######## design 1 ########
design_1/m2.png
Cells faint in the background.
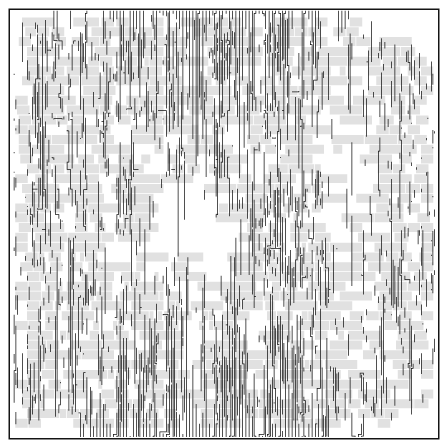
design_1/sizing.png
Scale bar: 20 um.
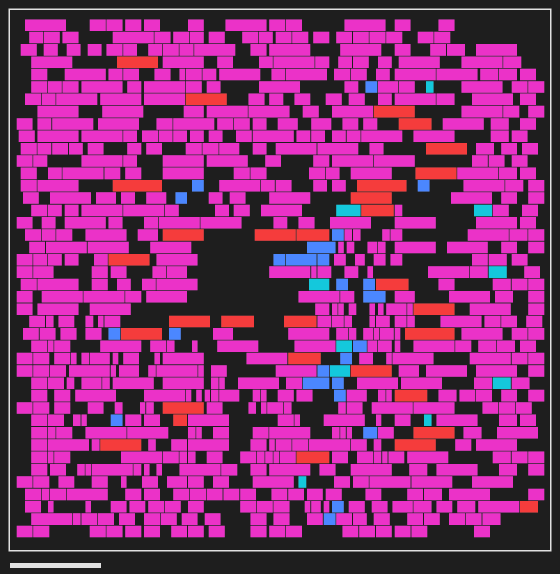
===== config.mk =====
export PLATFORM = sky130hd
export DESIGN_NAME = core_mem_arbiter_flat
export DESIGN_NICKNAME = d
export VERILOG_FILES = /design/src/rtl/core_mem_arbiter_if.sv /design/src/rtl/core_mem_arbiter.sv /design/src/flat_wrapper.sv
export SDC_FILE = /design/constraint.sdc
export NUM_CORES = 1
export LEC_CHECK = 0
export CAP_MARGIN = 10
export CORE_MARGIN = 1
export CORE_UTILIZATION = 41
export DETAILED_ROUTE_END_ITERATION = 7
export GPL_ROUTABILITY_DRIVEN = 0
export PLACE_DENSITY_LB_ADDON = 0.15
export SKIP_LAST_GASP = 1
export SLEW_MARGIN = 10
export SYNTH_ARGS = -nofsm -noshare
export SYNTH_HDL_FRONTEND = slang
export SYNTH_SLANG_ARGS = --single-unit

===== constraint.sdc =====
create_clock -name clk -period 1.8 [get_ports clk]
set_input_delay 0.36 -clock clk [delete_from_list [all_inputs] [get_ports clk]]
set_output_delay 0.36 -clock clk [all_outputs]
set_load 0.02 [all_outputs]

===== src/rtl/core_mem_arbiter_if.sv =====
// Bundle of the IF, LS and memory-side signals around core_mem_arbiter.
// The arbiter connects through 'slave'; the core/memory environment through 'master'.
interface core_mem_arbiter_if #(
  parameter int ADDR_W = 32,
  parameter int DATA_W = 32
);
  logic              if_req_in;
  logic [ADDR_W-1:0] if_addr_in;
  logic [DATA_W-1:0] if_rdata_out;
  logic              if_ack_out;

  logic              ls_req_in;
  logic              ls_rw_in;
  logic [ADDR_W-1:0] ls_addr_in;
  logic [DATA_W-1:0] ls_wdata_in;
  logic [DATA_W-1:0] ls_rdata_out;
  logic              ls_ack_out;

  logic              mem_req_out;
  logic              mem_rw_out;
  logic [ADDR_W-1:0] mem_addr_out;
  logic [DATA_W-1:0] mem_wdata_out;
  logic [DATA_W-1:0] mem_rdata_in;
  logic              mem_ack_in;

  logic              stall_out;
  logic              err_out;

  modport slave (
    input  if_req_in, if_addr_in,
    input  ls_req_in, ls_rw_in, ls_addr_in, ls_wdata_in,
    input  mem_rdata_in, mem_ack_in,
    output if_rdata_out, if_ack_out,
    output ls_rdata_out, ls_ack_out,
    output mem_req_out, mem_rw_out, mem_addr_out, mem_wdata_out,
    output stall_out, err_out
  );

  modport master (
    output if_req_in, if_addr_in,
    output ls_req_in, ls_rw_in, ls_addr_in, ls_wdata_in,
    output mem_rdata_in, mem_ack_in,
    input  if_rdata_out, if_ack_out,
    input  ls_rdata_out, ls_ack_out,
    input  mem_req_out, mem_rw_out, mem_addr_out, mem_wdata_out,
    input  stall_out, err_out
  );
endinterface


===== src/rtl/core_mem_arbiter.sv =====
// Shares the core memory port between instruction fetch and load/store, with a hung-access watchdog.
// Define CORE_ARB_RR_EN for round-robin on simultaneous requests; default is fixed LS > IF priority.
module core_mem_arbiter #(
  parameter int ADDR_W         = 32,
  parameter int DATA_W         = 32,
  parameter int TIMEOUT_CYCLES = 16
) (
  input  logic               clk,
  input  logic               rst,
  core_mem_arbiter_if.slave  bus
);

  localparam bit WD_EN = (TIMEOUT_CYCLES > 0);
  localparam int CNT_W = (TIMEOUT_CYCLES > 2) ? $clog2(TIMEOUT_CYCLES) : 1;
  localparam logic [CNT_W-1:0] CNT_LAST = CNT_W'(WD_EN ? TIMEOUT_CYCLES - 1 : 0);

  typedef enum logic [1:0] {IDLE, IF_BUSY, LS_BUSY, DONE} state_t;

  state_t           state;
  logic [CNT_W-1:0] wd_cnt;
  logic             grant_ls;
  logic             timeout;

`ifdef CORE_ARB_RR_EN
  // rr_ls set means LS wins the next tie; it flips to whoever was not just served.
  logic rr_ls;

  assign grant_ls = bus.ls_req_in & (~bus.if_req_in | rr_ls);

  always_ff @(posedge clk or negedge rst) begin
    if (!rst)                rr_ls <= 1'b1;
    else if (state == DONE)  rr_ls <= bus.if_ack_out;
  end
`else
  assign grant_ls = bus.ls_req_in;
`endif

  // The abort fires on the last allowed busy cycle only if the memory stays silent.
  assign timeout = WD_EN && (wd_cnt == CNT_LAST) && !bus.mem_ack_in;

  assign bus.stall_out = (bus.if_req_in & ~bus.if_ack_out) |
                         (bus.ls_req_in & ~bus.ls_ack_out);

  // NOTE: non-blocking assignments so every register here samples pre-edge values.
  always_ff @(posedge clk or negedge rst) begin
    if (!rst) begin
      state             <= IDLE;
      wd_cnt            <= '0;
      bus.mem_req_out   <= 1'b0;
      bus.mem_rw_out    <= 1'b0;
      bus.mem_addr_out  <= {ADDR_W{1'b0}};
      bus.mem_wdata_out <= {DATA_W{1'b0}};
      bus.if_rdata_out  <= {DATA_W{1'b0}};
      bus.ls_rdata_out  <= {DATA_W{1'b0}};
      bus.if_ack_out    <= 1'b0;
      bus.ls_ack_out    <= 1'b0;
      bus.err_out       <= 1'b0;
    end else begin
      bus.if_ack_out <= 1'b0;
      bus.ls_ack_out <= 1'b0;
      bus.err_out    <= 1'b0;

      case (state)
        IDLE: begin
          if (bus.ls_req_in || bus.if_req_in) begin
            wd_cnt          <= '0;
            bus.mem_req_out <= 1'b1;
            if (grant_ls) begin
              bus.mem_rw_out    <= bus.ls_rw_in;
              bus.mem_addr_out  <= bus.ls_addr_in;
              bus.mem_wdata_out <= bus.ls_wdata_in;
              state             <= LS_BUSY;
            end else begin
              bus.mem_rw_out    <= 1'b0;
              bus.mem_addr_out  <= bus.if_addr_in;
              state             <= IF_BUSY;
            end
          end
        end

        IF_BUSY, LS_BUSY: begin
          if (bus.mem_ack_in || timeout) begin
            bus.mem_req_out <= 1'b0;
            bus.err_out     <= !bus.mem_ack_in;
            state           <= DONE;
            if (state == IF_BUSY) begin
              bus.if_ack_out   <= 1'b1;
              bus.if_rdata_out <= bus.mem_ack_in ? bus.mem_rdata_in : {DATA_W{1'b0}};
            end else begin
              bus.ls_ack_out <= 1'b1;
              // A completed write leaves the LS read data untouched.
              if (!bus.mem_ack_in)      bus.ls_rdata_out <= {DATA_W{1'b0}};
              else if (!bus.mem_rw_out) bus.ls_rdata_out <= bus.mem_rdata_in;
            end
          end else begin
            wd_cnt <= wd_cnt + CNT_W'(1);
          end
        end

        DONE:    state <= IDLE;
        default: state <= IDLE;
      endcase
    end
  end

endmodule


===== src/flat_wrapper.sv =====
// flat-port wrapper written by rule: the top's interface ports become plain ports
module core_mem_arbiter_flat 
#(
  parameter int ADDR_W         = 32,
  parameter int DATA_W         = 32,
  parameter int TIMEOUT_CYCLES = 16
)
  (clk, rst, bus_if_req_in, bus_if_addr_in, bus_ls_req_in, bus_ls_rw_in, bus_ls_addr_in, bus_ls_wdata_in, bus_mem_rdata_in, bus_mem_ack_in, bus_if_rdata_out, bus_if_ack_out, bus_ls_rdata_out, bus_ls_ack_out, bus_mem_req_out, bus_mem_rw_out, bus_mem_addr_out, bus_mem_wdata_out, bus_stall_out, bus_err_out);
  core_mem_arbiter_if #(.ADDR_W(ADDR_W), .DATA_W(DATA_W)) bus_i ();
  input  logic clk;
  input  logic rst;
  input wire logic [$bits(bus_i.if_req_in)-1:0] bus_if_req_in;
  input wire logic [$bits(bus_i.if_addr_in)-1:0] bus_if_addr_in;
  input wire logic [$bits(bus_i.ls_req_in)-1:0] bus_ls_req_in;
  input wire logic [$bits(bus_i.ls_rw_in)-1:0] bus_ls_rw_in;
  input wire logic [$bits(bus_i.ls_addr_in)-1:0] bus_ls_addr_in;
  input wire logic [$bits(bus_i.ls_wdata_in)-1:0] bus_ls_wdata_in;
  input wire logic [$bits(bus_i.mem_rdata_in)-1:0] bus_mem_rdata_in;
  input wire logic [$bits(bus_i.mem_ack_in)-1:0] bus_mem_ack_in;
  output wire logic [$bits(bus_i.if_rdata_out)-1:0] bus_if_rdata_out;
  output wire logic [$bits(bus_i.if_ack_out)-1:0] bus_if_ack_out;
  output wire logic [$bits(bus_i.ls_rdata_out)-1:0] bus_ls_rdata_out;
  output wire logic [$bits(bus_i.ls_ack_out)-1:0] bus_ls_ack_out;
  output wire logic [$bits(bus_i.mem_req_out)-1:0] bus_mem_req_out;
  output wire logic [$bits(bus_i.mem_rw_out)-1:0] bus_mem_rw_out;
  output wire logic [$bits(bus_i.mem_addr_out)-1:0] bus_mem_addr_out;
  output wire logic [$bits(bus_i.mem_wdata_out)-1:0] bus_mem_wdata_out;
  output wire logic [$bits(bus_i.stall_out)-1:0] bus_stall_out;
  output wire logic [$bits(bus_i.err_out)-1:0] bus_err_out;
  assign bus_i.if_req_in = bus_if_req_in;
  assign bus_i.if_addr_in = bus_if_addr_in;
  assign bus_i.ls_req_in = bus_ls_req_in;
  assign bus_i.ls_rw_in = bus_ls_rw_in;
  assign bus_i.ls_addr_in = bus_ls_addr_in;
  assign bus_i.ls_wdata_in = bus_ls_wdata_in;
  assign bus_i.mem_rdata_in = bus_mem_rdata_in;
  assign bus_i.mem_ack_in = bus_mem_ack_in;
  assign bus_if_rdata_out = bus_i.if_rdata_out;
  assign bus_if_ack_out = bus_i.if_ack_out;
  assign bus_ls_rdata_out = bus_i.ls_rdata_out;
  assign bus_ls_ack_out = bus_i.ls_ack_out;
  assign bus_mem_req_out = bus_i.mem_req_out;
  assign bus_mem_rw_out = bus_i.mem_rw_out;
  assign bus_mem_addr_out = bus_i.mem_addr_out;
  assign bus_mem_wdata_out = bus_i.mem_wdata_out;
  assign bus_stall_out = bus_i.stall_out;
  assign bus_err_out = bus_i.err_out;
  core_mem_arbiter #(.ADDR_W(ADDR_W), .DATA_W(DATA_W), .TIMEOUT_CYCLES(TIMEOUT_CYCLES)) u_core (.clk(clk), .rst(rst), .bus(bus_i));
endmodule

==> qor.txt <==
Layout net count: 835
Crit path cell chain: clkdlybuf4s50_1
Antenna cells: 0
Share of cells above drive strength 1: 9.15%
Post-Syn Nets: 558
Routed wire length per instance: 16.8 um
Crit-path max FO: 2
Die Size: 14100 um2
Placement Setup Slack: -0.225 ns
Hold buffers post-CTS: 1
Leakage: 0.00428 uW
Critical path's largest stage delay: 0.64 ns
Critical path class: reg -> out
Final non-filler cell total: 886
Detail Placement HPWL: 10.7 mm
Yosys Chip Area: 5610 um2
Cells in synth_stat.txt: 420
Post-Syn Area: 5610 um2
Buf/Inv on CP: 1
Type of origin of the critical path: flip-flop
Worst path top cell family by delay: buffers and inverters
Most instantiated logic cell after routing: clkdlybuf4s50_1
Filler instances: 940
Status: finished, final reports clean
## Picture notes: design_1/m2.png
main direction: vertical
wire length on this layer: 7480 um
longest straight run: 48.8 um

## Picture notes: design_1/sizing.png
legend:
  blue:
    size: x3 and x4
    cells: 24
  red:
    size: x6 and larger
    cells: 31
  magenta:
    size: x1 and smaller
    cells: 645
  cyan:
    size: x2
    cells: 10
count of non-CTS buffers in the layout: 289
Area Growth Syn to Fin: 64.9%
setup ws final: 0.0291 ns

==> power by group <==
group          total (uW)  leakage (uW)  switching [uW]  internal (uW)
sequential           5430       0.00172             819           4620
combinational        8260       0.00229            4120           4140
clock                3490      0.000275            1310           2180
total               17200       0.00428            6250          10900
==> metal layers <==
| metal | vias to the layer above | track usage [%] | part of all wire [%] |
|---|---|---|---|
| li1 | 2097 | - | - |
| met1 | 2190 | 24.7 | 39 |
| met2 | 168 | 36.1 | 50 |
| met3 | 38 | 7.04 | 7.1 |
| met4 | 0 | 10.4 | 3.3 |
| met5 | - | 0 | 0 |
==> final cells by class <==
cell class | count | area (um2) | area share, %
sequential | 139 | 3480 | 37.6
inverter | 6 | 22.5 | 0.244
multi-input combinational | 244 | 1930 | 20.9
clock buffer | 18 | 429 | 4.64
tap | 176 | 220 | 2.38
clock inverter | 14 | 171 | 1.85
timing repair buffer | 289 | 2990 | 32.3
==> kinds of logic (layout without fill, tap and decap cells) <==
kind of cell | after synthesis | count (layout) | synth area share (%)
compound gates | 116 | 116 | 15.8
fa+ha+maj | 4 | 4 | 0.893
buf+inv | 37 | 327 | 3.86
flops | 139 | 139 | 62.0
mux | 64 | 64 | 12.1
simple gates | 60 | 60 | 5.31

######## design 2 ########
design_2/m1.png
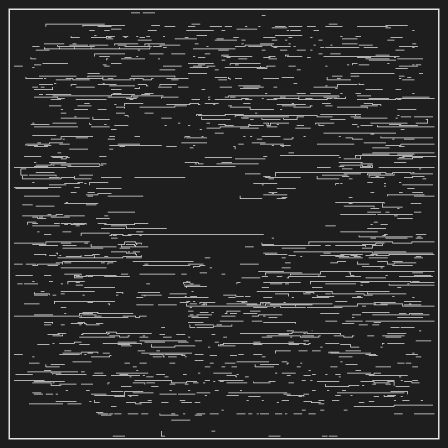
design_2/clock_nets.png
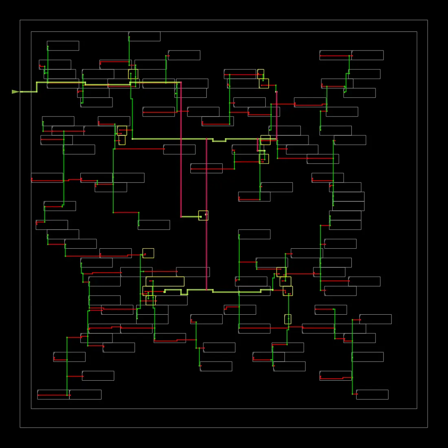
### src/rtl/alu_arbiter_pkg.sv
// Shared encodings and bundles for the two-port ALU arbiter.
// ALU op codes are the ones the external ALU decodes; the arbiter passes them through unchecked.
package alu_arbiter_pkg;

    localparam int OP_W   = 4;
    localparam int DATA_W = 32;

    localparam logic [OP_W-1:0] ALU_ADD  = 4'd0;
    localparam logic [OP_W-1:0] ALU_SUB  = 4'd1;
    localparam logic [OP_W-1:0] ALU_AND  = 4'd2;
    localparam logic [OP_W-1:0] ALU_OR   = 4'd3;
    localparam logic [OP_W-1:0] ALU_XOR  = 4'd4;
    localparam logic [OP_W-1:0] ALU_SLT  = 4'd5;
    localparam logic [OP_W-1:0] ALU_SLTU = 4'd6;
    localparam logic [OP_W-1:0] ALU_SLL  = 4'd7;
    localparam logic [OP_W-1:0] ALU_SRL  = 4'd8;
    localparam logic [OP_W-1:0] ALU_SRA  = 4'd9;

    typedef enum logic [1:0] {
        ARB_IDLE = 2'd0,
        ARB_EXEC = 2'd1,
        ARB_RESP = 2'd2
    } arb_state_e;

    typedef struct packed {
        logic [OP_W-1:0]   op;
        logic [DATA_W-1:0] a;
        logic [DATA_W-1:0] b;
    } alu_req_t;

    typedef struct packed {
        logic [DATA_W-1:0] result;
        logic              zero;
        logic              less;
    } alu_resp_t;

endpackage

### src/rtl/alu_arbiter_rr_pick2.sv
// Two-way round-robin picker: grants are one-hot or zero.
// last = 1 means port 1 was granted most recently, so port 0 wins a conflict.
module rr_pick2 (
    input  logic v0,
    input  logic v1,
    input  logic last,
    output logic g0,
    output logic g1
);

    assign g0 = v0 & (~v1 | last);
    assign g1 = v1 & (~v0 | ~last);

endmodule

### src/rtl/alu_arbiter.sv
// Shares one external combinational ALU between two requesters: IDLE grants,
// EXEC drives the ALU from latched operands, RESP holds the result for the owner.
module alu_arbiter
    import alu_arbiter_pkg::*;
(
    input  logic              clk,
    input  logic              rst,
    input  logic              req0_valid,
    output logic              req0_ready,
    input  logic [OP_W-1:0]   req0_op,
    input  logic [DATA_W-1:0] req0_a,
    input  logic [DATA_W-1:0] req0_b,
    input  logic              req1_valid,
    output logic              req1_ready,
    input  logic [OP_W-1:0]   req1_op,
    input  logic [DATA_W-1:0] req1_a,
    input  logic [DATA_W-1:0] req1_b,
    output logic              resp0_valid,
    input  logic              resp0_ready,
    output logic              resp1_valid,
    input  logic              resp1_ready,
    output logic [DATA_W-1:0] resp_result,
    output logic              resp_zero,
    output logic              resp_less,
    output logic [OP_W-1:0]   alu_op,
    output logic [DATA_W-1:0] alu_a,
    output logic [DATA_W-1:0] alu_b,
    input  logic [DATA_W-1:0] alu_result,
    input  logic              alu_zero,
    input  logic              alu_less
);

    arb_state_e state_q, state_d;
    logic       owner_q, owner_d;
    logic       last_grant_q, last_grant_d;
    alu_req_t   req_q, req_d;
    alu_resp_t  rsp_q, rsp_d;
    logic       g0, g1;

    rr_pick2 u_pick (
        .v0   (req0_valid),
        .v1   (req1_valid),
        .last (last_grant_q),
        .g0   (g0),
        .g1   (g1)
    );

    always_comb begin
        state_d      = state_q;
        owner_d      = owner_q;
        last_grant_d = last_grant_q;
        req_d        = req_q;
        rsp_d        = rsp_q;
        req0_ready   = 1'b0;
        req1_ready   = 1'b0;
        case (state_q)
            ARB_IDLE: begin
                req0_ready = g0;
                req1_ready = g1;
                if (g0 | g1) begin
                    owner_d      = g1;
                    last_grant_d = g1;
                    req_d        = g1 ? '{req1_op, req1_a, req1_b}
                                      : '{req0_op, req0_a, req0_b};
                    state_d      = ARB_EXEC;
                end
            end
            ARB_EXEC: begin
                rsp_d   = '{alu_result, alu_zero, alu_less};
                state_d = ARB_RESP;
            end
            ARB_RESP: begin
                // Only the owner's ready can retire the response.
                if (owner_q ? resp1_ready : resp0_ready) state_d = ARB_IDLE;
            end
            default: state_d = ARB_IDLE;
        endcase
    end

    always_ff @(posedge clk or posedge rst) begin
        if (rst) begin
            state_q      <= ARB_IDLE;
            owner_q      <= 1'b0;
            last_grant_q <= 1'b1;
            req_q        <= '{ALU_ADD, '0, '0};
            rsp_q        <= '0;
        end else begin
            state_q      <= state_d;
            owner_q      <= owner_d;
            last_grant_q <= last_grant_d;
            req_q        <= req_d;
            rsp_q        <= rsp_d;
        end
    end

    assign resp0_valid = (state_q == ARB_RESP) && !owner_q;
    assign resp1_valid = (state_q == ARB_RESP) &&  owner_q;
    assign resp_result = rsp_q.result;
    assign resp_zero   = rsp_q.zero;
    assign resp_less   = rsp_q.less;
    assign alu_op      = req_q.op;
    assign alu_a       = req_q.a;
    assign alu_b       = req_q.b;

endmodule

### config.mk
export PLATFORM = sky130hd
export DESIGN_NAME = alu_arbiter
export DESIGN_NICKNAME = d
export VERILOG_FILES = /design/src/rtl/alu_arbiter_pkg.sv /design/src/rtl/alu_arbiter_rr_pick2.sv /design/src/rtl/alu_arbiter.sv
export SDC_FILE = /design/constraint.sdc
export NUM_CORES = 1
export LEC_CHECK = 0
export CAP_MARGIN = 20
export CORE_MARGIN = 3
export CORE_UTILIZATION = 39
export CTS_BUF_LIST = sky130_fd_sc_hd__clkbuf_4
export DETAILED_ROUTE_END_ITERATION = 6
export GPL_ROUTABILITY_DRIVEN = 0
export GPL_TIMING_DRIVEN = 0
export PLACE_DENSITY = 0.82
export SYNTH_ARGS = -nofsm -noshare
export SYNTH_HDL_FRONTEND = slang
export SYNTH_SLANG_ARGS = --single-unit
### constraint.sdc
create_clock -name clk -period 3.7 [get_ports clk]
set_input_delay 0.37 -clock clk [delete_from_list [all_inputs] [get_ports clk]]
set_output_delay 0.37 -clock clk [all_outputs]
set_load 0.005 [all_outputs]
==> qor.txt <==
Area fraction in xor and xnor cells: 0%
Worst path top cell family by delay: buffers and inverters
Busiest grt layer: met2
CP Capture Type: output port
Post-CTS Setup Bufs: 0
DR vias/cell: 4.66
Final Max Tran Viols: 0
Post-placement cell area: 7900 um2
Grt met2 use: 35.9%
Sequential share of the synthesized area: 54.6%
Status: finished, final reports clean
Gr usage total: 19.6%
Worst path depth: 7
Final non-filler cell total: 779
Max-cap violations: 0
Relative slew slack: 47.5%
Hold buffers post-CTS: 0
Logic family by area: multiplexers
Critical Path Start: req1_valid
Global Route met3 Usage: 8.17%
FF-to-FF End: alu_b[2]
Router iterations before antenna repair: 4
Setup crit end: req1_ready
Finished Core Util: 66.4%
Post-Syn Nets: 489
And+or+nand+nor area frac: 0.876%
R2R depth: 6
Total core area: 12100 um2
Mux area share: 41.0%
About design_2/m1.png:
wire length on this layer: 4790 um
nets with wire on the layer: 659
share of all routed wire: 36%
longest straight run: 37.3 um
vias: 3632
met1 Use GR: 21.0%
Final Routed Wirelength: 13.5 mm

About design_2/clock_nets.png:
cts bufs inserted: 9
clk ins delay skew pair: 0.44 ns
flop count: 106

## placed cells by master, fill, tap and decap left out
master	count
inv_4	1
buf_2	15
mux2_2	153
bufinv_16	1
dfstp_2	1
clkbuf_1	1
nor2_1	3
clkinv_2	3
clkinv_4	2
clkbuf_4	9
clkinvlp_4	1
and3_1	1
o21bai_1	1
o21a_1	1
nand2b_1	2
mux2_4	18
or2b_1	1
a21bo_1	1
a21oi_1	1
buf_6	3
nor3_1	1
dfrtp_1	105
buf_12	1
a31oi_1	1
o21ai_0	1
buf_4	1
clkdlybuf4s50_1	281
inv_1	1
## layout make-up
cell class / instances / area, um2
Multi-Input combinational cell: 185 / 2080
Fill cell: 930 / 4070
Buffer: 20 / 120
Timing Repair Buffer: 282 / 2830
Clock inverter: 7 / 70.1
Tap cell: 168 / 210
Inverter: 2 / 10.0
Sequential cell: 106 / 2650
Clock buffer: 9 / 67.6
## where the power goes
group	leakage, uW	switching, uW	total (uW)	internal, uW
registers	0.00124	306	2070	1760
clock network	0.0000757	377	583	205
logic	0.00199	936	2970	2030

######## design 3 ########
design_3/layers.png
Two of the layers only.
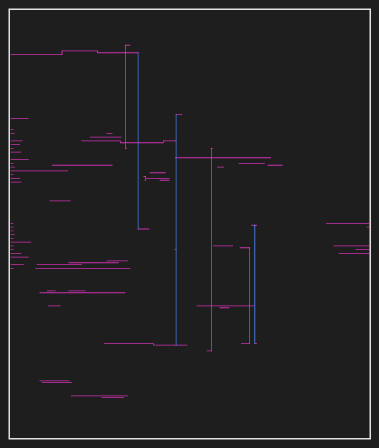
design_3/m2.png
Cells faint in the background.
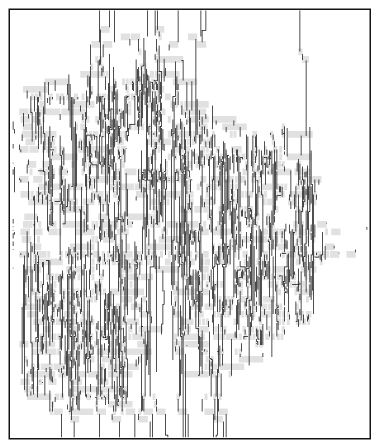
design_3/sizing.png
Scale bar: 50 um.
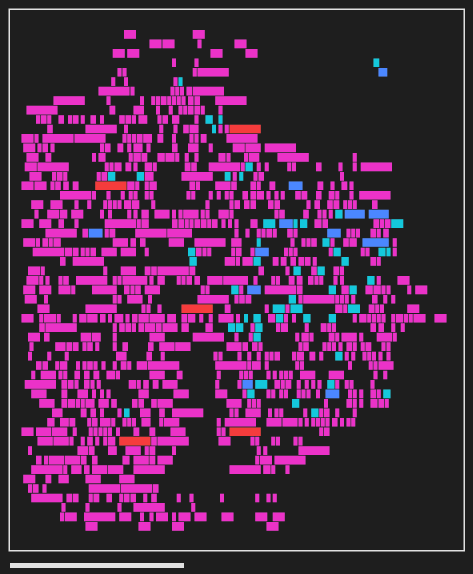
## config.mk

```make
export PLATFORM = sky130hd
export DESIGN_NAME = fixed_point_parser_flat
export DESIGN_NICKNAME = d
export VERILOG_FILES = /design/src/rtl/fixed_point_parser_if.sv /design/src/rtl/fixed_point_parser.sv /design/src/flat_wrapper.sv
export SDC_FILE = /design/constraint.sdc
export NUM_CORES = 1
export LEC_CHECK = 0
export ABC_AREA = 1
export CAP_MARGIN = 20
export CORE_ASPECT_RATIO = 1.2
export CORE_MARGIN = 3
export CORE_UTILIZATION = 30
export CTS_CLUSTER_DIAMETER = 30
export CTS_CLUSTER_SIZE = 20
export DETAILED_ROUTE_END_ITERATION = 12
export GPL_ROUTABILITY_DRIVEN = 0
export MAX_ROUTING_LAYER = met4
export PLACE_DENSITY_LB_ADDON = 0.3
export SLEW_MARGIN = 20
export SYNTH_ARGS = -nofsm -noshare
export SYNTH_HDL_FRONTEND = slang
export SYNTH_SLANG_ARGS = --single-unit
```

## constraint.sdc

```tcl
create_clock -name clk -period 5.89 [get_ports clk]
set_clock_uncertainty 0.05 [all_clocks]
set_input_delay 1.178 -clock clk [delete_from_list [all_inputs] [get_ports clk]]
set_output_delay 1.178 -clock clk [all_outputs]
set_load 0.03 [all_outputs]
```

## src/rtl/fixed_point_parser_if.sv

```systemverilog
// Character-in / number-out handshake bundle for the ASCII fixed-point parser.
// The master side drives characters and takes numbers; the slave side is the parser.
interface fixed_point_parser_if #(
  parameter int LEN = 32
);
  logic [7:0]     ch_data;
  logic           ch_valid;
  logic           ch_ready;
  logic [LEN-1:0] num_out;
  logic           num_valid;
  logic           num_ready;
  logic [7:0]     term_char;
  logic           ovf;
  logic           err;

  modport master (
    output ch_data, ch_valid, num_ready,
    input  ch_ready, num_out, num_valid, term_char, ovf, err
  );

  modport slave (
    input  ch_data, ch_valid, num_ready,
    output ch_ready, num_out, num_valid, term_char, ovf, err
  );
endinterface

```

## src/rtl/fixed_point_parser.sv

```systemverilog
// ASCII decimal field -> sign-magnitude fixed-point word {sign, int_part, frac_part}.
// frac_part is the decimal fraction scaled by 10^FRAC_DIGITS. Short fractions are
// left-aligned by a PAD phase that multiplies by ten once per missing digit.
module fixed_point_parser #(
  parameter int INT_W       = 17,
  parameter int FRAC_W      = 14,
  parameter int FRAC_DIGITS = 4
) (
  input  logic                 clk,
  input  logic                 rst_n,
  input  logic                 clear,
  fixed_point_parser_if.slave  bus
);

  localparam int N_W        = $clog2(FRAC_DIGITS + 1);
  localparam int MAX_FRAC_I = 10**FRAC_DIGITS - 1;
  localparam logic [N_W-1:0]    FD       = N_W'(FRAC_DIGITS);
  localparam logic [N_W-1:0]    FD_M1    = N_W'(FRAC_DIGITS - 1);
  localparam logic [INT_W-1:0]  INT_MAX  = {INT_W{1'b1}};
  localparam logic [FRAC_W-1:0] MAX_FRAC = FRAC_W'(MAX_FRAC_I);

  typedef enum logic [2:0] {S_IDLE, S_INT, S_FRAC, S_PAD, S_OUT} state_t;

  state_t             state_q, state_d;
  logic               sign_q, sign_d;
  logic [INT_W-1:0]   int_q, int_d;
  logic [FRAC_W-1:0]  frac_q, frac_d;
  logic [N_W-1:0]     n_q, n_d;
  logic               ovf_q, ovf_d;
  logic               dig_q, dig_d;
  logic [7:0]         term_q, term_d;

  logic               ch_ready_w;
  logic               xfer;
  logic               is_dig;
  logic [3:0]         dval;
  logic [INT_W:0]     int_res;
  logic               out_st;
  logic               mag_zero;

  // x*10 + d via shift-add, saturating to the integer field; returns {ovf, value}
  function automatic logic [INT_W:0] int_mac(input logic [INT_W-1:0] x,
                                             input logic [3:0]       d);
    logic [INT_W+3:0] acc;
    acc = ({4'd0, x} << 3) + ({4'd0, x} << 1) + {{INT_W{1'b0}}, d};
    if (acc > {4'd0, INT_MAX})
      return {1'b1, INT_MAX};
    return {1'b0, acc[INT_W-1:0]};
  endfunction

  // x*10 + d for the fraction; the clamp is defensive, digit counting keeps it in range
  function automatic logic [FRAC_W-1:0] frac_mac(input logic [FRAC_W-1:0] x,
                                                 input logic [3:0]        d);
    logic [FRAC_W+3:0] acc;
    acc = ({4'd0, x} << 3) + ({4'd0, x} << 1) + {{FRAC_W{1'b0}}, d};
    if (acc > {4'd0, MAX_FRAC})
      return MAX_FRAC;
    return acc[FRAC_W-1:0];
  endfunction

  assign ch_ready_w = (state_q == S_IDLE) || (state_q == S_INT) || (state_q == S_FRAC);
  assign xfer       = bus.ch_valid & ch_ready_w;
  assign is_dig     = (bus.ch_data >= 8'h30) && (bus.ch_data <= 8'h39);
  assign dval       = bus.ch_data[3:0];

  // Next-state and accumulator update for the character FSM
  always_comb begin
    state_d = state_q;
    sign_d  = sign_q;
    int_d   = int_q;
    frac_d  = frac_q;
    n_d     = n_q;
    ovf_d   = ovf_q;
    dig_d   = dig_q;
    term_d  = term_q;
    int_res = int_mac(int_q, dval);

    case (state_q)
      S_IDLE: begin
        if (xfer) begin
          if (bus.ch_data == 8'h20 || bus.ch_data == 8'h09) begin
            state_d = S_IDLE;
          end else if (bus.ch_data == 8'h2D) begin
            sign_d  = 1'b1;
            state_d = S_INT;
          end else if (bus.ch_data == 8'h2B) begin
            state_d = S_INT;
          end else if (is_dig) begin
            int_d   = {{(INT_W-4){1'b0}}, dval};
            dig_d   = 1'b1;
            state_d = S_INT;
          end else if (bus.ch_data == 8'h2E) begin
            state_d = S_FRAC;
          end else begin
            term_d  = bus.ch_data;
            state_d = (n_q < FD) ? S_PAD : S_OUT;
          end
        end
      end
      S_INT: begin
        if (xfer) begin
          if (is_dig) begin
            dig_d = 1'b1;
            // once saturated, later integer digits are swallowed
            if (!ovf_q) begin
              ovf_d = int_res[INT_W];
              int_d = int_res[INT_W-1:0];
            end
          end else if (bus.ch_data == 8'h2E) begin
            state_d = S_FRAC;
          end else begin
            term_d  = bus.ch_data;
            state_d = (n_q < FD) ? S_PAD : S_OUT;
          end
        end
      end
      S_FRAC: begin
        if (xfer) begin
          if (is_dig) begin
            dig_d = 1'b1;
            // digits beyond FRAC_DIGITS are truncated, not rounded
            if (n_q < FD) begin
              frac_d = frac_mac(frac_q, dval);
              n_d    = n_q + 1'b1;
            end
          end else begin
            term_d  = bus.ch_data;
            state_d = (n_q < FD) ? S_PAD : S_OUT;
          end
        end
      end
      S_PAD: begin
        frac_d = frac_mac(frac_q, 4'd0);
        n_d    = n_q + 1'b1;
        if (n_q == FD_M1)
          state_d = S_OUT;
      end
      S_OUT: begin
        if (bus.num_ready) begin
          state_d = S_IDLE;
          sign_d  = 1'b0;
          int_d   = '0;
          frac_d  = '0;
          n_d     = '0;
          ovf_d   = 1'b0;
          dig_d   = 1'b0;
          term_d  = '0;
        end
      end
      default: state_d = S_IDLE;
    endcase
  end

  // State and accumulator registers; clear aborts synchronously and beats any transfer
  always_ff @(posedge clk or negedge rst_n) begin
    if (!rst_n) begin
      state_q <= S_IDLE;
      sign_q  <= 1'b0;
      int_q   <= '0;
      frac_q  <= '0;
      n_q     <= '0;
      ovf_q   <= 1'b0;
      dig_q   <= 1'b0;
      term_q  <= '0;
    end else if (clear) begin
      state_q <= S_IDLE;
      sign_q  <= 1'b0;
      int_q   <= '0;
      frac_q  <= '0;
      n_q     <= '0;
      ovf_q   <= 1'b0;
      dig_q   <= 1'b0;
      term_q  <= '0;
    end else begin
      state_q <= state_d;
      sign_q  <= sign_d;
      int_q   <= int_d;
      frac_q  <= frac_d;
      n_q     <= n_d;
      ovf_q   <= ovf_d;
      dig_q   <= dig_d;
      term_q  <= term_d;
    end
  end

  // Results are only presented in OUT; a zero magnitude never carries a minus sign
  assign out_st        = (state_q == S_OUT);
  assign mag_zero      = (int_q == '0) && (frac_q == '0);
  assign bus.ch_ready  = ch_ready_w;
  assign bus.num_valid = out_st;
  assign bus.num_out   = out_st ? {sign_q & ~mag_zero, int_q, frac_q} : '0;
  assign bus.term_char = out_st ? term_q : 8'd0;
  assign bus.ovf       = out_st & ovf_q;
  assign bus.err       = out_st & ~dig_q;

endmodule
```

## src/flat_wrapper.sv

```systemverilog
// flat-port wrapper written by rule: the top's interface ports become plain ports
module fixed_point_parser_flat 
#(
  parameter int INT_W       = 17,
  parameter int FRAC_W      = 14,
  parameter int FRAC_DIGITS = 4
)
  (clk, rst_n, clear, bus_ch_data, bus_ch_valid, bus_num_ready, bus_ch_ready, bus_num_out, bus_num_valid, bus_term_char, bus_ovf, bus_err);
  fixed_point_parser_if bus_i ();
  input  logic clk;
  input  logic rst_n;
  input  logic clear;
  input wire logic [$bits(bus_i.ch_data)-1:0] bus_ch_data;
  input wire logic [$bits(bus_i.ch_valid)-1:0] bus_ch_valid;
  input wire logic [$bits(bus_i.num_ready)-1:0] bus_num_ready;
  output wire logic [$bits(bus_i.ch_ready)-1:0] bus_ch_ready;
  output wire logic [$bits(bus_i.num_out)-1:0] bus_num_out;
  output wire logic [$bits(bus_i.num_valid)-1:0] bus_num_valid;
  output wire logic [$bits(bus_i.term_char)-1:0] bus_term_char;
  output wire logic [$bits(bus_i.ovf)-1:0] bus_ovf;
  output wire logic [$bits(bus_i.err)-1:0] bus_err;
  assign bus_i.ch_data = bus_ch_data;
  assign bus_i.ch_valid = bus_ch_valid;
  assign bus_i.num_ready = bus_num_ready;
  assign bus_ch_ready = bus_i.ch_ready;
  assign bus_num_out = bus_i.num_out;
  assign bus_num_valid = bus_i.num_valid;
  assign bus_term_char = bus_i.term_char;
  assign bus_ovf = bus_i.ovf;
  assign bus_err = bus_i.err;
  fixed_point_parser #(.INT_W(INT_W), .FRAC_W(FRAC_W), .FRAC_DIGITS(FRAC_DIGITS)) u_core (.clk(clk), .rst_n(rst_n), .clear(clear), .bus(bus_i));
endmodule
```

==> qor.txt <==
Crit-path slowest cell: clkdlybuf4s50_1
Max IR drop VDD: 0.000162 V
Share of cells above drive strength 1: 7.30%
Total core area: 17800 um2
Cycle use final: 78.4%
Worst path top cell family by delay: AND-OR/OR-AND gates
Most frequent cells in the layout: nand2_1 (209), inv_1 (127), nor2_1 (99), nand3_1 (64), o21ai_0 (63)
Aoi share: 14.0%
Count of clock tree sinks: 48
Yosys Chip Area: 5570 um2
First-pass GRT wire length: 28.1 mm
Clk pin slew, worst setup/hold paths: 0.07 ns
CTS tree: done
Critical path class: in -> reg
Critical path's largest stage delay: 0.58 ns
Remaining DRCs: 0
Commonest cells post-synth: nand2_1 (209), inv_1 (127), nor2_1 (99)
CTS Buffer Depth: 2
Status: finished, final reports clean
Min Tclk post-route: 4.62 ns
Antenna-violating nets left: 0
And+or+nand+nor area frac: 38.5%
Logic family by area: simple AND/OR/NAND/NOR gates
Adder Share, Synth: 12.7%
Initial DRC count: 355
Unrepaired setup endpoints after global routing: false
Clk pwr share: 10.4%
Seq pwr: 572 uW
## Picture notes: design_3/layers.png
legend:
  blue:
    layer: M4
    wire_length: 336 um
  magenta:
    layer: M3
    wire_length: 571 um

## Picture notes: design_3/m2.png
longest straight run: 60.9 um
wire length on this layer: 8460 um
main direction: vertical
nets with wire on the layer: 786

## Picture notes: design_3/sizing.png
legend:
  cyan:
    size: x2
    cells: 51
  red:
    size: x6 and larger
    cells: 5
  magenta:
    size: x1 and smaller
    cells: 863
  blue:
    size: x3 and x4
    cells: 12

area by class of cell:
| class | count | area (um2) | area share [%] |
|---|---|---|---|
| Clock buffer | 5 | 125 | 1.93 |
| Clock inverter | 3 | 18.8 | 0.289 |
| Inverter | 136 | 510 | 7.86 |
| Multi-Input combinational cell | 682 | 3800 | 58.5 |
| Sequential cell | 48 | 1200 | 18.5 |
| Tap cell | 220 | 275 | 4.24 |
| Timing Repair Buffer | 57 | 563 | 8.67 |
per-layer routing:
| metal | vias up | share of wire [%] | global-route usage (%) |
|---|---|---|---|
| li1 | 2996 | - | - |
| met1 | 2647 | 45 | 21.1 |
| met2 | 102 | 50 | 31.0 |
| met3 | 14 | 3.4 | 2.06 |
| met4 | 0 | 2.0 | 4.90 |
| met5 | - | 0 | - |
metrics by stage:
step / utilization (%) / setup WS (ns) / instance area, um2 / cells / hold WS [ns]
floorplan: - / 2.23 / 5570 / 878 / 0.403
global placement: 35.6 / 1.07 / 6350 / 1143 / 0.424
detailed placement: 35.6 / 0.992 / 6350 / 1143 / 0.422
CTS: 36.4 / 1.31 / 6490 / 1151 / 0.433
global route: 36.4 / 0.984 / 6490 / 1151 / 0.471
finish: 36.4 / 1.27 / 6490 / 1151 / 0.429

######## design 4 ########
design_4/m2.png
Cells faint in the background.
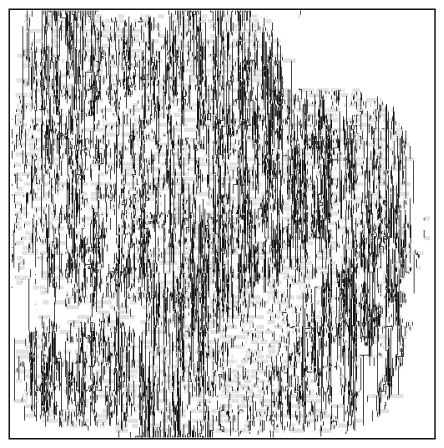
design_4/sizing.png
Scale bar: 50 um.
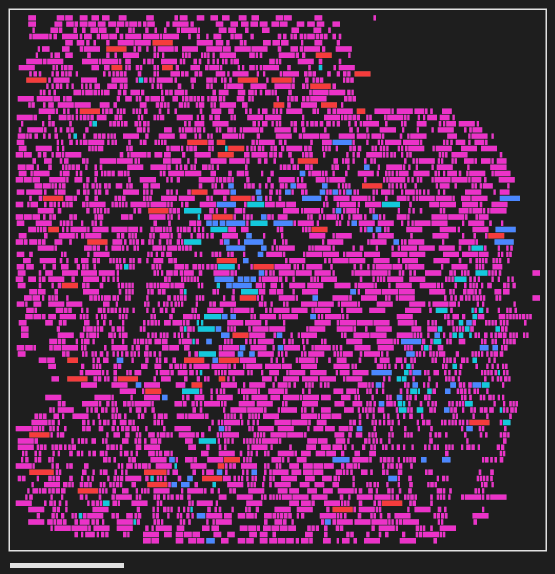
[src/rtl/tlk2711_tx_sched_if.sv]
`default_nettype none
// ============================================================================
// Module      : tlk2711_tx_sched_if
// Description : Command/completion bus between the TX scheduler and the
//               TX DMA-read datapath.
// Revision    : 1.0 - initial release
// ============================================================================
interface tlk2711_tx_sched_if #(
    parameter int ADDR_WIDTH = 32
);
    logic                  cmd_valid;
    logic                  cmd_ready;
    logic [ADDR_WIDTH-1:0] cmd_addr;
    logic [15:0]           cmd_len;
    logic                  cmd_last;
    logic [15:0]           cmd_idx;
    logic                  pkt_done;

    // Scheduler side: issues commands, receives ready and packet completion
    modport master (
        output cmd_valid, cmd_addr, cmd_len, cmd_last, cmd_idx,
        input  cmd_ready, pkt_done
    );

    // Datapath side
    modport slave (
        input  cmd_valid, cmd_addr, cmd_len, cmd_last, cmd_idx,
        output cmd_ready, pkt_done
    );
endinterface
`default_nettype wire

[src/rtl/tlk2711_tx_sched.sv]
`default_nettype none
// ============================================================================
// Module      : tlk2711_tx_sched
// Description : TX file-transfer sequencer. Latches the TX register set on a
//               start pulse, validates it, then issues one DMA-read command
//               per packet (body packets, then optional tail), waiting for
//               packet-done between commands. Raises a completion interrupt
//               and exposes a 10-bit status word.
// Revision    : 1.0 - initial release
// ============================================================================
module tlk2711_tx_sched #(
    parameter int ADDR_WIDTH     = 32,
    parameter int GAP_CYCLES     = 16,
    parameter int TIMEOUT_CYCLES = 1000000
) (
    input  logic                  clk,
    input  logic                  rst,
    input  logic                  i_soft_rst,
    input  logic                  i_tx_config_done,
    input  logic [ADDR_WIDTH-1:0] i_tx_base_addr,
    input  logic [31:0]           i_tx_total_length,
    input  logic [15:0]           i_tx_packet_body,
    input  logic [15:0]           i_tx_packet_tail,
    input  logic [15:0]           i_tx_body_num,
    tlk2711_tx_sched_if.master    cmd_if,
    output logic                  o_tx_interrupt,
    output logic                  o_busy,
    output logic [9:0]            o_status
);

    localparam logic [31:0] C_GAP     = 32'(GAP_CYCLES);
    localparam logic [31:0] C_TIMEOUT = 32'(TIMEOUT_CYCLES);

    typedef enum logic [2:0] {
        S_IDLE      = 3'd0,
        S_CHECK     = 3'd1,
        S_ISSUE     = 3'd2,
        S_WAIT_DONE = 3'd3,
        S_GAP       = 3'd4,
        S_FINISH    = 3'd5,
        S_ERROR     = 3'd6
    } state_t;

    state_t                r_state;
    logic [ADDR_WIDTH-1:0] r_base;
    logic [31:0]           r_total;
    logic [15:0]           r_body;
    logic [15:0]           r_tail;
    logic [15:0]           r_num;
    logic [ADDR_WIDTH-1:0] r_addr;
    logic [15:0]           r_idx;
    logic [15:0]           r_len;
    logic                  r_last;
    logic                  r_cmd_valid;
    logic [31:0]           r_cnt;
    logic                  r_irq;
    logic                  r_cfg_err;
    logic                  r_timeout;
    logic                  r_done;
    logic                  r_overrun;

    logic [31:0]           w_product;
    logic [32:0]           w_sum;
    logic                  w_cfg_bad;
    logic [15:0]           w_next_idx;

    // Body packets come first; every index at or past body_num is the tail
    function automatic logic [15:0] f_len(input logic [15:0] idx, input logic [15:0] num,
                                          input logic [15:0] body, input logic [15:0] tail);
        return (idx < num) ? body : tail;
    endfunction

    // With no tail, the final body packet closes the file
    function automatic logic f_last(input logic [15:0] idx, input logic [15:0] num,
                                    input logic [15:0] tail);
        if (tail != 16'd0)
            return idx == num;
        else
            return ({1'b0, idx} + 17'd1) == {1'b0, num};
    endfunction

    // Configuration consistency: the split must add up exactly to the total
    assign w_product  = 32'(r_num) * 32'(r_body);
    assign w_sum      = {1'b0, w_product} + {17'd0, r_tail};
    assign w_cfg_bad  = (w_sum != {1'b0, r_total}) || (r_total == 32'd0) ||
                        ((r_num != 16'd0) && (r_body == 16'd0));
    assign w_next_idx = r_idx + 16'd1;

    assign cmd_if.cmd_valid = r_cmd_valid;
    assign cmd_if.cmd_addr  = r_addr;
    assign cmd_if.cmd_len   = r_len;
    assign cmd_if.cmd_last  = r_last;
    assign cmd_if.cmd_idx   = r_idx;

    assign o_tx_interrupt = r_irq;
    assign o_busy         = (r_state != S_IDLE);
    assign o_status       = {2'b00, r_state, r_overrun, r_done, r_timeout, r_cfg_err, o_busy};

    // Transfer sequencer: state, latched config, command payload and sticky status
    always_ff @(posedge clk) begin
        if (rst || i_soft_rst) begin
            r_state     <= S_IDLE;
            r_base      <= '0;
            r_total     <= '0;
            r_body      <= '0;
            r_tail      <= '0;
            r_num       <= '0;
            r_addr      <= '0;
            r_idx       <= '0;
            r_len       <= '0;
            r_last      <= 1'b0;
            r_cmd_valid <= 1'b0;
            r_cnt       <= '0;
            r_irq       <= 1'b0;
            r_cfg_err   <= 1'b0;
            r_timeout   <= 1'b0;
            r_done      <= 1'b0;
            r_overrun   <= 1'b0;
        end else begin
            r_irq <= 1'b0;
            if (i_tx_config_done && (r_state != S_IDLE))
                r_overrun <= 1'b1;

            case (r_state)
                S_IDLE: begin
                    if (i_tx_config_done) begin
                        r_base    <= i_tx_base_addr;
                        r_total   <= i_tx_total_length;
                        r_body    <= i_tx_packet_body;
                        r_tail    <= i_tx_packet_tail;
                        r_num     <= i_tx_body_num;
                        r_cfg_err <= 1'b0;
                        r_timeout <= 1'b0;
                        r_done    <= 1'b0;
                        r_overrun <= 1'b0;
                        r_state   <= S_CHECK;
                    end
                end
                S_CHECK: begin
                    if (w_cfg_bad) begin
                        r_cfg_err <= 1'b1;
                        r_irq     <= 1'b1;
                        r_state   <= S_ERROR;
                    end else begin
                        r_addr      <= r_base;
                        r_idx       <= 16'd0;
                        r_len       <= f_len(16'd0, r_num, r_body, r_tail);
                        r_last      <= f_last(16'd0, r_num, r_tail);
                        r_cmd_valid <= 1'b1;
                        r_state     <= S_ISSUE;
                    end
                end
                S_ISSUE: begin
                    if (cmd_if.cmd_ready) begin
                        r_cmd_valid <= 1'b0;
                        r_cnt       <= '0;
                        r_state     <= S_WAIT_DONE;
                    end
                end
                S_WAIT_DONE: begin
                    if (cmd_if.pkt_done) begin
                        r_addr <= r_addr + ADDR_WIDTH'(r_len);
                        r_idx  <= w_next_idx;
                        r_len  <= f_len(w_next_idx, r_num, r_body, r_tail);
                        r_last <= f_last(w_next_idx, r_num, r_tail);
                        if (r_last) begin
                            r_done  <= 1'b1;
                            r_irq   <= 1'b1;
                            r_state <= S_FINISH;
                        end else if (C_GAP == 32'd0) begin
                            r_cmd_valid <= 1'b1;
                            r_state     <= S_ISSUE;
                        end else begin
                            r_cnt   <= '0;
                            r_state <= S_GAP;
                        end
                    end else if ((C_TIMEOUT != 32'd0) && (r_cnt == C_TIMEOUT)) begin
                        r_timeout <= 1'b1;
                        r_irq     <= 1'b1;
                        r_state   <= S_FINISH;
                    end else begin
                        r_cnt <= r_cnt + 32'd1;
                    end
                end
                S_GAP: begin
                    if (r_cnt == C_GAP - 32'd1) begin
                        r_cmd_valid <= 1'b1;
                        r_state     <= S_ISSUE;
                    end else begin
                        r_cnt <= r_cnt + 32'd1;
                    end
                end
                S_FINISH: r_state <= S_IDLE;
                S_ERROR:  r_state <= S_IDLE;
                default:  r_state <= S_IDLE;
            endcase
        end
    end

endmodule
`default_nettype wire
[src/flat_wrapper.sv]
// flat-port wrapper written by rule: the top's interface ports become plain ports
module tlk2711_tx_sched_flat 
#(
    parameter int ADDR_WIDTH     = 32,
    parameter int GAP_CYCLES     = 16,
    parameter int TIMEOUT_CYCLES = 1000000
)
  (clk, rst, i_soft_rst, i_tx_config_done, i_tx_base_addr, i_tx_total_length, i_tx_packet_body, i_tx_packet_tail, i_tx_body_num, o_tx_interrupt, o_busy, o_status, cmd_if_cmd_valid, cmd_if_cmd_addr, cmd_if_cmd_len, cmd_if_cmd_last, cmd_if_cmd_idx, cmd_if_cmd_ready, cmd_if_pkt_done);
  tlk2711_tx_sched_if #(.ADDR_WIDTH(ADDR_WIDTH)) cmd_if_i ();
  input  logic clk;
  input  logic rst;
  input  logic i_soft_rst;
  input  logic i_tx_config_done;
  input  logic [ADDR_WIDTH-1:0] i_tx_base_addr;
  input  logic [31:0] i_tx_total_length;
  input  logic [15:0] i_tx_packet_body;
  input  logic [15:0] i_tx_packet_tail;
  input  logic [15:0] i_tx_body_num;
  output logic o_tx_interrupt;
  output logic o_busy;
  output logic [9:0] o_status;
  output wire logic [$bits(cmd_if_i.cmd_valid)-1:0] cmd_if_cmd_valid;
  output wire logic [$bits(cmd_if_i.cmd_addr)-1:0] cmd_if_cmd_addr;
  output wire logic [$bits(cmd_if_i.cmd_len)-1:0] cmd_if_cmd_len;
  output wire logic [$bits(cmd_if_i.cmd_last)-1:0] cmd_if_cmd_last;
  output wire logic [$bits(cmd_if_i.cmd_idx)-1:0] cmd_if_cmd_idx;
  input wire logic [$bits(cmd_if_i.cmd_ready)-1:0] cmd_if_cmd_ready;
  input wire logic [$bits(cmd_if_i.pkt_done)-1:0] cmd_if_pkt_done;
  assign cmd_if_cmd_valid = cmd_if_i.cmd_valid;
  assign cmd_if_cmd_addr = cmd_if_i.cmd_addr;
  assign cmd_if_cmd_len = cmd_if_i.cmd_len;
  assign cmd_if_cmd_last = cmd_if_i.cmd_last;
  assign cmd_if_cmd_idx = cmd_if_i.cmd_idx;
  assign cmd_if_i.cmd_ready = cmd_if_cmd_ready;
  assign cmd_if_i.pkt_done = cmd_if_pkt_done;
  tlk2711_tx_sched #(.ADDR_WIDTH(ADDR_WIDTH), .GAP_CYCLES(GAP_CYCLES), .TIMEOUT_CYCLES(TIMEOUT_CYCLES)) u_core (.clk(clk), .rst(rst), .i_soft_rst(i_soft_rst), .i_tx_config_done(i_tx_config_done), .i_tx_base_addr(i_tx_base_addr), .i_tx_total_length(i_tx_total_length), .i_tx_packet_body(i_tx_packet_body), .i_tx_packet_tail(i_tx_packet_tail), .i_tx_body_num(i_tx_body_num), .cmd_if(cmd_if_i), .o_tx_interrupt(o_tx_interrupt), .o_busy(o_busy), .o_status(o_status));
endmodule
[config.mk]
export PLATFORM = sky130hd
export DESIGN_NAME = tlk2711_tx_sched_flat
export DESIGN_NICKNAME = d
export VERILOG_FILES = /design/src/rtl/tlk2711_tx_sched_if.sv /design/src/rtl/tlk2711_tx_sched.sv /design/src/flat_wrapper.sv
export SDC_FILE = /design/constraint.sdc
export NUM_CORES = 1
export LEC_CHECK = 0
export ABC_AREA = 1
export CAP_MARGIN = 20
export CORE_AREA = 2 2 232 234
export DETAILED_ROUTE_END_ITERATION = 7
export DIE_AREA = 0 0 234 236
export SETUP_SLACK_MARGIN = 0.05
export SLEW_MARGIN = 10
export SYNTH_ARGS = -nofsm -noshare
export SYNTH_HDL_FRONTEND = slang
export SYNTH_SLANG_ARGS = --single-unit
[constraint.sdc]
create_clock -name clk -period 6.75 [get_ports clk]
set_input_delay 1.35 -clock clk [delete_from_list [all_inputs] [get_ports clk]]
set_output_delay 1.35 -clock clk [all_outputs]
set_load 0.05 [all_outputs]
==> qor.txt <==
Status: finished, final reports clean
N_taps: 696
Most used cell along the critical path: fa_1
FP Util: 42.3%
Final non-filler cell total: 4230
Placement Setup Slack: -0.0702 ns
Internal power: 2460 uW
Buf/Inv on CP: 5
Crit-path slowest cell: fa_1
Top Consumer: the clock network
Finished Core Util: 50.0%
Hold path cells: 2
Initial DRC count: 1653
Router iterations before antenna repair: 5
H-tree depth: 1
## Picture notes: design_4/m2.png
share of all routed wire: 44%
longest straight run: 75.1 um
main direction: vertical
nets with wire on the layer: 3026
Final Routed Wirelength: 73.3 mm
grt met2 use: 40.7%
vias: 21300

## Picture notes: design_4/sizing.png
legend:
  magenta:
    size: x1 and smaller
    cells: 3319
  red:
    size: x6 and larger
    cells: 53
  cyan:
    size: x2
    cells: 68
  blue:
    size: x3 and x4
    cells: 93
count of non-CTS buffers in the layout: 275
Area Growth Syn to Fin: 18.3%

-- kinds of logic after synthesis --
group	count (synthesis)	share of synthesized area [%]
fa+ha+maj	359	27.1
flops	218	19.5
mux	2	0.0893
compound gates	441	10.2
buf+inv	737	12.6
xor+xnor	53	2.07
other cells	1	0.0167
simple gates	1551	28.5
-- Yosys cell counts, drive strengths merged (6+ instances only) --
cell type    n  area [um2]
nor3        46         235
nand3      146         731
buf         49         248
o21bai       6        45.0
clkbuf     106         398
inv        581        2180
ha         147        1840
nand3b      32         240
nor2       409        1550
nand2      855        3210
fa         212        4240
dfxtp      218        4360
xor2        31         272
nand4       45         297
a211oi       8        60.1
nor4        13        81.3
a21oi      184         921
o21ai      228        1140
xnor2       22         193
-- worst paths after layout --
path                                         from                    endpoint  slack, ns
worst min-delay path            u_core.r_base[10]           u_core.r_base[10]       0.45
worst max register to register   u_core.r_body[6]  u_core.cmd_if.cmd_addr[12]       0.31
worst min register to register  u_core.r_base[10]           u_core.r_base[10]       0.45
worst max-delay path             u_core.r_body[6]  u_core.cmd_if.cmd_addr[12]       0.31
-- metal layers --
layer	wire length, um	GRT usage [%]
met1	33400	37.2
met2	32300	40.7
met3	5220	5.28
met4	2200	7.38
met5	78	0

######## design 5 ########
File: config.mk
export PLATFORM = sky130hd
export DESIGN_NAME = l2_cacheline_adaptor
export DESIGN_NICKNAME = d
export VERILOG_FILES = /design/src/rtl/l2_adaptor_pkg.sv /design/src/rtl/l2_cacheline_adaptor.sv
export SDC_FILE = /design/constraint.sdc
export NUM_CORES = 1
export LEC_CHECK = 0
export ABC_CLOCK_PERIOD_IN_PS = 5260
export CORE_AREA = 8 8 272 274
export CTS_BUF_LIST = sky130_fd_sc_hd__clkbuf_4 sky130_fd_sc_hd__clkbuf_8
export CTS_CLUSTER_SIZE = 8
export DETAILED_ROUTE_END_ITERATION = 12
export DIE_AREA = 0 0 280 282
export SLEW_MARGIN = 40
export SYNTH_ARGS = -nofsm -noshare
export SYNTH_HDL_FRONTEND = slang
export SYNTH_SLANG_ARGS = --single-unit
File: constraint.sdc
create_clock -name clk -period 5.26 [get_ports clk]
set_input_delay 1.578 -clock clk [delete_from_list [all_inputs] [get_ports clk]]
set_output_delay 1.578 -clock clk [all_outputs]
set_load 0.005 [all_outputs]
File: src/rtl/l2_adaptor_pkg.sv
// l2_adaptor_pkg: shared widths, beat indexing and FSM states for the L2 cacheline adaptor
package l2_adaptor_pkg;
  localparam int LINE_W_D   = 256;
  localparam int BURST_W_D  = 64;
  localparam int BEATS      = 4;
  localparam int BEAT_IDX_W = $clog2(BEATS);
  typedef enum logic [1:0] {ST_IDLE, ST_READ, ST_WRITE, ST_DONE} state_t;
endpackage

File: src/rtl/l2_cacheline_adaptor.sv
// l2_cacheline_adaptor: converts L2 line read/write requests into 4-beat memory bursts
module l2_cacheline_adaptor
  import l2_adaptor_pkg::*;
#(
  parameter int LINE_W  = LINE_W_D,
  parameter int BURST_W = BURST_W_D
) (
  input  logic              clk,
  input  logic              rst_n,
  input  logic [31:0]       pmem_address,
  input  logic              pmem_read,
  input  logic              pmem_write,
  input  logic [LINE_W-1:0] pmem_wdata,
  output logic [LINE_W-1:0] pmem_rdata,
  output logic              pmem_resp,
  output logic [31:0]       mem_address,
  output logic              mem_read,
  output logic              mem_write,
  output logic [BURST_W-1:0] mem_wdata,
  input  logic [BURST_W-1:0] mem_rdata,
  input  logic              mem_resp
);
  localparam logic [31:0] OFF_MASK = 32'(LINE_W / 8 - 1);
  state_t                r_state, w_next;
  logic [BEAT_IDX_W-1:0] r_k;
  logic [31:0]           r_addr;
  logic [LINE_W-1:0]     r_wdata, r_rdata;
  logic                  w_beat, w_last, w_take;
  assign w_beat = mem_resp && (r_state == ST_READ || r_state == ST_WRITE);
  assign w_last = w_beat && (r_k == BEAT_IDX_W'(BEATS - 1));
  assign w_take = r_state == ST_IDLE && (pmem_read || pmem_write);
  always_comb begin
    w_next = r_state;
    w_next = (r_state == ST_IDLE) ? (pmem_read ? ST_READ : pmem_write ? ST_WRITE : ST_IDLE) :
             (r_state == ST_DONE) ? ST_IDLE :
             w_last ? ST_DONE : r_state;
  end
  always_ff @(posedge clk or negedge rst_n) begin
    if (!rst_n) begin
      r_state <= ST_IDLE;
      r_k     <= '0;
      r_addr  <= '0;
      r_wdata <= '0;
      r_rdata <= '0;
    end else begin
      r_state <= w_next;
      if (w_beat) r_k <= r_k + 1'b1;
      if (w_take) r_addr <= pmem_address & ~OFF_MASK;
      if (w_take && !pmem_read) r_wdata <= pmem_wdata;
      if (w_beat && r_state == ST_READ) r_rdata[int'(r_k)*BURST_W +: BURST_W] <= mem_rdata;
    end
  end
  assign pmem_rdata  = r_rdata;
  assign pmem_resp   = r_state == ST_DONE;
  assign mem_read    = r_state == ST_READ;
  assign mem_write   = r_state == ST_WRITE;
  assign mem_address = r_addr;
  assign mem_wdata   = r_wdata[int'(r_k)*BURST_W +: BURST_W];
endmodule

design_5/m2.png
Cells faint in the background.
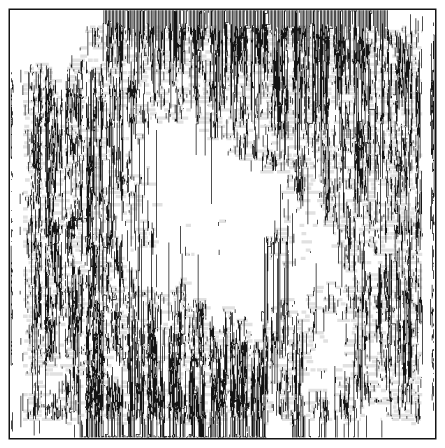
nets with wire on the layer: 2436
wire length on this layer: 45.0 mm
main direction: vertical
vias: 17600
Final Routed Wirelength: 91.5 mm
grt met2 use: 37.2%

design_5/clock_nets.png
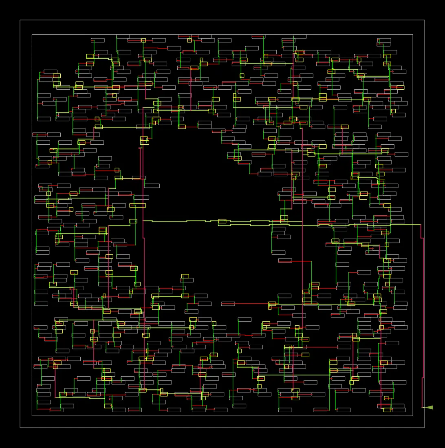
clock buf count: 165
P_clk: 4400 uW
count of clock tree sinks: 543

==> qor.txt <==
And+or+nand+nor area frac: 8.48%
Area Growth Syn to Fin: 42.5%
Post-CTS Setup Bufs: 0
Final Max Tran Viols: 0
Uppermost layer routed: met5
Synth Warn #: 0
PortBufs: 701
CTS Buffer Depth: 3
Most frequent cells in the layout: clkdlybuf4s50_1 (699), dfrtp_1 (541), mux2_2 (375), nand4_1 (165), clkbuf_8 (133)
Clk pin slew, worst setup/hold paths: 0.06 ns
Adder Share, Synth: 0.466%
Total core area: 69500 um2
Synth Register Bits: 543
Post-synth EDFFs: 0
Hold buffers post-CTS: 0
Vias in the first global route: 19200
Placement Setup Slack: 1.36 ns
Status: finished, final reports clean
design_5/layers.png
Two of the layers only.
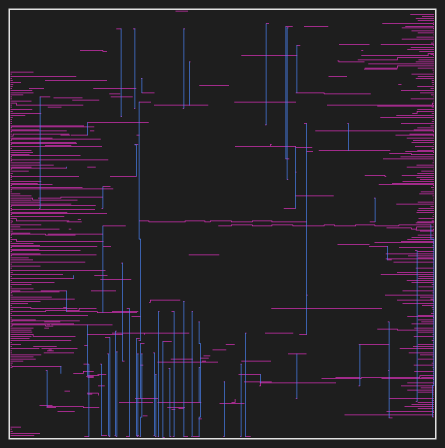
legend:
  blue:
    layer: M4
    wire_length: 2960 um
  magenta:
    layer: M3
    wire_length: 7780 um
routed wire length per instance: 27.5 um
gr usage total: 22.4%

## power breakdown
part | switching [uW] | internal (uW) | leakage, uW
combinational | 3980 | 4890 | 0.00579
clock | 1860 | 2540 | 0.00118
sequential | 988 | 5880 | 0.00691
## worst paths after layout
check,from,end,cells after the start
max,r_k[0],mem_wdata[32],3
min,pmem_rdata[97],pmem_rdata[97],1
max reg2reg,r_k[0],pmem_rdata[211],5
min reg2reg,pmem_rdata[97],pmem_rdata[97],1
max in group asynchronous,rst_n,r_k[0],3
min in group asynchronous,rst_n,pmem_rdata[2],1
## layout make-up
cell class / instances / area (um2) / share of cell area [%]
diodes: 11 / 27.5 / 0.0800
clock buffers: 165 / 2070 / 6.02
clock inverters: 16 / 143 / 0.415
inverters: 4 / 15.0 / 0.0436
multi-input cells: 891 / 9770 / 28.4
flip-flops and latches: 543 / 13600 / 39.5
well taps: 940 / 1180 / 3.42
repair buffers: 752 / 7600 / 22.1
## sequential cells by signal (all words and copies together), names as in the netlist
| signal | flops |
|---|---|
| mem_address | 27 |
| pmem_rdata | 256 |
| r_k | 2 |
| r_state | 2 |
| r_wdata | 256 |

######## design 6 ########
design_6/m1.png
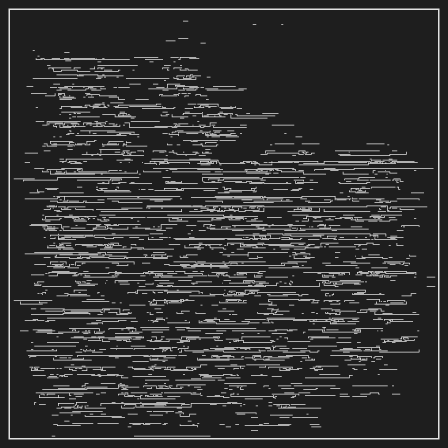
design_6/layers.png
Two of the layers only.
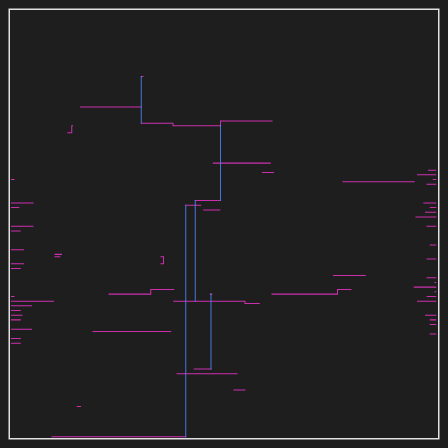
design_6/sizing.png
Scale bar: 20 um.
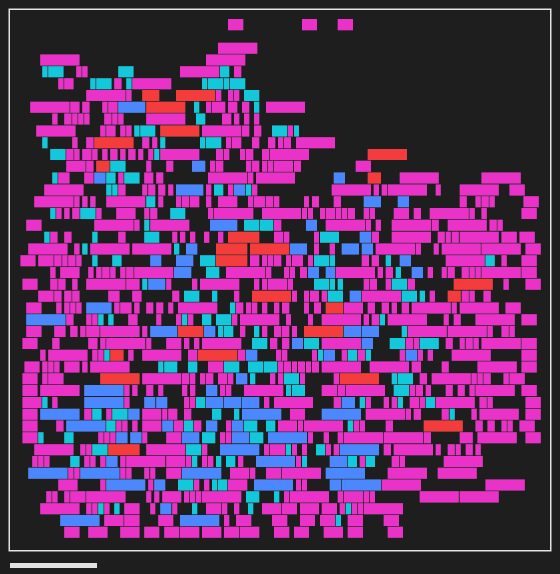
File: src/rtl/capture_if.sv
// Capture controller bus: ADC sample stream and control in, sample-RAM writes and frame status out.
// The master side drives samples and controls; the slave side (the controller) drives RAM writes and status.
interface capture_if #(
  parameter int SAMPLE_W = 14,
  parameter int ADDR_W   = 10
);
  logic                       sample_valid;
  logic signed [SAMPLE_W-1:0] sample_data;
  logic                       arm;
  logic                       abort;
  logic                       cont;
  logic                       auto_mode;
  logic                       trig_slope;
  logic signed [SAMPLE_W-1:0] trig_level;
  logic [7:0]                 decim;
  logic                       rd_done;
  logic                       wr_en;
  logic [ADDR_W-1:0]          wr_addr;
  logic signed [SAMPLE_W-1:0] wr_data;
  logic [ADDR_W-1:0]          frame_start;
  logic                       done;
  logic                       forced;
  logic                       busy;

  modport master (
    output sample_valid, sample_data, arm, abort, cont, auto_mode,
           trig_slope, trig_level, decim, rd_done,
    input  wr_en, wr_addr, wr_data, frame_start, done, forced, busy
  );

  modport slave (
    input  sample_valid, sample_data, arm, abort, cont, auto_mode,
           trig_slope, trig_level, decim, rd_done,
    output wr_en, wr_addr, wr_data, frame_start, done, forced, busy
  );
endinterface

File: src/rtl/capture_ctrl.sv
// Scope acquisition: decimate, ring-buffer into sample RAM, trigger, post-capture, hand off frame.
// RAM write lands one cycle after the accepted sample strobe; no backpressure, frame held until rd_done.
module capture_ctrl #(
  parameter int SAMPLE_W  = 14,
  parameter int ADDR_W    = 10,
  parameter int PRE_DEPTH = 256,
  parameter int AUTO_TO   = 2048
) (
  input logic      clk,
  input logic      rst,
  capture_if.slave cif
);
  localparam int DEPTH  = 2 ** ADDR_W;
  localparam int POST_N = DEPTH - PRE_DEPTH - 1;
  localparam int PW     = $clog2(PRE_DEPTH + 1);
  localparam int AW     = $clog2(AUTO_TO + 1);

  localparam logic [PW-1:0]     PRE_LAST = PW'(PRE_DEPTH - 1);
  localparam logic [AW-1:0]     AUTO_LIM = AW'(AUTO_TO);
  localparam logic [ADDR_W-1:0] POST_LIM = ADDR_W'(POST_N);
  localparam logic [ADDR_W-1:0] PRE_OFS  = ADDR_W'(PRE_DEPTH);

  typedef enum logic [2:0] {
    IDLE,
    PRE,
    WAIT_TRIG,
    POST,
    DONE
  } state_t;

  state_t                     state, state_nxt;
  logic [7:0]                 dcnt;
  logic [ADDR_W-1:0]          ptr;
  logic [ADDR_W-1:0]          trig_addr;
  logic [ADDR_W-1:0]          post_cnt;
  logic [PW-1:0]              pre_cnt;
  logic [AW-1:0]              acnt;
  logic signed [SAMPLE_W-1:0] prev;
  logic                       prev_valid;

  logic capturing;
  logic post_full;
  logic sample_in;
  logic accept;
  logic rise;
  logic fall;
  logic trig_hit;
  logic auto_hit;
  logic enter_pre;
  logic enter_done;

  always_ff @(posedge clk or negedge rst) begin
    if (!rst) begin
      state <= IDLE;
    end else begin
      state <= state_nxt;
    end
  end

  always_comb begin
    state_nxt  = state;
    capturing  = (state == PRE) || (state == WAIT_TRIG) || (state == POST);
    post_full  = (state == POST) && (post_cnt == POST_LIM);
    sample_in  = capturing && cif.sample_valid;
    // Once the post-trigger quota is met, further strobes must not write.
    accept     = sample_in && (dcnt == 8'd0) && !post_full;
    rise       = ($signed(prev) < $signed(cif.trig_level)) &&
                 ($signed(cif.sample_data) >= $signed(cif.trig_level));
    fall       = ($signed(prev) >= $signed(cif.trig_level)) &&
                 ($signed(cif.sample_data) < $signed(cif.trig_level));
    trig_hit   = (state == WAIT_TRIG) && accept && prev_valid &&
                 (cif.trig_slope ? fall : rise);
    auto_hit   = (state == WAIT_TRIG) && accept && cif.auto_mode && (acnt == AUTO_LIM);

    case (state)
      IDLE:      if (cif.arm) state_nxt = PRE;
      PRE:       if (accept && (pre_cnt == PRE_LAST)) state_nxt = WAIT_TRIG;
      WAIT_TRIG: if (trig_hit || auto_hit) state_nxt = POST;
      POST:      if (post_full) state_nxt = DONE;
      DONE:      if (cif.rd_done) state_nxt = cif.cont ? PRE : IDLE;
      default:   state_nxt = IDLE;
    endcase

    if (cif.abort) state_nxt = IDLE;

    enter_pre  = (state_nxt == PRE) && (state != PRE);
    enter_done = (state_nxt == DONE) && (state != DONE);
  end

  assign cif.busy = capturing;

  always_ff @(posedge clk or negedge rst) begin
    if (!rst) begin
      cif.wr_en       <= 1'b0;
      cif.wr_addr     <= '0;
      cif.wr_data     <= '0;
      cif.frame_start <= '0;
      cif.done        <= 1'b0;
      cif.forced      <= 1'b0;
      ptr             <= '0;
      trig_addr       <= '0;
      dcnt            <= '0;
      pre_cnt         <= '0;
      acnt            <= '0;
      post_cnt        <= '0;
      prev            <= '0;
      prev_valid      <= 1'b0;
    end else begin
      cif.wr_en <= accept && !cif.abort;
      cif.done  <= (state_nxt == DONE);

      if (accept) begin
        cif.wr_data <= cif.sample_data;
        cif.wr_addr <= ptr;
        ptr         <= ptr + ADDR_W'(1);
        prev        <= cif.sample_data;
        prev_valid  <= 1'b1;
      end

      // Reload-on-accept: a new decim value only bites at the next accepted sample.
      if (sample_in) begin
        dcnt <= (dcnt == 8'd0) ? cif.decim : (dcnt - 8'd1);
      end

      if ((state == PRE) && accept) pre_cnt <= pre_cnt + PW'(1);

      if ((state == WAIT_TRIG) && accept && (acnt != AUTO_LIM)) acnt <= acnt + AW'(1);

      if (trig_hit || auto_hit) begin
        trig_addr  <= ptr;
        cif.forced <= !trig_hit;
      end

      if ((state == POST) && accept) post_cnt <= post_cnt + ADDR_W'(1);

      if (enter_done) cif.frame_start <= trig_addr - PRE_OFS;

      if (enter_pre) begin
        ptr        <= '0;
        dcnt       <= '0;
        pre_cnt    <= '0;
        acnt       <= '0;
        post_cnt   <= '0;
        prev_valid <= 1'b0;
        cif.forced <= 1'b0;
      end
    end
  end
endmodule

File: src/flat_wrapper.sv
// flat-port wrapper written by rule: the top's interface ports become plain ports
module capture_ctrl_flat 
#(
  parameter int SAMPLE_W  = 14,
  parameter int ADDR_W    = 10,
  parameter int PRE_DEPTH = 256,
  parameter int AUTO_TO   = 2048
)
  (clk, rst, cif_sample_valid, cif_sample_data, cif_arm, cif_abort, cif_cont, cif_auto_mode, cif_trig_slope, cif_trig_level, cif_decim, cif_rd_done, cif_wr_en, cif_wr_addr, cif_wr_data, cif_frame_start, cif_done, cif_forced, cif_busy);
  capture_if #(.SAMPLE_W(SAMPLE_W), .ADDR_W(ADDR_W)) cif_i ();
  input logic clk;
  input logic rst;
  input wire logic [$bits(cif_i.sample_valid)-1:0] cif_sample_valid;
  input wire logic [$bits(cif_i.sample_data)-1:0] cif_sample_data;
  input wire logic [$bits(cif_i.arm)-1:0] cif_arm;
  input wire logic [$bits(cif_i.abort)-1:0] cif_abort;
  input wire logic [$bits(cif_i.cont)-1:0] cif_cont;
  input wire logic [$bits(cif_i.auto_mode)-1:0] cif_auto_mode;
  input wire logic [$bits(cif_i.trig_slope)-1:0] cif_trig_slope;
  input wire logic [$bits(cif_i.trig_level)-1:0] cif_trig_level;
  input wire logic [$bits(cif_i.decim)-1:0] cif_decim;
  input wire logic [$bits(cif_i.rd_done)-1:0] cif_rd_done;
  output wire logic [$bits(cif_i.wr_en)-1:0] cif_wr_en;
  output wire logic [$bits(cif_i.wr_addr)-1:0] cif_wr_addr;
  output wire logic [$bits(cif_i.wr_data)-1:0] cif_wr_data;
  output wire logic [$bits(cif_i.frame_start)-1:0] cif_frame_start;
  output wire logic [$bits(cif_i.done)-1:0] cif_done;
  output wire logic [$bits(cif_i.forced)-1:0] cif_forced;
  output wire logic [$bits(cif_i.busy)-1:0] cif_busy;
  assign cif_i.sample_valid = cif_sample_valid;
  assign cif_i.sample_data = cif_sample_data;
  assign cif_i.arm = cif_arm;
  assign cif_i.abort = cif_abort;
  assign cif_i.cont = cif_cont;
  assign cif_i.auto_mode = cif_auto_mode;
  assign cif_i.trig_slope = cif_trig_slope;
  assign cif_i.trig_level = cif_trig_level;
  assign cif_i.decim = cif_decim;
  assign cif_i.rd_done = cif_rd_done;
  assign cif_wr_en = cif_i.wr_en;
  assign cif_wr_addr = cif_i.wr_addr;
  assign cif_wr_data = cif_i.wr_data;
  assign cif_frame_start = cif_i.frame_start;
  assign cif_done = cif_i.done;
  assign cif_forced = cif_i.forced;
  assign cif_busy = cif_i.busy;
  capture_ctrl #(.SAMPLE_W(SAMPLE_W), .ADDR_W(ADDR_W), .PRE_DEPTH(PRE_DEPTH), .AUTO_TO(AUTO_TO)) u_core (.clk(clk), .rst(rst), .cif(cif_i));
endmodule
File: config.mk
export PLATFORM = sky130hd
export DESIGN_NAME = capture_ctrl_flat
export DESIGN_NICKNAME = d
export VERILOG_FILES = /design/src/rtl/capture_if.sv /design/src/rtl/capture_ctrl.sv /design/src/flat_wrapper.sv
export SDC_FILE = /design/constraint.sdc
export NUM_CORES = 1
export LEC_CHECK = 0
export ABC_AREA = 1
export CAP_MARGIN = 15
export CELL_PAD_IN_SITES_DETAIL_PLACEMENT = 0
export CELL_PAD_IN_SITES_GLOBAL_PLACEMENT = 1
export CORE_MARGIN = 2
export CORE_UTILIZATION = 41
export CTS_BUF_LIST = sky130_fd_sc_hd__clkbuf_16
export DETAILED_ROUTE_END_ITERATION = 8
export GPL_ROUTABILITY_DRIVEN = 0
export PLACE_DENSITY = 0.92
export SYNTH_ARGS = -nofsm -noshare
export SYNTH_HDL_FRONTEND = slang
export SYNTH_SLANG_ARGS = --single-unit
export TNS_END_PERCENT = 50
File: constraint.sdc
create_clock -name clk -period 3 [get_ports clk]
set_input_delay 0.9 -clock clk [delete_from_list [all_inputs] [get_ports clk]]
set_output_delay 0.9 -clock clk [all_outputs]
set_load 0.01 [all_outputs]
==> qor.txt <==
Placement Setup Slack: -0.330 ns
Synth area leader: dfrtp_1
Sum Neg Setup Slack: 0 ns
R2R depth: 16
Relative slew slack: 50.0%
Buf/Inv on CP: 6
WL met3: 412 um
Grt met2 use: 29.6%
Status: finished, final reports clean
Hold path startpoint: u_core.cif.frame_start[1]
Type of origin of the critical path: input port
Setup ws final: 0.0186 ns
Crit-path max FO: 8
Critical Path RT: 3.26 ns
CTS Buffer Depth: 2
Vias: 5176
Remaining DRCs: 0
Notes on design_6/m1.png above:
nets with wire on the layer: 869
main direction: horizontal
longest straight run: 35.9 um
wire length on this layer: 6710 um
met1 Use GR: 23.2%
Final Routed Wirelength: 14.4 mm

Notes on design_6/layers.png above:
legend:
  magenta:
    layer: M3
    wire_length: 413 um
  blue:
    layer: M4
    wire_length: 154 um

Notes on design_6/sizing.png above:
legend:
  red:
    size: x6 and larger
    cells: 24
  cyan:
    size: x2
    cells: 138
  magenta:
    size: x1 and smaller
    cells: 646
  blue:
    size: x3 and x4
    cells: 75
Area Growth Syn to Fin: 35.7%
count of non-CTS buffers in the layout: 124

[power by group through the flow]
stage,combinational [uW],clock (uW),sequential (uW)
final,1490,1160,1700
after global routing,1670,1250,1720
after CTS,1250,1200,1670
after detailed placement,1240,0,1690
after global placement,1230,0,1690
after floorplan,677,0,1710
[cell usage after synthesis (all sizes together)]
library cell,n
dfrtp,100
o211ai,2
xor2,3
o31ai,1
and2,1
inv,160
nor2,42
or2,5
nand4,19
nand3b,2
nor3,16
o2111ai,1
o22ai,1
nand2,195
ha,35
clkinv,1
buf,8
a21oi,14
a31oi,1
a211oi,1
clkbuf,6
o21ai,67
nand3,73
o21bai,1
nor4,2
[registers in the layout, indices dropped and copies added, names as in the netlist]
register / flops
u_core.post_cnt: 10
u_core.cif.forced: 1
u_core.acnt: 12
u_core.state: 3
u_core.dcnt: 8
u_core.cif.frame_start: 10
u_core.prev_valid: 1
u_core.cif.wr_en: 1
u_core.cif.done: 1
u_core.trig_addr: 10
u_core.cif.wr_data: 14
u_core.pre_cnt: 9
u_core.ptr: 10
u_core.cif.wr_addr: 10
[repair_timing]
action                                  in CTS  in global routing
hold buffers                                 0                  0
buffers inserted                             0                  3
endpoints found under the setup margin       0                 61
gates resized                                0                 90

######## design 7 ########
design_7/m1.png
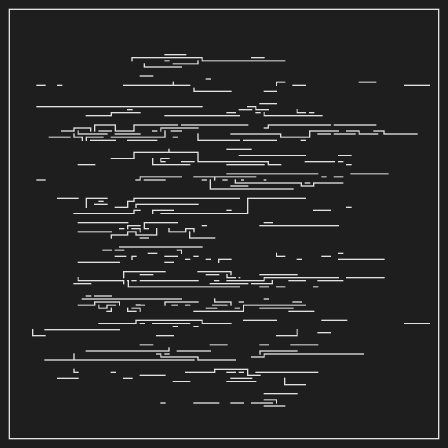
## src/rtl/serial_sub_pkg.sv

```systemverilog
// Shared constants and FSM state type for the bit-serial subtractor.
package serial_sub_pkg;

  localparam int WIDTH_DEF = 4;

  typedef enum logic [1:0] {
    IDLE = 2'd0,
    RUN  = 2'd1,
    DONE = 2'd2
  } state_t;

endpackage

```

## src/rtl/full_subtractor.sv

```systemverilog
// One-bit full subtractor: d = a - b - b_in with borrow-out.
module full_subtractor (
  input  logic a,
  input  logic b,
  input  logic b_in,
  output logic d,
  output logic b_out
);

  assign d     = a ^ b ^ b_in;
  assign b_out = (~a & b) | (~(a ^ b) & b_in);

endmodule

```

## src/rtl/serial_subtractor4.sv

```systemverilog
// Bit-serial subtractor, LSB first, one bit per clock: {b_out, d} = a - b - b_in.
// Optional macro SERIAL_SUB_OVF_EN adds a registered signed-overflow flag ovf.
//
// state | meaning
// IDLE  | waiting for start
// RUN   | shifting one operand bit per cycle, WIDTH cycles
// DONE  | result valid, done high; start here begins the next operation
module serial_subtractor4
  import serial_sub_pkg::*;
#(
  parameter int WIDTH = WIDTH_DEF
) (
  input  logic             clk,
  input  logic             rst,
  input  logic             start,
  input  logic [WIDTH-1:0] a,
  input  logic [WIDTH-1:0] b,
  input  logic             b_in,
  output logic             busy,
  output logic             done,
  output logic [WIDTH-1:0] d,
  output logic             b_out
`ifdef SERIAL_SUB_OVF_EN
  ,
  output logic             ovf
`endif
);

  localparam int CW = $clog2(WIDTH);

  state_t           state_q, state_d;
  logic [WIDTH-1:0] a_sh, b_sh, res_sh;
  logic             br;
  logic [CW-1:0]    cnt;
  logic             load, last;
  logic             diff_bit, br_nxt;

  full_subtractor u_fs (
    .a    (a_sh[0]),
    .b    (b_sh[0]),
    .b_in (br),
    .d    (diff_bit),
    .b_out(br_nxt)
  );

  always_ff @(posedge clk or posedge rst) begin
    if (rst) state_q <= IDLE;
    else     state_q <= state_d;
  end

  always_comb begin
    state_d = state_q;
    load    = 1'b0;
    last    = 1'b0;
    case (state_q)
      IDLE: begin
        if (start) begin
          state_d = RUN;
          load    = 1'b1;
        end
      end
      RUN: begin
        if (cnt == CW'(WIDTH - 1)) begin
          state_d = DONE;
          last    = 1'b1;
        end
      end
      DONE: begin
        load    = start;
        state_d = start ? RUN : IDLE;
      end
      default: state_d = IDLE;
    endcase
  end

  assign busy = (state_q == RUN);
  assign done = (state_q == DONE);

  // Result bits enter at the MSB so that after WIDTH shifts the LSB lands in bit 0.
  always_ff @(posedge clk or posedge rst) begin
    if (rst) begin
      a_sh   <= '0;
      b_sh   <= '0;
      res_sh <= '0;
      br     <= 1'b0;
      cnt    <= '0;
      d      <= '0;
      b_out  <= 1'b0;
    end else if (load) begin
      a_sh   <= a;
      b_sh   <= b;
      res_sh <= '0;
      br     <= b_in;
      cnt    <= '0;
    end else if (state_q == RUN) begin
      a_sh   <= a_sh >> 1;
      b_sh   <= b_sh >> 1;
      res_sh <= {diff_bit, res_sh[WIDTH-1:1]};
      br     <= br_nxt;
      cnt    <= cnt + CW'(1);
      if (last) begin
        d     <= {diff_bit, res_sh[WIDTH-1:1]};
        b_out <= br_nxt;
      end
    end
  end

`ifdef SERIAL_SUB_OVF_EN
  logic a_sgn, b_sgn;

  // Operand signs are kept at capture; on the last bit diff_bit is the result sign.
  always_ff @(posedge clk or posedge rst) begin
    if (rst) begin
      a_sgn <= 1'b0;
      b_sgn <= 1'b0;
      ovf   <= 1'b0;
    end else if (load) begin
      a_sgn <= a[WIDTH-1];
      b_sgn <= b[WIDTH-1];
    end else if (last) begin
      ovf <= (a_sgn != b_sgn) && (diff_bit != a_sgn);
    end
  end
`endif

endmodule

```

## config.mk

```make
export PLATFORM = sky130hd
export DESIGN_NAME = serial_subtractor4
export DESIGN_NICKNAME = d
export VERILOG_FILES = /design/src/rtl/serial_sub_pkg.sv /design/src/rtl/full_subtractor.sv /design/src/rtl/serial_subtractor4.sv
export SDC_FILE = /design/constraint.sdc
export NUM_CORES = 1
export LEC_CHECK = 0
export CORE_MARGIN = 2
export CORE_UTILIZATION = 49
export DETAILED_ROUTE_END_ITERATION = 10
export PLACE_DENSITY = 0.77
export REMOVE_ABC_BUFFERS = 1
export SLEW_MARGIN = 15
export SYNTH_ARGS = -nofsm -noshare
export SYNTH_HDL_FRONTEND = slang
export SYNTH_SLANG_ARGS = --single-unit
```

## constraint.sdc

```tcl
create_clock -name clk -period 1.5 [get_ports clk]
set_input_delay 0.3 -clock clk [delete_from_list [all_inputs] [get_ports clk]]
set_output_delay 0.3 -clock clk [all_outputs]
set_load 0.1 [all_outputs]
```

==> qor.txt <==
Status: finished, final reports clean
Clk ins delay skew pair: 0.30 ns
Busiest grt layer: met2
Max-cap violations: 0
Area fraction in xor and xnor cells: 0%
Ports: 19
Total core area: 1760 um2
Router iterations before antenna repair: 4
Die height: 47.6 um
DR WL met2: 846 um
Synth Warn #: 0
M1 wire length: 744 um
Placement Setup Slack: 0.0421 ns
Layout net count: 116
Design area: 1280 um2
Arrival @ worst endpoint: 1.14 ns
Final Setup Violations: 0
Pin count of the biggest net entering global routing: 22
Most instantiated logic cell after routing: dfrtp_1
Yosys Chip Area: 933 um2
N_taps: 25
About design_7/m1.png:
longest straight run: 18.4 um
share of all routed wire: 44%
wire length on this layer: 745 um

-- final timing paths --
kind / start / endpoint / slack (ns) / depth (start not counted)
worst max-delay path: state_q[1] / busy / 0.06 / 3
worst min-delay path: rst / b_out / 0.31 / 3
worst max register to register: b_sh[0] / br / 0.18 / 4
worst min register to register: cnt[0] / cnt[0] / 0.51 / 1
max in group asynchronous: rst / state_q[0] / 0.96 / 3
min in group clk: cnt[0] / cnt[0] / 0.51 / 1
-- cells in the mapped netlist, types with 2 or more instances --
cell type / count / area share [%]
dfrtp_1: 21 / 56
mux2_2: 5 / 6.0
a22o_2: 4 / 4.3
inv_1: 4 / 1.6
o21ai_0: 4 / 2.1
o22ai_1: 4 / 2.7
a21oi_1: 3 / 1.6
nand3_1: 3 / 1.6
nor2_1: 3 / 1.2
nor2b_1: 3 / 2.0
nor3_1: 3 / 1.6
a211oi_1: 2 / 1.6
buf_6: 2 / 2.4
mux2i_1: 2 / 2.1
nand2_1: 2 / 0.80
nand2b_1: 2 / 1.3
-- worst min-delay path: stages --
cell	delay (ns)
clkdlybuf4s50_1	0.40
inv_1	0.05
buf_4	0.26

######## design 8 ########
[config.mk]
export PLATFORM = sky130hd
export DESIGN_NAME = wide_add_sequencer_flat
export DESIGN_NICKNAME = d
export VERILOG_FILES = /design/src/rtl/alu_defs.sv /design/src/rtl/wide_add_sequencer_if.sv /design/src/rtl/Adder.sv /design/src/rtl/wide_add_sequencer.sv /design/src/flat_wrapper.sv
export SDC_FILE = /design/constraint.sdc
export NUM_CORES = 1
export LEC_CHECK = 0
export CORE_MARGIN = 2
export CORE_UTILIZATION = 52
export CTS_CLUSTER_DIAMETER = 50
export DETAILED_ROUTE_END_ITERATION = 7
export MAX_ROUTING_LAYER = met4
export PLACE_DENSITY = 0.81
export SLEW_MARGIN = 20
export SYNTH_ARGS = -nofsm -noshare
export SYNTH_HDL_FRONTEND = slang
export SYNTH_SLANG_ARGS = --single-unit
[constraint.sdc]
create_clock -name clk -period 2.2 [get_ports clk]
set_input_delay 0.55 -clock clk [delete_from_list [all_inputs] [get_ports clk]]
set_output_delay 0.55 -clock clk [all_outputs]
set_load 0.05 [all_outputs]
[src/rtl/alu_defs.sv]
// Definitions shared by the ALU-side blocks: FSM encodings and the
// width helper for slice counters.
package alu_defs;

    typedef enum logic [1:0] {
        IDLE = 2'b00,
        RUN  = 2'b01,
        DONE = 2'b10
    } state_t;

    // A counter over `words` slices needs at least one bit even when words == 1.
    function automatic int idx_width(input int words);
        return (words > 1) ? $clog2(words) : 1;
    endfunction

endpackage

[src/rtl/wide_add_sequencer_if.sv]
// Operand/result handshake bundle between the ALU operand registers
// and the wide-add sequencer; W is the full operand width.
interface wide_add_sequencer_if #(
    parameter int W = 16
);
    logic         in_valid;
    logic         in_ready;
    logic [W-1:0] augend;
    logic [W-1:0] addend;
    logic         out_valid;
    logic         out_ready;
    logic [W:0]   final_sum;
    logic         busy;

    modport master (
        output in_valid, augend, addend, out_ready,
        input  in_ready, out_valid, final_sum, busy
    );

    modport slave (
        input  in_valid, augend, addend, out_ready,
        output in_ready, out_valid, final_sum, busy
    );
endinterface

[src/rtl/Adder.sv]
// Narrow unsigned adder shared by the ALU; the carry-out is bit n of s.
module Adder #(
    parameter int n = 4
) (
    input  logic [n-1:0] a,
    input  logic [n-1:0] b,
    output logic [n:0]   s
);
    assign s = {1'b0, a} + {1'b0, b};
endmodule

[src/rtl/wide_add_sequencer.sv]
// Adds two W-bit operands one n-bit slice per cycle through a single shared
// Adder, chaining the carry between slices; result returned over valid/ready.
module wide_add_sequencer
    import alu_defs::*;
#(
    parameter int n     = 4,
    parameter int WORDS = 4
) (
    input  logic             clk,
    input  logic             rst_n,
    wide_add_sequencer_if.slave bus
);
    localparam int W    = n * WORDS;
    localparam int IDXW = idx_width(WORDS);

    state_t          state_reg;
    state_t          state_next;
    logic [W-1:0]    a_reg;
    logic [W-1:0]    b_reg;
    logic            c_reg;
    logic [IDXW-1:0] idx_reg;
    logic [W:0]      sum_reg;
    logic [W-1:0]    res_next;
    logic [n:0]      s;
    logic [n:0]      t;
    logic            last_slice;

    Adder #(.n(n)) u_adder (
        .a (a_reg[n-1:0]),
        .b (b_reg[n-1:0]),
        .s (s)
    );

    // s + c peaks at 2^(n+1)-1, so n+1 bits never overflow.
    assign t          = s + {{n{1'b0}}, c_reg};
    assign last_slice = (idx_reg == IDXW'(WORDS - 1));

    // Earlier slices are kept top-aligned; the newest slice enters at the top
    // and, on the last slice, the oldest one lands in bits [n-1:0].
    generate
        if (WORDS == 1) begin : g_single
            assign res_next = t[n-1:0];
        end else begin : g_multi
            logic [W-n-1:0] acc_reg;

            assign res_next = {t[n-1:0], acc_reg};

            always_ff @(posedge clk or negedge rst_n) begin
                if (!rst_n) begin
                    acc_reg <= '0;
                end else if (state_reg == RUN) begin
                    acc_reg <= res_next[W-1:n];
                end
            end
        end
    endgenerate

    always_ff @(posedge clk or negedge rst_n) begin
        if (!rst_n) begin
            state_reg <= IDLE;
        end else begin
            state_reg <= state_next;
        end
    end

    always_comb begin
        state_next    = state_reg;
        bus.in_ready  = 1'b0;
        bus.out_valid = 1'b0;
        bus.busy      = 1'b0;
        case (state_reg)
            IDLE: begin
                bus.in_ready = 1'b1;
                if (bus.in_valid) begin
                    state_next = RUN;
                end
            end
            RUN: begin
                bus.busy = 1'b1;
                if (last_slice) begin
                    state_next = DONE;
                end
            end
            DONE: begin
                bus.busy      = 1'b1;
                bus.out_valid = 1'b1;
                if (bus.out_ready) begin
                    state_next = IDLE;
                end
            end
            default: state_next = IDLE;
        endcase
    end

    always_ff @(posedge clk or negedge rst_n) begin
        if (!rst_n) begin
            a_reg   <= '0;
            b_reg   <= '0;
            c_reg   <= 1'b0;
            idx_reg <= '0;
            sum_reg <= '0;
        end else begin
            case (state_reg)
                IDLE: begin
                    if (bus.in_valid) begin
                        a_reg   <= bus.augend;
                        b_reg   <= bus.addend;
                        c_reg   <= 1'b0;
                        idx_reg <= '0;
                    end
                end
                RUN: begin
                    a_reg   <= a_reg >> n;
                    b_reg   <= b_reg >> n;
                    c_reg   <= t[n];
                    idx_reg <= idx_reg + IDXW'(1);
                    if (last_slice) begin
                        sum_reg <= {t[n], res_next};
                    end
                end
                default: ;
            endcase
        end
    end

    assign bus.final_sum = sum_reg;

endmodule

[src/flat_wrapper.sv]
// flat-port wrapper written by rule: the top's interface ports become plain ports
module wide_add_sequencer_flat import alu_defs::*;
#(
    parameter int n     = 4,
    parameter int WORDS = 4
)
  (clk, rst_n, bus_in_valid, bus_augend, bus_addend, bus_out_ready, bus_in_ready, bus_out_valid, bus_final_sum, bus_busy);
  wide_add_sequencer_if #(.W(16)) bus_i ();
  input  logic clk;
  input  logic rst_n;
  input wire logic [$bits(bus_i.in_valid)-1:0] bus_in_valid;
  input wire logic [$bits(bus_i.augend)-1:0] bus_augend;
  input wire logic [$bits(bus_i.addend)-1:0] bus_addend;
  input wire logic [$bits(bus_i.out_ready)-1:0] bus_out_ready;
  output wire logic [$bits(bus_i.in_ready)-1:0] bus_in_ready;
  output wire logic [$bits(bus_i.out_valid)-1:0] bus_out_valid;
  output wire logic [$bits(bus_i.final_sum)-1:0] bus_final_sum;
  output wire logic [$bits(bus_i.busy)-1:0] bus_busy;
  assign bus_i.in_valid = bus_in_valid;
  assign bus_i.augend = bus_augend;
  assign bus_i.addend = bus_addend;
  assign bus_i.out_ready = bus_out_ready;
  assign bus_in_ready = bus_i.in_ready;
  assign bus_out_valid = bus_i.out_valid;
  assign bus_final_sum = bus_i.final_sum;
  assign bus_busy = bus_i.busy;
  wide_add_sequencer #(.n(n), .WORDS(WORDS)) u_core (.clk(clk), .rst_n(rst_n), .bus(bus_i));
endmodule
==> qor.txt <==
Buf/Inv on CP: 1
Worst path top cell family by delay: buffers and inverters
DR vias/cell: 5.33
Seq pwr: 2110 uW
Final hold vios: 0
Reg-to-reg slack, setup: 0.47 ns
Clk_skew: 0.00814 ns
Commonest cells post-synth: dfrtp_1 (66), nand2_1 (40), o21ai_0 (35)
PwrDens: 1580 nW/um2
Final Setup Violations: 0
Fmax achieved: 477 MHz
Logic pwr share: 48.9%
Critical path's largest stage delay: 0.82 ns
Vias in the first global route: 2131
Sum Neg Setup Slack: 0 ns
Synth area leader: dfrtp_1
Worst-Margin Slew: 0.550 ns
PortBufs: 55
Design area: 3860 um2
Cycle use final: 95.3%
Status: finished, final reports clean
Most common reg cell: dfrtp_1
Die Size: 6530 um2
## metal layers
layer | up-vias | wire length (um) | GRT usage (%)
li1 | 1028 | - | -
met1 | 993 | 2410 | 21.9
met2 | 64 | 2830 | 33.4
met3 | 14 | 292 | 4.56
met4 | 0 | 131 | 11.0
met5 | - | 0 | -
## metrics by stage
stage / power (uW) / cells / util [%] / hold WS [ns]
6_report: 6080 / 394 / 68.8 / 0.174
2_1_floorplan: 4350 / 261 / - / 0.254
3_5_place_dp: 5140 / 380 / 65.4 / 0.467
4_1_cts: 6150 / 394 / 68.8 / 0.175
3_3_place_gp: 5010 / 380 / 65.4 / 0.460
5_1_grt: 6520 / 394 / 68.8 / 0.205
## cell type report
type / count / area (um2) / share of cell area (%)
inverters: 9 / 33.8 / 0.875
flip-flops and latches: 66 / 1650 / 42.8
clock buffers: 11 / 151 / 3.92
multi-input cells: 171 / 1260 / 32.8
well taps: 72 / 90.1 / 2.33
repair buffers: 62 / 628 / 16.3
clock inverters: 3 / 40.0 / 1.04
design_8/m2.png
Cells faint in the background.
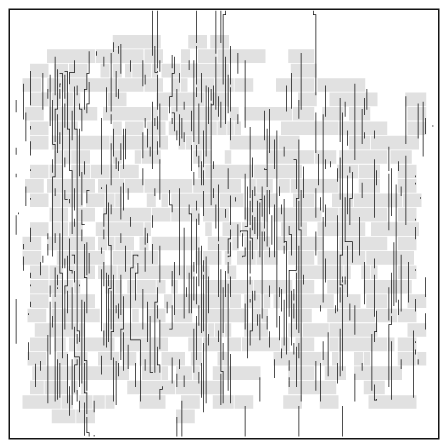
wire length on this layer: 2830 um
nets with wire on the layer: 306

design_8/m4.png
Scale bar: 20 um. Cells faint in the background.
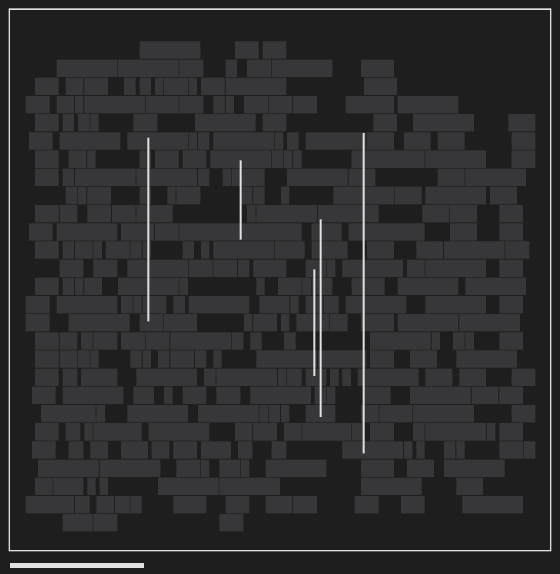
share of all routed wire: 2.3%
main direction: vertical
nets with wire on the layer: 4
wire length on this layer: 131 um
longest straight run: 47.6 um
Final Routed Wirelength: 5.65 mm
vias: 2099

design_8/layers.png
Two of the layers only.
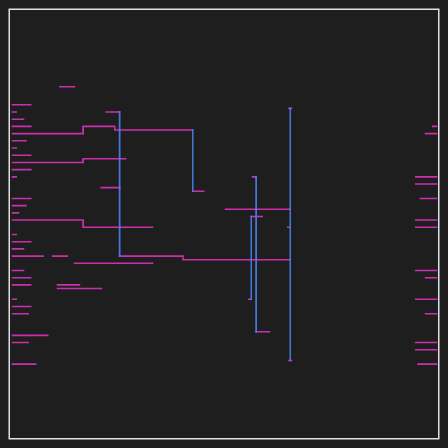
legend:
  blue:
    layer: M4
    wire_length: 131 um
  magenta:
    layer: M3
    wire_length: 292 um
routed wire length per instance: 14.4 um
gr usage total: 19.9%


######## design 9 ########
design_9/layers.png
Two of the layers only.
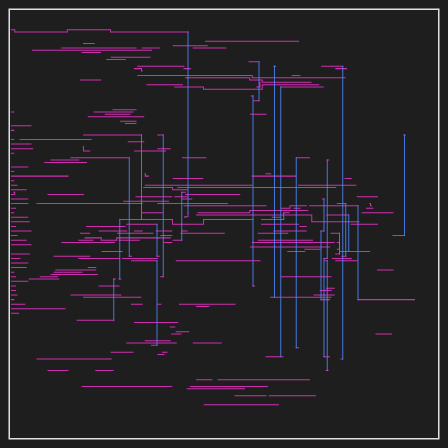
design_9/clock_nets.png
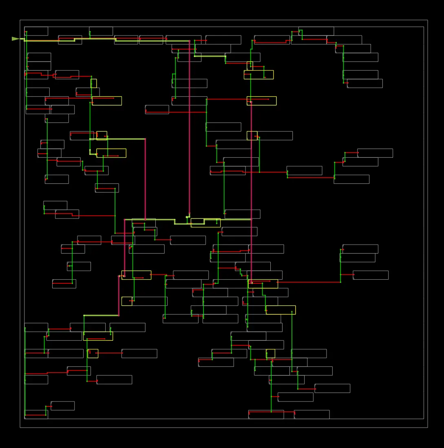
design_9/m2.png
Cells faint in the background.
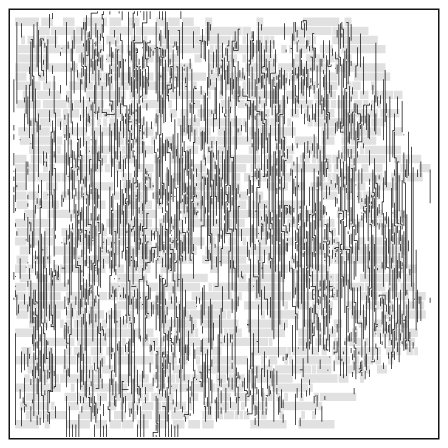
## config.mk

```make
export PLATFORM = sky130hd
export DESIGN_NAME = muldiv_seq
export DESIGN_NICKNAME = d
export VERILOG_FILES = /design/src/rtl/muldiv_seq_pkg.sv /design/src/rtl/muldiv_seq_iter.sv /design/src/rtl/muldiv_seq.sv
export SDC_FILE = /design/constraint.sdc
export NUM_CORES = 1
export LEC_CHECK = 0
export CORE_UTILIZATION = 53
export DETAILED_ROUTE_END_ITERATION = 12
export MAX_ROUTING_LAYER = met4
export PLACE_DENSITY = 0.77
export SETUP_SLACK_MARGIN = 0.2
export SYNTH_ARGS = -nofsm -noshare
export SYNTH_HDL_FRONTEND = slang
export SYNTH_HIERARCHICAL = 1
export SYNTH_SLANG_ARGS = --single-unit
```

## constraint.sdc

```tcl
create_clock -name clk -period 4.6 [get_ports clk]
set_clock_uncertainty 0.05 [all_clocks]
set_input_delay 0.69 -clock clk [delete_from_list [all_inputs] [get_ports clk]]
set_output_delay 0.69 -clock clk [all_outputs]
set_load 0.03 [all_outputs]
```

## src/rtl/muldiv_seq_pkg.sv

```systemverilog
// Shared processor definitions: EX-stage ALU control codes and the
// multiply/divide sequencer state encoding.
package muldiv_seq_pkg;

  localparam logic [3:0] ALU_MUL = 4'b0100;
  localparam logic [3:0] ALU_DIV = 4'b0101;

  typedef enum logic [1:0] {
    MD_IDLE = 2'd0,
    MD_CALC = 2'd1,
    MD_DONE = 2'd2
  } md_state_e;

endpackage

```

## src/rtl/muldiv_seq_iter.sv

```systemverilog
// Single iteration of the sequencer datapath: one shift-add multiply step
// or one restoring-divide step on unsigned magnitudes.
module muldiv_iter #(
  parameter int WIDTH = 16
) (
  input  logic [2*WIDTH-1:0] acc_i,
  input  logic [WIDTH-1:0]   mag_i,
  input  logic               bit_i,
  input  logic               is_div_i,
  output logic [2*WIDTH-1:0] acc_o
);

  logic [WIDTH:0]     rem_sh;
  logic               ge;
  logic [WIDTH-1:0]   rem_nx;
  logic [2*WIDTH-1:0] mul_nx;

  // Divide: acc = {remainder, quotient}; bit_i is the next dividend bit, MSB first.
  assign rem_sh = {acc_i[2*WIDTH-1:WIDTH], bit_i};
  assign ge     = rem_sh >= {1'b0, mag_i};
  assign rem_nx = ge ? WIDTH'(rem_sh - {1'b0, mag_i}) : rem_sh[WIDTH-1:0];

  // Multiply: bit_i is the next multiplier bit, MSB first, so shift then add.
  assign mul_nx = {acc_i[2*WIDTH-2:0], 1'b0} + (bit_i ? {{WIDTH{1'b0}}, mag_i} : '0);

  assign acc_o = is_div_i ? {rem_nx, acc_i[WIDTH-2:0], ge} : mul_nx;

endmodule

```

## src/rtl/muldiv_seq.sv

```systemverilog
// Iterative signed multiply/divide sequencer for the EX stage. Holds the
// pipeline with stall for WIDTH cycles, then presents a one-cycle done.
module muldiv_seq #(
  parameter int WIDTH = 16
) (
  input  logic                    clk,
  input  logic                    rst,
  input  logic                    start,
  input  logic [3:0]              alu_cntrl,
  input  logic signed [WIDTH-1:0] op1,
  input  logic signed [WIDTH-1:0] op2,
  input  logic                    flush,
  output logic                    stall,
  output logic                    done,
  output logic [WIDTH-1:0]        result,
  output logic [WIDTH-1:0]        result_hi,
  output logic                    div_zero
);
  import muldiv_seq_pkg::*;

  localparam int CNT_W = $clog2(WIDTH + 1);

  function automatic logic [WIDTH-1:0] abs_w(input logic [WIDTH-1:0] v);
    return v[WIDTH-1] ? -v : v;
  endfunction

  function automatic logic [WIDTH-1:0] cond_neg(input logic [WIDTH-1:0] v, input logic neg);
    return neg ? -v : v;
  endfunction

  md_state_e          state_q, state_d;
  logic [CNT_W-1:0]   cnt_q, cnt_d;
  logic [2*WIDTH-1:0] acc_q, acc_d, acc_step, prod;
  logic [WIDTH-1:0]   mag_q, mag_d, sh_q, sh_d;
  logic               is_div_q, is_div_d;
  logic               rsign_q, rsign_d;
  logic               remsign_q, remsign_d;
  logic               dz_q, dz_d;
  logic [WIDTH-1:0]   res_q, res_d, hi_q, hi_d;
  logic               req_div, req_valid, accept;

  assign req_div   = alu_cntrl == ALU_DIV;
  assign req_valid = start && (alu_cntrl == ALU_MUL || req_div);
  assign accept    = (state_q == MD_IDLE) && req_valid && !flush;

  assign stall     = accept || (state_q == MD_CALC);
  assign done      = (state_q == MD_DONE) && !flush;
  assign div_zero  = done && dz_q;
  assign result    = res_q;
  assign result_hi = hi_q;

  muldiv_iter #(.WIDTH(WIDTH)) u_iter (
    .acc_i    (acc_q),
    .mag_i    (mag_q),
    .bit_i    (sh_q[WIDTH-1]),
    .is_div_i (is_div_q),
    .acc_o    (acc_step)
  );

  assign prod = rsign_q ? -acc_step : acc_step;

  always_comb begin
    state_d   = state_q;
    cnt_d     = cnt_q;
    acc_d     = acc_q;
    mag_d     = mag_q;
    sh_d      = sh_q;
    is_div_d  = is_div_q;
    rsign_d   = rsign_q;
    remsign_d = remsign_q;
    dz_d      = dz_q;
    res_d     = res_q;
    hi_d      = hi_q;
    case (state_q)
      MD_IDLE: begin
        if (accept) begin
          is_div_d = req_div;
          if (req_div && op2 == '0) begin
            state_d = MD_DONE;
            res_d   = '1;
            hi_d    = op1;
            dz_d    = 1'b1;
          end else begin
            // Multiply: add op1 magnitude per op2 bit; divide: shift op1 bits against |op2|.
            state_d   = MD_CALC;
            mag_d     = req_div ? abs_w(op2) : abs_w(op1);
            sh_d      = req_div ? abs_w(op1) : abs_w(op2);
            rsign_d   = op1[WIDTH-1] ^ op2[WIDTH-1];
            remsign_d = op1[WIDTH-1];
            acc_d     = '0;
            cnt_d     = CNT_W'(WIDTH);
            dz_d      = 1'b0;
          end
        end
      end
      MD_CALC: begin
        if (flush) begin
          state_d = MD_IDLE;
          cnt_d   = '0;
        end else begin
          acc_d = acc_step;
          sh_d  = sh_q << 1;
          cnt_d = cnt_q - CNT_W'(1);
          if (cnt_q == CNT_W'(1)) begin
            state_d = MD_DONE;
            if (is_div_q) begin
              res_d = cond_neg(acc_step[WIDTH-1:0], rsign_q);
              hi_d  = cond_neg(acc_step[2*WIDTH-1:WIDTH], remsign_q);
            end else begin
              res_d = prod[WIDTH-1:0];
              hi_d  = prod[2*WIDTH-1:WIDTH];
            end
          end
        end
      end
      MD_DONE: state_d = MD_IDLE;
      default: state_d = MD_IDLE;
    endcase
  end

  always_ff @(posedge clk) begin
    if (rst) begin
      state_q <= MD_IDLE;
      cnt_q   <= '0;
      dz_q    <= 1'b0;
      res_q   <= '0;
      hi_q    <= '0;
    end else begin
      state_q <= state_d;
      cnt_q   <= cnt_d;
      dz_q    <= dz_d;
      res_q   <= res_d;
      hi_q    <= hi_d;
    end
  end

  always_ff @(posedge clk) begin
    acc_q     <= acc_d;
    mag_q     <= mag_d;
    sh_q      <= sh_d;
    is_div_q  <= is_div_d;
    rsign_q   <= rsign_d;
    remsign_q <= remsign_d;
  end

endmodule

```

==> qor.txt <==
Status: finished, final reports clean
Flop area: 2810 um2
Final Max Tran Viols: 0
Most instantiated logic cell after routing: nand2_1
Leakage: 0.00383 uW
Die width: 127 um
Met1 Use GR: 47.2%
Final Setup Violations: 0
CTS tree: done
Share of cells above drive strength 1: 14.3%
Final non-filler cell total: 1306
Hold path cells: 2
Uppermost layer routed: met4
Sum Neg Setup Slack: 0 ns
N_taps: 211
Combinational Gates: 788
FP Util: 54.5%
Asr flop ratio synth: 0%
Crit-path max FO: 7
Worst-Margin Slew: 1.00 ns
Fmax achieved: 224 MHz
About design_9/layers.png:
legend:
  magenta:
    layer: M3
    wire_length: 1960 um
  blue:
    layer: M4
    wire_length: 803 um
vias: 8116
Final Routed Wirelength: 26.2 mm
gr usage total: 33.7%
routed wire length per instance: 20.0 um

About design_9/clock_nets.png:
clock buf count: 9
flop count: 107
count of clock tree sinks: 107

About design_9/m2.png:
longest straight run: 69.4 um
wire length on this layer: 11800 um

Yosys cell counts, types with 12 or more instances:
cell | instances | area share [%]
dfxtp_1 | 40 | 9.6
nand3_1 | 17 | 1.0
o21ai_0 | 58 | 3.5
and2_1 | 33 | 2.5
nor2_1 | 95 | 4.3
ha_1 | 38 | 5.7
a21oi_1 | 74 | 4.5
nand2_1 | 97 | 4.4
nor4_1 | 12 | 0.90
xor2_1 | 44 | 4.6
mux2i_1 | 23 | 2.8
xnor2_1 | 32 | 3.4
o31ai_1 | 14 | 1.3
inv_1 | 37 | 1.7
edfxtp_1 | 67 | 24
o21ai_1 | 16 | 0.96
a211oi_1 | 16 | 1.4
clkbuf_1 | 31 | 1.4
nor3_1 | 24 | 1.4
sequential cells by signal, indices dropped and copies added (netlist names):
| register | count |
|---|---|
| acc_q | 32 |
| mag_q | 16 |
| is_div_q | 1 |
| result | 16 |
| state_q | 2 |
| sh_q | 16 |
| remsign_q | 1 |
| dz_q | 1 |
| rsign_q | 1 |
| cnt_q | 5 |
| result_hi | 16 |
where the power goes:
group	internal, uW	switching [uW]	total, uW
clock	371	377	749
combinational	141	190	331
sequential	1030	6.98	1040
total	1540	574	2120

######## design 10 ########
design_10/m2.png
Cells faint in the background.
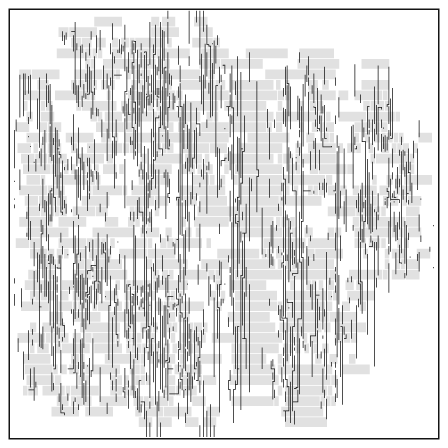
design_10/m4.png
Scale bar: 20 um. Cells faint in the background.
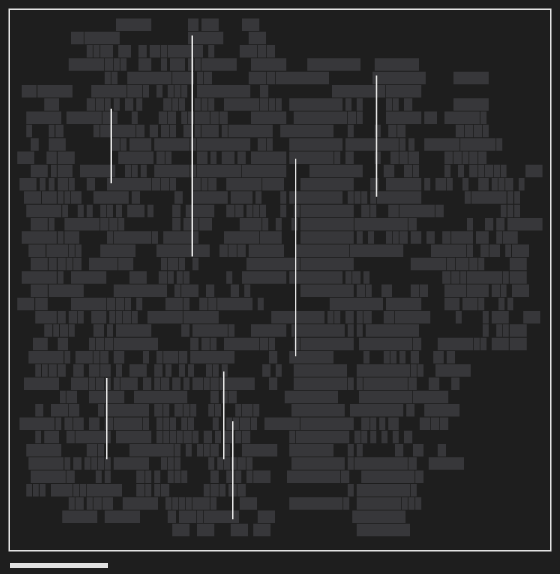
$ cat src/rtl/adc_scan_scheduler.sv
// adc_scan_scheduler: steps the ADC controller through the enabled channels once per scan
// period. Each (channel, sample) result is queued in a small FIFO, and each queued entry is
// sent to uart_tx as a 3-byte frame: sync byte, channel, data.
module adc_scan_scheduler #(
   parameter int unsigned SCAN_DIV     = 50000,
   parameter int unsigned CONV_TIMEOUT = 4096,
   parameter int unsigned FIFO_DEPTH   = 4,
   parameter logic [7:0]  SYNC_BYTE    = 8'hA5
) (
   input  logic       clock,
   input  logic       reset,
   input  logic       enable,
   input  logic [7:0] ch_mask,
   output logic       conv_start,
   output logic [2:0] conv_ch,
   input  logic       conv_done,
   input  logic [7:0] conv_data,
   output logic       tx_send,
   output logic [7:0] tx_data,
   input  logic       tx_ready,
   output logic       scan_busy,
   output logic [7:0] ovf_cnt,
   output logic       timeout_err
);

   localparam int TICK_W = $clog2(SCAN_DIV);
   localparam int TMO_W  = $clog2(CONV_TIMEOUT + 1);
   localparam int PTR_W  = $clog2(FIFO_DEPTH);
   localparam int CNT_W  = PTR_W + 1;

   typedef enum logic [2:0] {S_IDLE, S_START, S_WAIT, S_STORE, S_NEXT} scan_state_t;
   typedef enum logic [1:0] {T_IDLE, T_B0, T_B1, T_B2} tx_state_t;
   typedef enum logic [1:0] {P_SEND, P_LOW, P_HIGH} tx_phase_t;

   logic [TICK_W-1:0] tick_cnt;
   logic              tick;

   scan_state_t       scan_state, scan_next;
   logic [7:0]        round_mask;
   logic [7:0]        ch_onehot;
   logic [TMO_W-1:0]  tmo_cnt;
   logic              tmo_expire;
   logic [7:0]        sample;

   logic [10:0]       fifo_mem [FIFO_DEPTH];
   logic [PTR_W-1:0]  wr_ptr, rd_ptr;
   logic [CNT_W-1:0]  fifo_cnt;
   logic              fifo_push, fifo_pop, fifo_full, fifo_empty;

   tx_state_t         tx_state, tx_next;
   tx_phase_t         tx_phase, phase_next;
   logic [10:0]       frame;
   logic [7:0]        cur_byte;

   assign tick       = (tick_cnt == TICK_W'(SCAN_DIV - 1));
   assign tmo_expire = (tmo_cnt == TMO_W'(CONV_TIMEOUT - 1));
   assign ch_onehot  = 8'd1 << conv_ch;
   assign fifo_empty = (fifo_cnt == '0);
   assign fifo_full  = (fifo_cnt == CNT_W'(FIFO_DEPTH));
   // A pop in the same cycle frees a slot, so a push into a full FIFO is still accepted.
   assign fifo_push  = (scan_state == S_STORE) && (!fifo_full || fifo_pop);

   // Free-running scan-rate divider; it runs whether or not scanning is enabled.
   always_ff @(posedge clock) begin
      if (reset)
         tick_cnt <= '0;
      else if (tick)
         tick_cnt <= '0;
      else
         tick_cnt <= tick_cnt + TICK_W'(1);
   end

   // The channel being converted is the lowest bit still set in the round mask.
   // conv_ch therefore holds steady until S_NEXT clears that bit.
   always_comb begin
      conv_ch = 3'd0;
      for (int i = 7; i >= 0; i--) begin
         if (round_mask[i])
            conv_ch = 3'(i);
      end
   end

   // Scan FSM next-state logic and outputs.
   // enable and ch_mask are only looked at when a round starts.
   always_comb begin
      scan_next  = scan_state;
      conv_start = 1'b0;
      scan_busy  = (scan_state != S_IDLE);
      case (scan_state)
         S_IDLE:  if (tick && enable && (ch_mask != 8'd0)) scan_next = S_START;
         S_START: begin
            conv_start = 1'b1;
            scan_next  = S_WAIT;
         end
         S_WAIT: begin
            if (conv_done)
               scan_next = S_STORE;
            else if (tmo_expire)
               scan_next = S_NEXT;
         end
         S_STORE: scan_next = S_NEXT;
         S_NEXT:  scan_next = ((round_mask & ~ch_onehot) != 8'd0) ? S_START : S_IDLE;
         default: scan_next = S_IDLE;
      endcase
   end

   // Scan FSM state and datapath: round mask, timeout counter, captured sample, error counters.
   always_ff @(posedge clock) begin
      if (reset) begin
         scan_state  <= S_IDLE;
         round_mask  <= 8'd0;
         tmo_cnt     <= '0;
         sample      <= 8'd0;
         ovf_cnt     <= 8'd0;
         timeout_err <= 1'b0;
      end else begin
         scan_state <= scan_next;
         case (scan_state)
            S_IDLE:  if (scan_next == S_START) round_mask <= ch_mask;
            S_START: tmo_cnt <= '0;
            S_WAIT: begin
               tmo_cnt <= tmo_cnt + TMO_W'(1);
               if (conv_done)
                  sample <= conv_data;
               else if (tmo_expire)
                  timeout_err <= 1'b1;
            end
            S_STORE: if (!fifo_push && (ovf_cnt != 8'hFF)) ovf_cnt <= ovf_cnt + 8'd1;
            S_NEXT:  round_mask <= round_mask & ~ch_onehot;
            default: ;
         endcase
      end
   end

   // FIFO pointers and occupancy.
   always_ff @(posedge clock) begin
      if (reset) begin
         wr_ptr   <= '0;
         rd_ptr   <= '0;
         fifo_cnt <= '0;
      end else begin
         if (fifo_push)
            wr_ptr <= wr_ptr + PTR_W'(1);
         if (fifo_pop)
            rd_ptr <= rd_ptr + PTR_W'(1);
         case ({fifo_push, fifo_pop})
            2'b10:   fifo_cnt <= fifo_cnt + CNT_W'(1);
            2'b01:   fifo_cnt <= fifo_cnt - CNT_W'(1);
            default: ;
         endcase
      end
   end

   // FIFO storage. The head entry is read directly, so the FIFO is first-word-fall-through.
   always_ff @(posedge clock) begin
      if (fifo_push)
         fifo_mem[wr_ptr] <= {conv_ch, sample};
   end

   // TX FSM next-state logic and outputs.
   // Each byte is sent once, then the FSM waits for tx_ready to go low and then high again.
   always_comb begin
      tx_next    = tx_state;
      phase_next = tx_phase;
      tx_send    = 1'b0;
      tx_data    = 8'd0;
      fifo_pop   = 1'b0;
      case (tx_state)
         T_B0:    cur_byte = SYNC_BYTE;
         T_B1:    cur_byte = {5'd0, frame[10:8]};
         T_B2:    cur_byte = frame[7:0];
         default: cur_byte = 8'd0;
      endcase
      if (tx_state == T_IDLE) begin
         if (!fifo_empty && tx_ready) begin
            fifo_pop   = 1'b1;
            tx_next    = T_B0;
            phase_next = P_SEND;
         end
      end else begin
         case (tx_phase)
            P_SEND: if (tx_ready) begin
               tx_send    = 1'b1;
               tx_data    = cur_byte;
               phase_next = P_LOW;
            end
            P_LOW:  if (!tx_ready) phase_next = P_HIGH;
            P_HIGH: if (tx_ready) begin
               phase_next = P_SEND;
               case (tx_state)
                  T_B0:    tx_next = T_B1;
                  T_B1:    tx_next = T_B2;
                  default: tx_next = T_IDLE;
               endcase
            end
            default: phase_next = P_SEND;
         endcase
      end
   end

   // TX FSM state register and frame holding register.
   always_ff @(posedge clock) begin
      if (reset) begin
         tx_state <= T_IDLE;
         tx_phase <= P_SEND;
         frame    <= 11'd0;
      end else begin
         tx_state <= tx_next;
         tx_phase <= phase_next;
         if (fifo_pop)
            frame <= fifo_mem[rd_ptr];
      end
   end

endmodule

$ cat config.mk
export PLATFORM = sky130hd
export DESIGN_NAME = adc_scan_scheduler
export DESIGN_NICKNAME = d
export VERILOG_FILES = /design/src/rtl/adc_scan_scheduler.sv
export SDC_FILE = /design/constraint.sdc
export NUM_CORES = 1
export LEC_CHECK = 0
export ABC_AREA = 1
export CORE_UTILIZATION = 47
export DETAILED_ROUTE_END_ITERATION = 16
export PLACE_DENSITY = 0.68
export SYNTH_ARGS = -nofsm -noshare
export SYNTH_HDL_FRONTEND = slang
export SYNTH_SLANG_ARGS = --single-unit
$ cat constraint.sdc
create_clock -name clock -period 3.9 [get_ports clock]
set_input_delay 0.78 -clock clock [delete_from_list [all_inputs] [get_ports clock]]
set_output_delay 0.78 -clock clock [all_outputs]
set_load 0.005 [all_outputs]
==> qor.txt <==
Status: finished, final reports clean
Total grt overflow: 0
Ports: 44
Critical path class: in -> out
Setup crit end: tx_data[2]
Most common reg cell: dfxtp_1
CP Capture Type: output port
Layout net count: 741
Worst-Margin Slew: 1.03 ns
Gates resized, CTS repair: 0
Final Setup Violations: 0
Logic family by area: simple AND/OR/NAND/NOR gates
Hold path startpoint: tick_cnt[0]
Die width: 110 um
Type of origin of the critical path: input port
Final hold vios: 0
About design_10/m2.png:
main direction: vertical
longest straight run: 53.0 um
nets with wire on the layer: 589
wire length on this layer: 5650 um
share of all routed wire: 49%

About design_10/m4.png:
wire length on this layer: 178 um
main direction: vertical
vias: 4522
Final Routed Wirelength: 11.5 mm

==> final cells by class <==
type	instances	area [um2]
fill	988	4720
sequential	123	2900
multi-input combinational	441	2240
timing repair buffer	45	445
clock buffer	22	444
inverter	81	309
tap	143	179
clock inverter	10	171
==> report_power, final <==
part | total (uW) | switching, uW | internal, uW
combinational | 566 | 360 | 206
sequential | 1480 | 58.3 | 1420
clock | 1640 | 517 | 1120
==> state kept, by name, indices dropped and copies added (netlist names) <==
| register | flops |
|---|---|
| fifo_mem | 44 |
| tick_cnt | 16 |
| tmo_cnt | 13 |
| frame | 11 |
| ovf_cnt | 8 |
| round_mask | 8 |
| sample | 8 |
| fifo_cnt | 3 |
| scan_state | 3 |
| rd_ptr | 2 |
| tx_phase | 2 |
| tx_state | 2 |
| wr_ptr | 2 |
| timeout_err | 1 |
==> layer usage <==
metal | wire length, um | vias to the layer above | track usage [%] | part of all wire, %
met2 | 5650 | 114 | 33.6 | 49
met3 | 658 | 17 | 5.76 | 5.7
li1 | - | 2313 | - | -
met5 | 0 | - | 0 | 0
met1 | 5020 | 2078 | 23.2 | 44
met4 | 178 | 0 | 8.98 | 1.5

######## design 11 ########
--- src/rtl/timing_attack_ctrl.sv ---
// Timing side-channel brute-forcer: sends 16-byte guesses, keeps the slowest-answered candidate per position.
// Optional measurement timeout is enabled by defining TA_TIMEOUT_EN.
module timing_attack_ctrl #(
  parameter logic [7:0]       CHAR_MIN = 8'h20,
  parameter logic [7:0]       CHAR_MAX = 8'h7E,
  parameter logic [7:0]       PAD_CHAR = 8'h41,
  parameter int unsigned      CNT_W    = 24,
  parameter logic [CNT_W-1:0] TIMEOUT  = 24'd1000000
) (
  input  logic         clk,
  input  logic         rst_n,
  input  logic         start,
  input  logic         tx_ready,
  output logic         tx_valid,
  output logic [7:0]   tx_data,
  input  logic         resp_valid,
  output logic         busy,
  output logic         done,
  output logic [127:0] key,
  output logic [3:0]   pos,
  output logic         timeout_err
);

  typedef enum logic [2:0] {IDLE, SEND, WAIT, EVAL, NEXT, DONE} state_t;

  state_t             state;
  logic [7:0]         cand;
  logic [7:0]         best_char;
  logic [CNT_W-1:0]   best_lat;
  logic [CNT_W-1:0]   latency;
  logic [CNT_W-1:0]   cnt;
  logic [CNT_W-1:0]   cnt_sat;
  logic [3:0]         byte_idx;
  logic [127:0]       key_upd;
  logic               timeout_flag;

  // Guess frame: recovered prefix, then the candidate, then filler.
  function automatic logic [7:0] frame_byte(input logic [127:0] k, input logic [3:0] p,
                                            input logic [7:0] c, input logic [3:0] i);
    if (i < p)       return k[{i, 3'b000} +: 8];
    else if (i == p) return c;
    else             return PAD_CHAR;
  endfunction

  assign cnt_sat = (&cnt) ? cnt : cnt + 1'b1;

  always_comb begin
    key_upd = key;
    key_upd[{pos, 3'b000} +: 8] = best_char;
  end

  assign timeout_err = timeout_flag;

`ifndef TA_TIMEOUT_EN
  logic [CNT_W-1:0] unused_timeout;
  assign unused_timeout = TIMEOUT;
`endif

  always_ff @(posedge clk or negedge rst_n) begin
    if (!rst_n) begin
      state        <= IDLE;
      cand         <= '0;
      best_char    <= '0;
      best_lat     <= '0;
      latency      <= '0;
      cnt          <= '0;
      byte_idx     <= '0;
      key          <= '0;
      pos          <= '0;
      tx_valid     <= 1'b0;
      tx_data      <= '0;
      busy         <= 1'b0;
      done         <= 1'b0;
      timeout_flag <= 1'b0;
    end else begin
      case (state)
        IDLE, DONE: begin
          if (start) begin
            state        <= SEND;
            pos          <= '0;
            cand         <= CHAR_MIN;
            best_lat     <= '0;
            best_char    <= CHAR_MIN;
            byte_idx     <= '0;
            key          <= '0;
            done         <= 1'b0;
            timeout_flag <= 1'b0;
            busy         <= 1'b1;
            tx_valid     <= 1'b1;
            tx_data      <= CHAR_MIN;
          end
        end

        SEND: begin
          if (tx_valid && tx_ready) begin
            if (byte_idx == 4'd15) begin
              state    <= WAIT;
              tx_valid <= 1'b0;
              cnt      <= '0;
            end else begin
              byte_idx <= byte_idx + 4'd1;
              tx_data  <= frame_byte(key, pos, cand, byte_idx + 4'd1);
            end
          end
        end

        WAIT: begin
          cnt <= cnt_sat;
          if (resp_valid) begin
            latency <= cnt;
            state   <= EVAL;
          end
`ifdef TA_TIMEOUT_EN
          // Abandon on the cycle the counter would reach TIMEOUT: exactly TIMEOUT cycles spent in WAIT.
          else if (cnt_sat == TIMEOUT) begin
            cnt          <= TIMEOUT;
            latency      <= TIMEOUT;
            timeout_flag <= 1'b1;
            state        <= EVAL;
          end
`endif
        end

        EVAL: begin
          if (latency > best_lat) begin
            best_lat  <= latency;
            best_char <= cand;
          end
          if (cand == CHAR_MAX) begin
            state <= NEXT;
          end else begin
            cand     <= cand + 8'd1;
            byte_idx <= '0;
            state    <= SEND;
            tx_valid <= 1'b1;
            tx_data  <= frame_byte(key, pos, cand + 8'd1, 4'd0);
          end
        end

        NEXT: begin
          key <= key_upd;
          if (pos == 4'd15) begin
            state <= DONE;
            done  <= 1'b1;
            busy  <= 1'b0;
          end else begin
            pos       <= pos + 4'd1;
            cand      <= CHAR_MIN;
            best_lat  <= '0;
            best_char <= CHAR_MIN;
            byte_idx  <= '0;
            state     <= SEND;
            tx_valid  <= 1'b1;
            tx_data   <= frame_byte(key_upd, pos + 4'd1, CHAR_MIN, 4'd0);
          end
        end

        default: state <= IDLE;
      endcase
    end
  end

endmodule

--- config.mk ---
export PLATFORM = sky130hd
export DESIGN_NAME = timing_attack_ctrl
export DESIGN_NICKNAME = d
export VERILOG_FILES = /design/src/rtl/timing_attack_ctrl.sv
export SDC_FILE = /design/constraint.sdc
export NUM_CORES = 1
export LEC_CHECK = 0
export ABC_AREA = 1
export CORE_MARGIN = 8
export CORE_UTILIZATION = 51
export DETAILED_ROUTE_END_ITERATION = 8
export PLACE_DENSITY_LB_ADDON = 0.1
export SYNTH_ARGS = -nofsm -noshare
export SYNTH_HDL_FRONTEND = slang
export SYNTH_SLANG_ARGS = --single-unit
--- constraint.sdc ---
create_clock -name clk -period 2.9 [get_ports clk]
set_clock_uncertainty 0.2 [all_clocks]
set_input_delay 0.435 -clock clk [delete_from_list [all_inputs] [get_ports clk]]
set_output_delay 0.435 -clock clk [all_outputs]
set_load 0.1 [all_outputs]
==> qor.txt <==
Logic family by area: simple AND/OR/NAND/NOR gates
Final Setup Violations: 0
Synth Register Bits: 238
Antenna-violating nets left: 0
Initial DRC count: 1287
Area Growth Syn to Fin: 19.3%
FF-to-FF End: cnt[23]
Cycle use final: 92.6%
Gate Area: 5840 um2
Pin count of the biggest net entering global routing: 131
R2R depth: 8
Logic share of the area: 37.6%
Status: finished, final reports clean
Sw power: 5580 uW
Share of cells above drive strength 1: 15.7%
Worst path depth: 8
Top cells by area, synth: dfrtp_1 (46%), nand2_1 (11%), inv_1 (6.3%)
Sw Ratio: 42.8%
Die Size: 30900 um2
Clk pin slew, worst setup/hold paths: 0.06 ns
Leakage: 0.00717 uW
Filler instances: 2325
==> cells in the final DEF (no fill, tap or decap), types with 4 or more instances in the layout <==
master	count
clkinv_2	7
nand4_1	19
xor2_1	17
buf_12	4
ha_1	36
o22ai_1	98
bufinv_16	5
clkbuf_16	27
buf_4	178
o21ai_0	155
clkbuf_1	5
nand2_1	364
nand3_1	137
a21oi_1	93
nor2_1	99
nand2_2	6
a21oi_4	9
inv_1	219
inv_2	12
nor3_1	29
dfrtp_1	235
nor2_2	7
o21ai_1	19
==> per-stage QoR <==
stage	total power, uW	hold slack, ns	setup WS [ns]	instances	utilization [%]
3_5_place_dp	9340	0.259	0.276	2111	58.0
2_1_floorplan	7750	-0.0606	0.0569	1662	-
5_1_grt	13800	0.295	0.0403	2162	61.8
4_1_cts	13000	0.274	0.253	2161	61.8
6_report	13000	0.270	0.213	2162	61.8
3_3_place_gp	9270	0.254	0.331	2111	58.0
==> timing repair <==
item | in CTS | in global routing
setup endpoints to repair | 0 | 3
gates resized | 0 | 0
setup buffers | 0 | 0
endpoints found under the hold margin | 78 | 0
hold buffers | 1 | 0
design_11/sizing.png
Scale bar: 50 um.
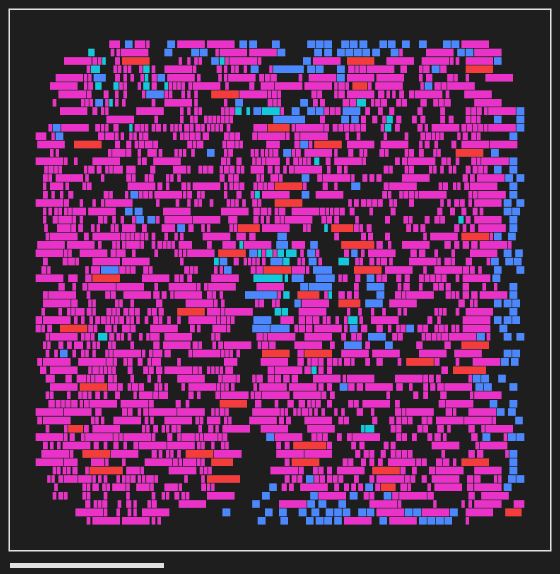
legend:
  magenta:
    size: x1 and smaller
    cells: 1545
  red:
    size: x6 and larger
    cells: 42
  blue:
    size: x3 and x4
    cells: 204
  cyan:
    size: x2
    cells: 41

design_11/clock_nets.png
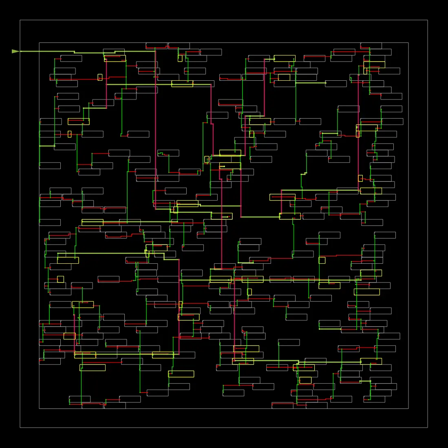
clk ins delay skew pair: 0.54 ns
cts bufs inserted: 27
P_clk: 3650 uW
clock buf count: 35



## Gallery

Cell sizes after repair.
image #1
Scale bar: 20 um.
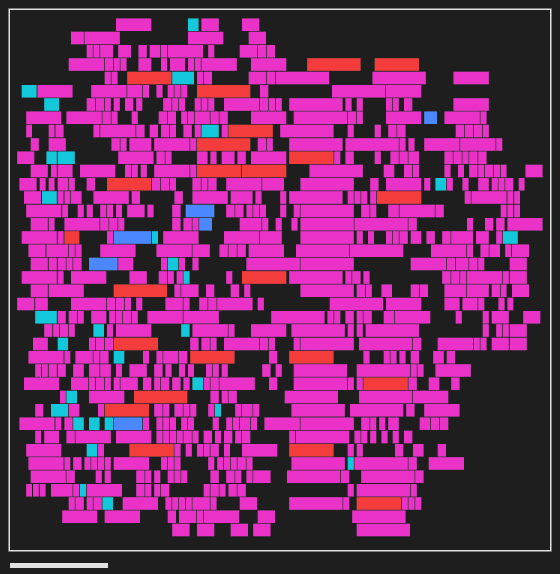
image #2
Scale bar: 100 um.
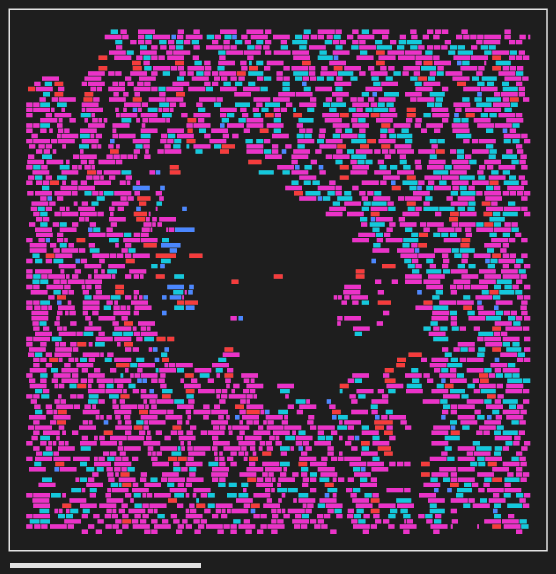
image #3
Scale bar: 20 um.
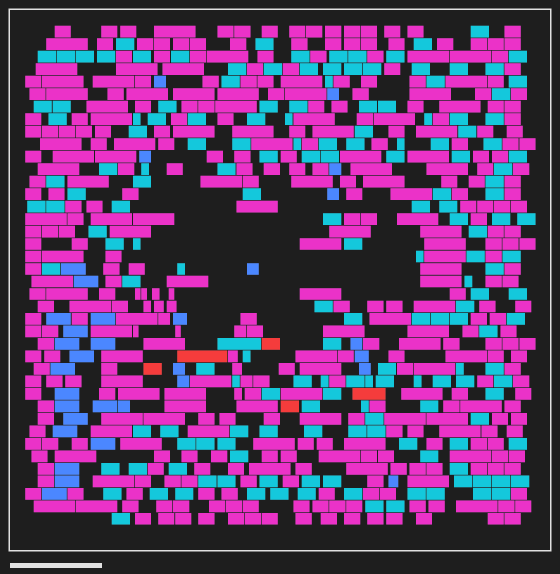
image #4
Scale bar: 50 um.
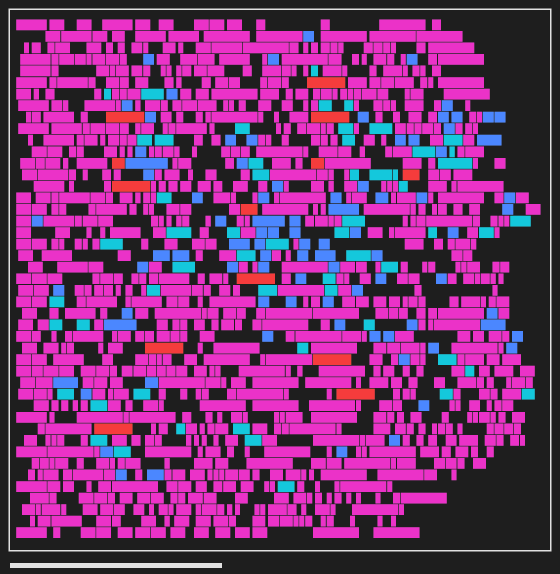
image #5
Scale bar: 20 um.
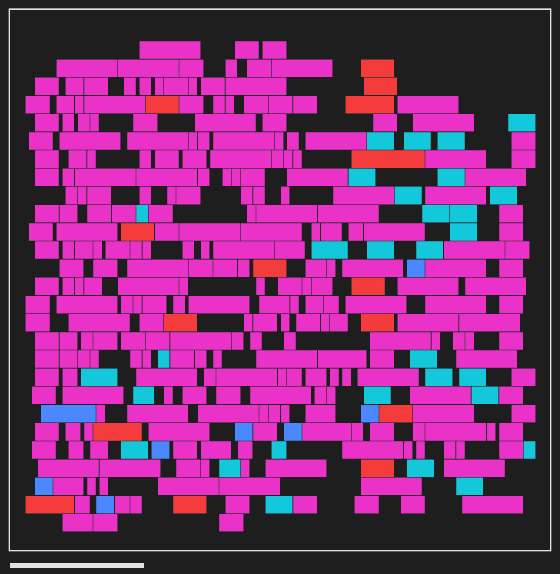
image #6
Scale bar: 10 um.
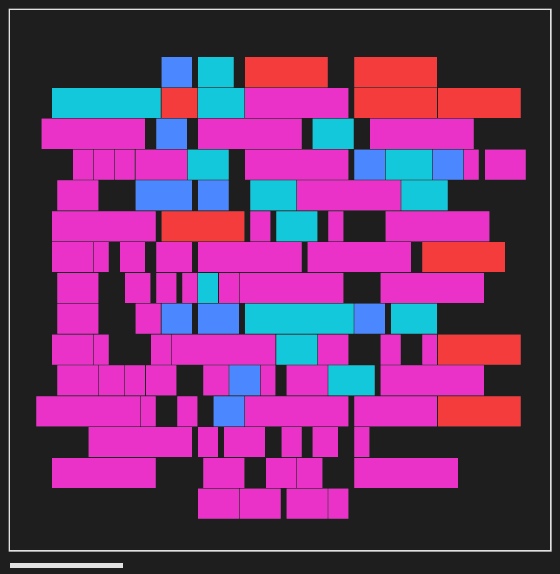
design 10 -> image #1
design 5 -> image #2
design 2 -> image #3
design 8 -> image #5
design 7 -> image #6
design 9 -> image #4
Of these, most cells: image #2
Of these, smallest die: image #6


## Gallery

Clock routing.
panel A
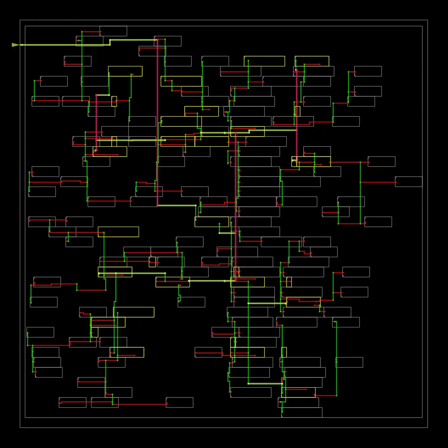
panel B
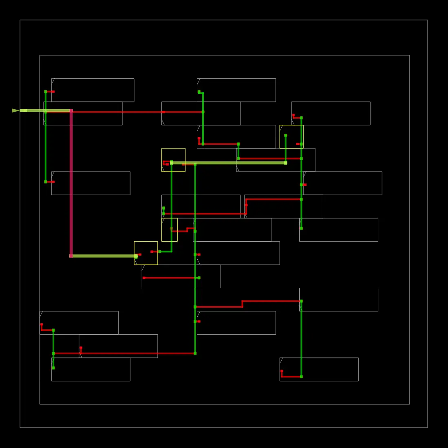
panel C
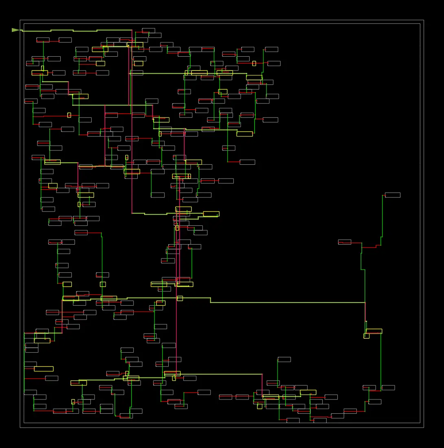
panel D
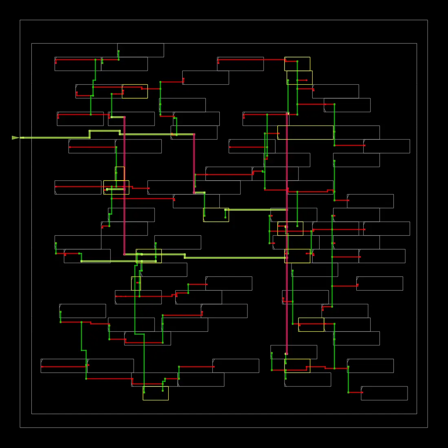
panel E
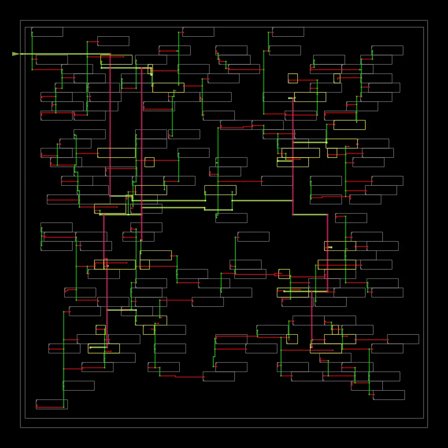
panel F
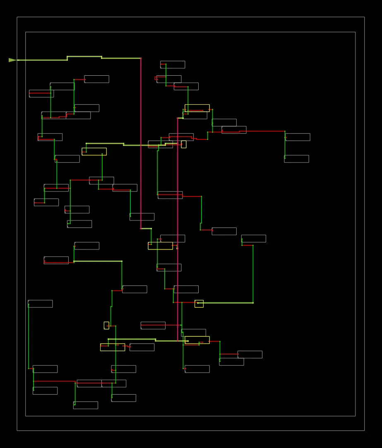
panel E: design 1
panel D: design 8
panel A: design 10
panel C: design 4
panel B: design 7
panel F: design 3
The one with the most clock buffers is panel C.
The one with the most sequential cells is panel C.

No activity file was given, so power comes from the tool's default toggle rates.
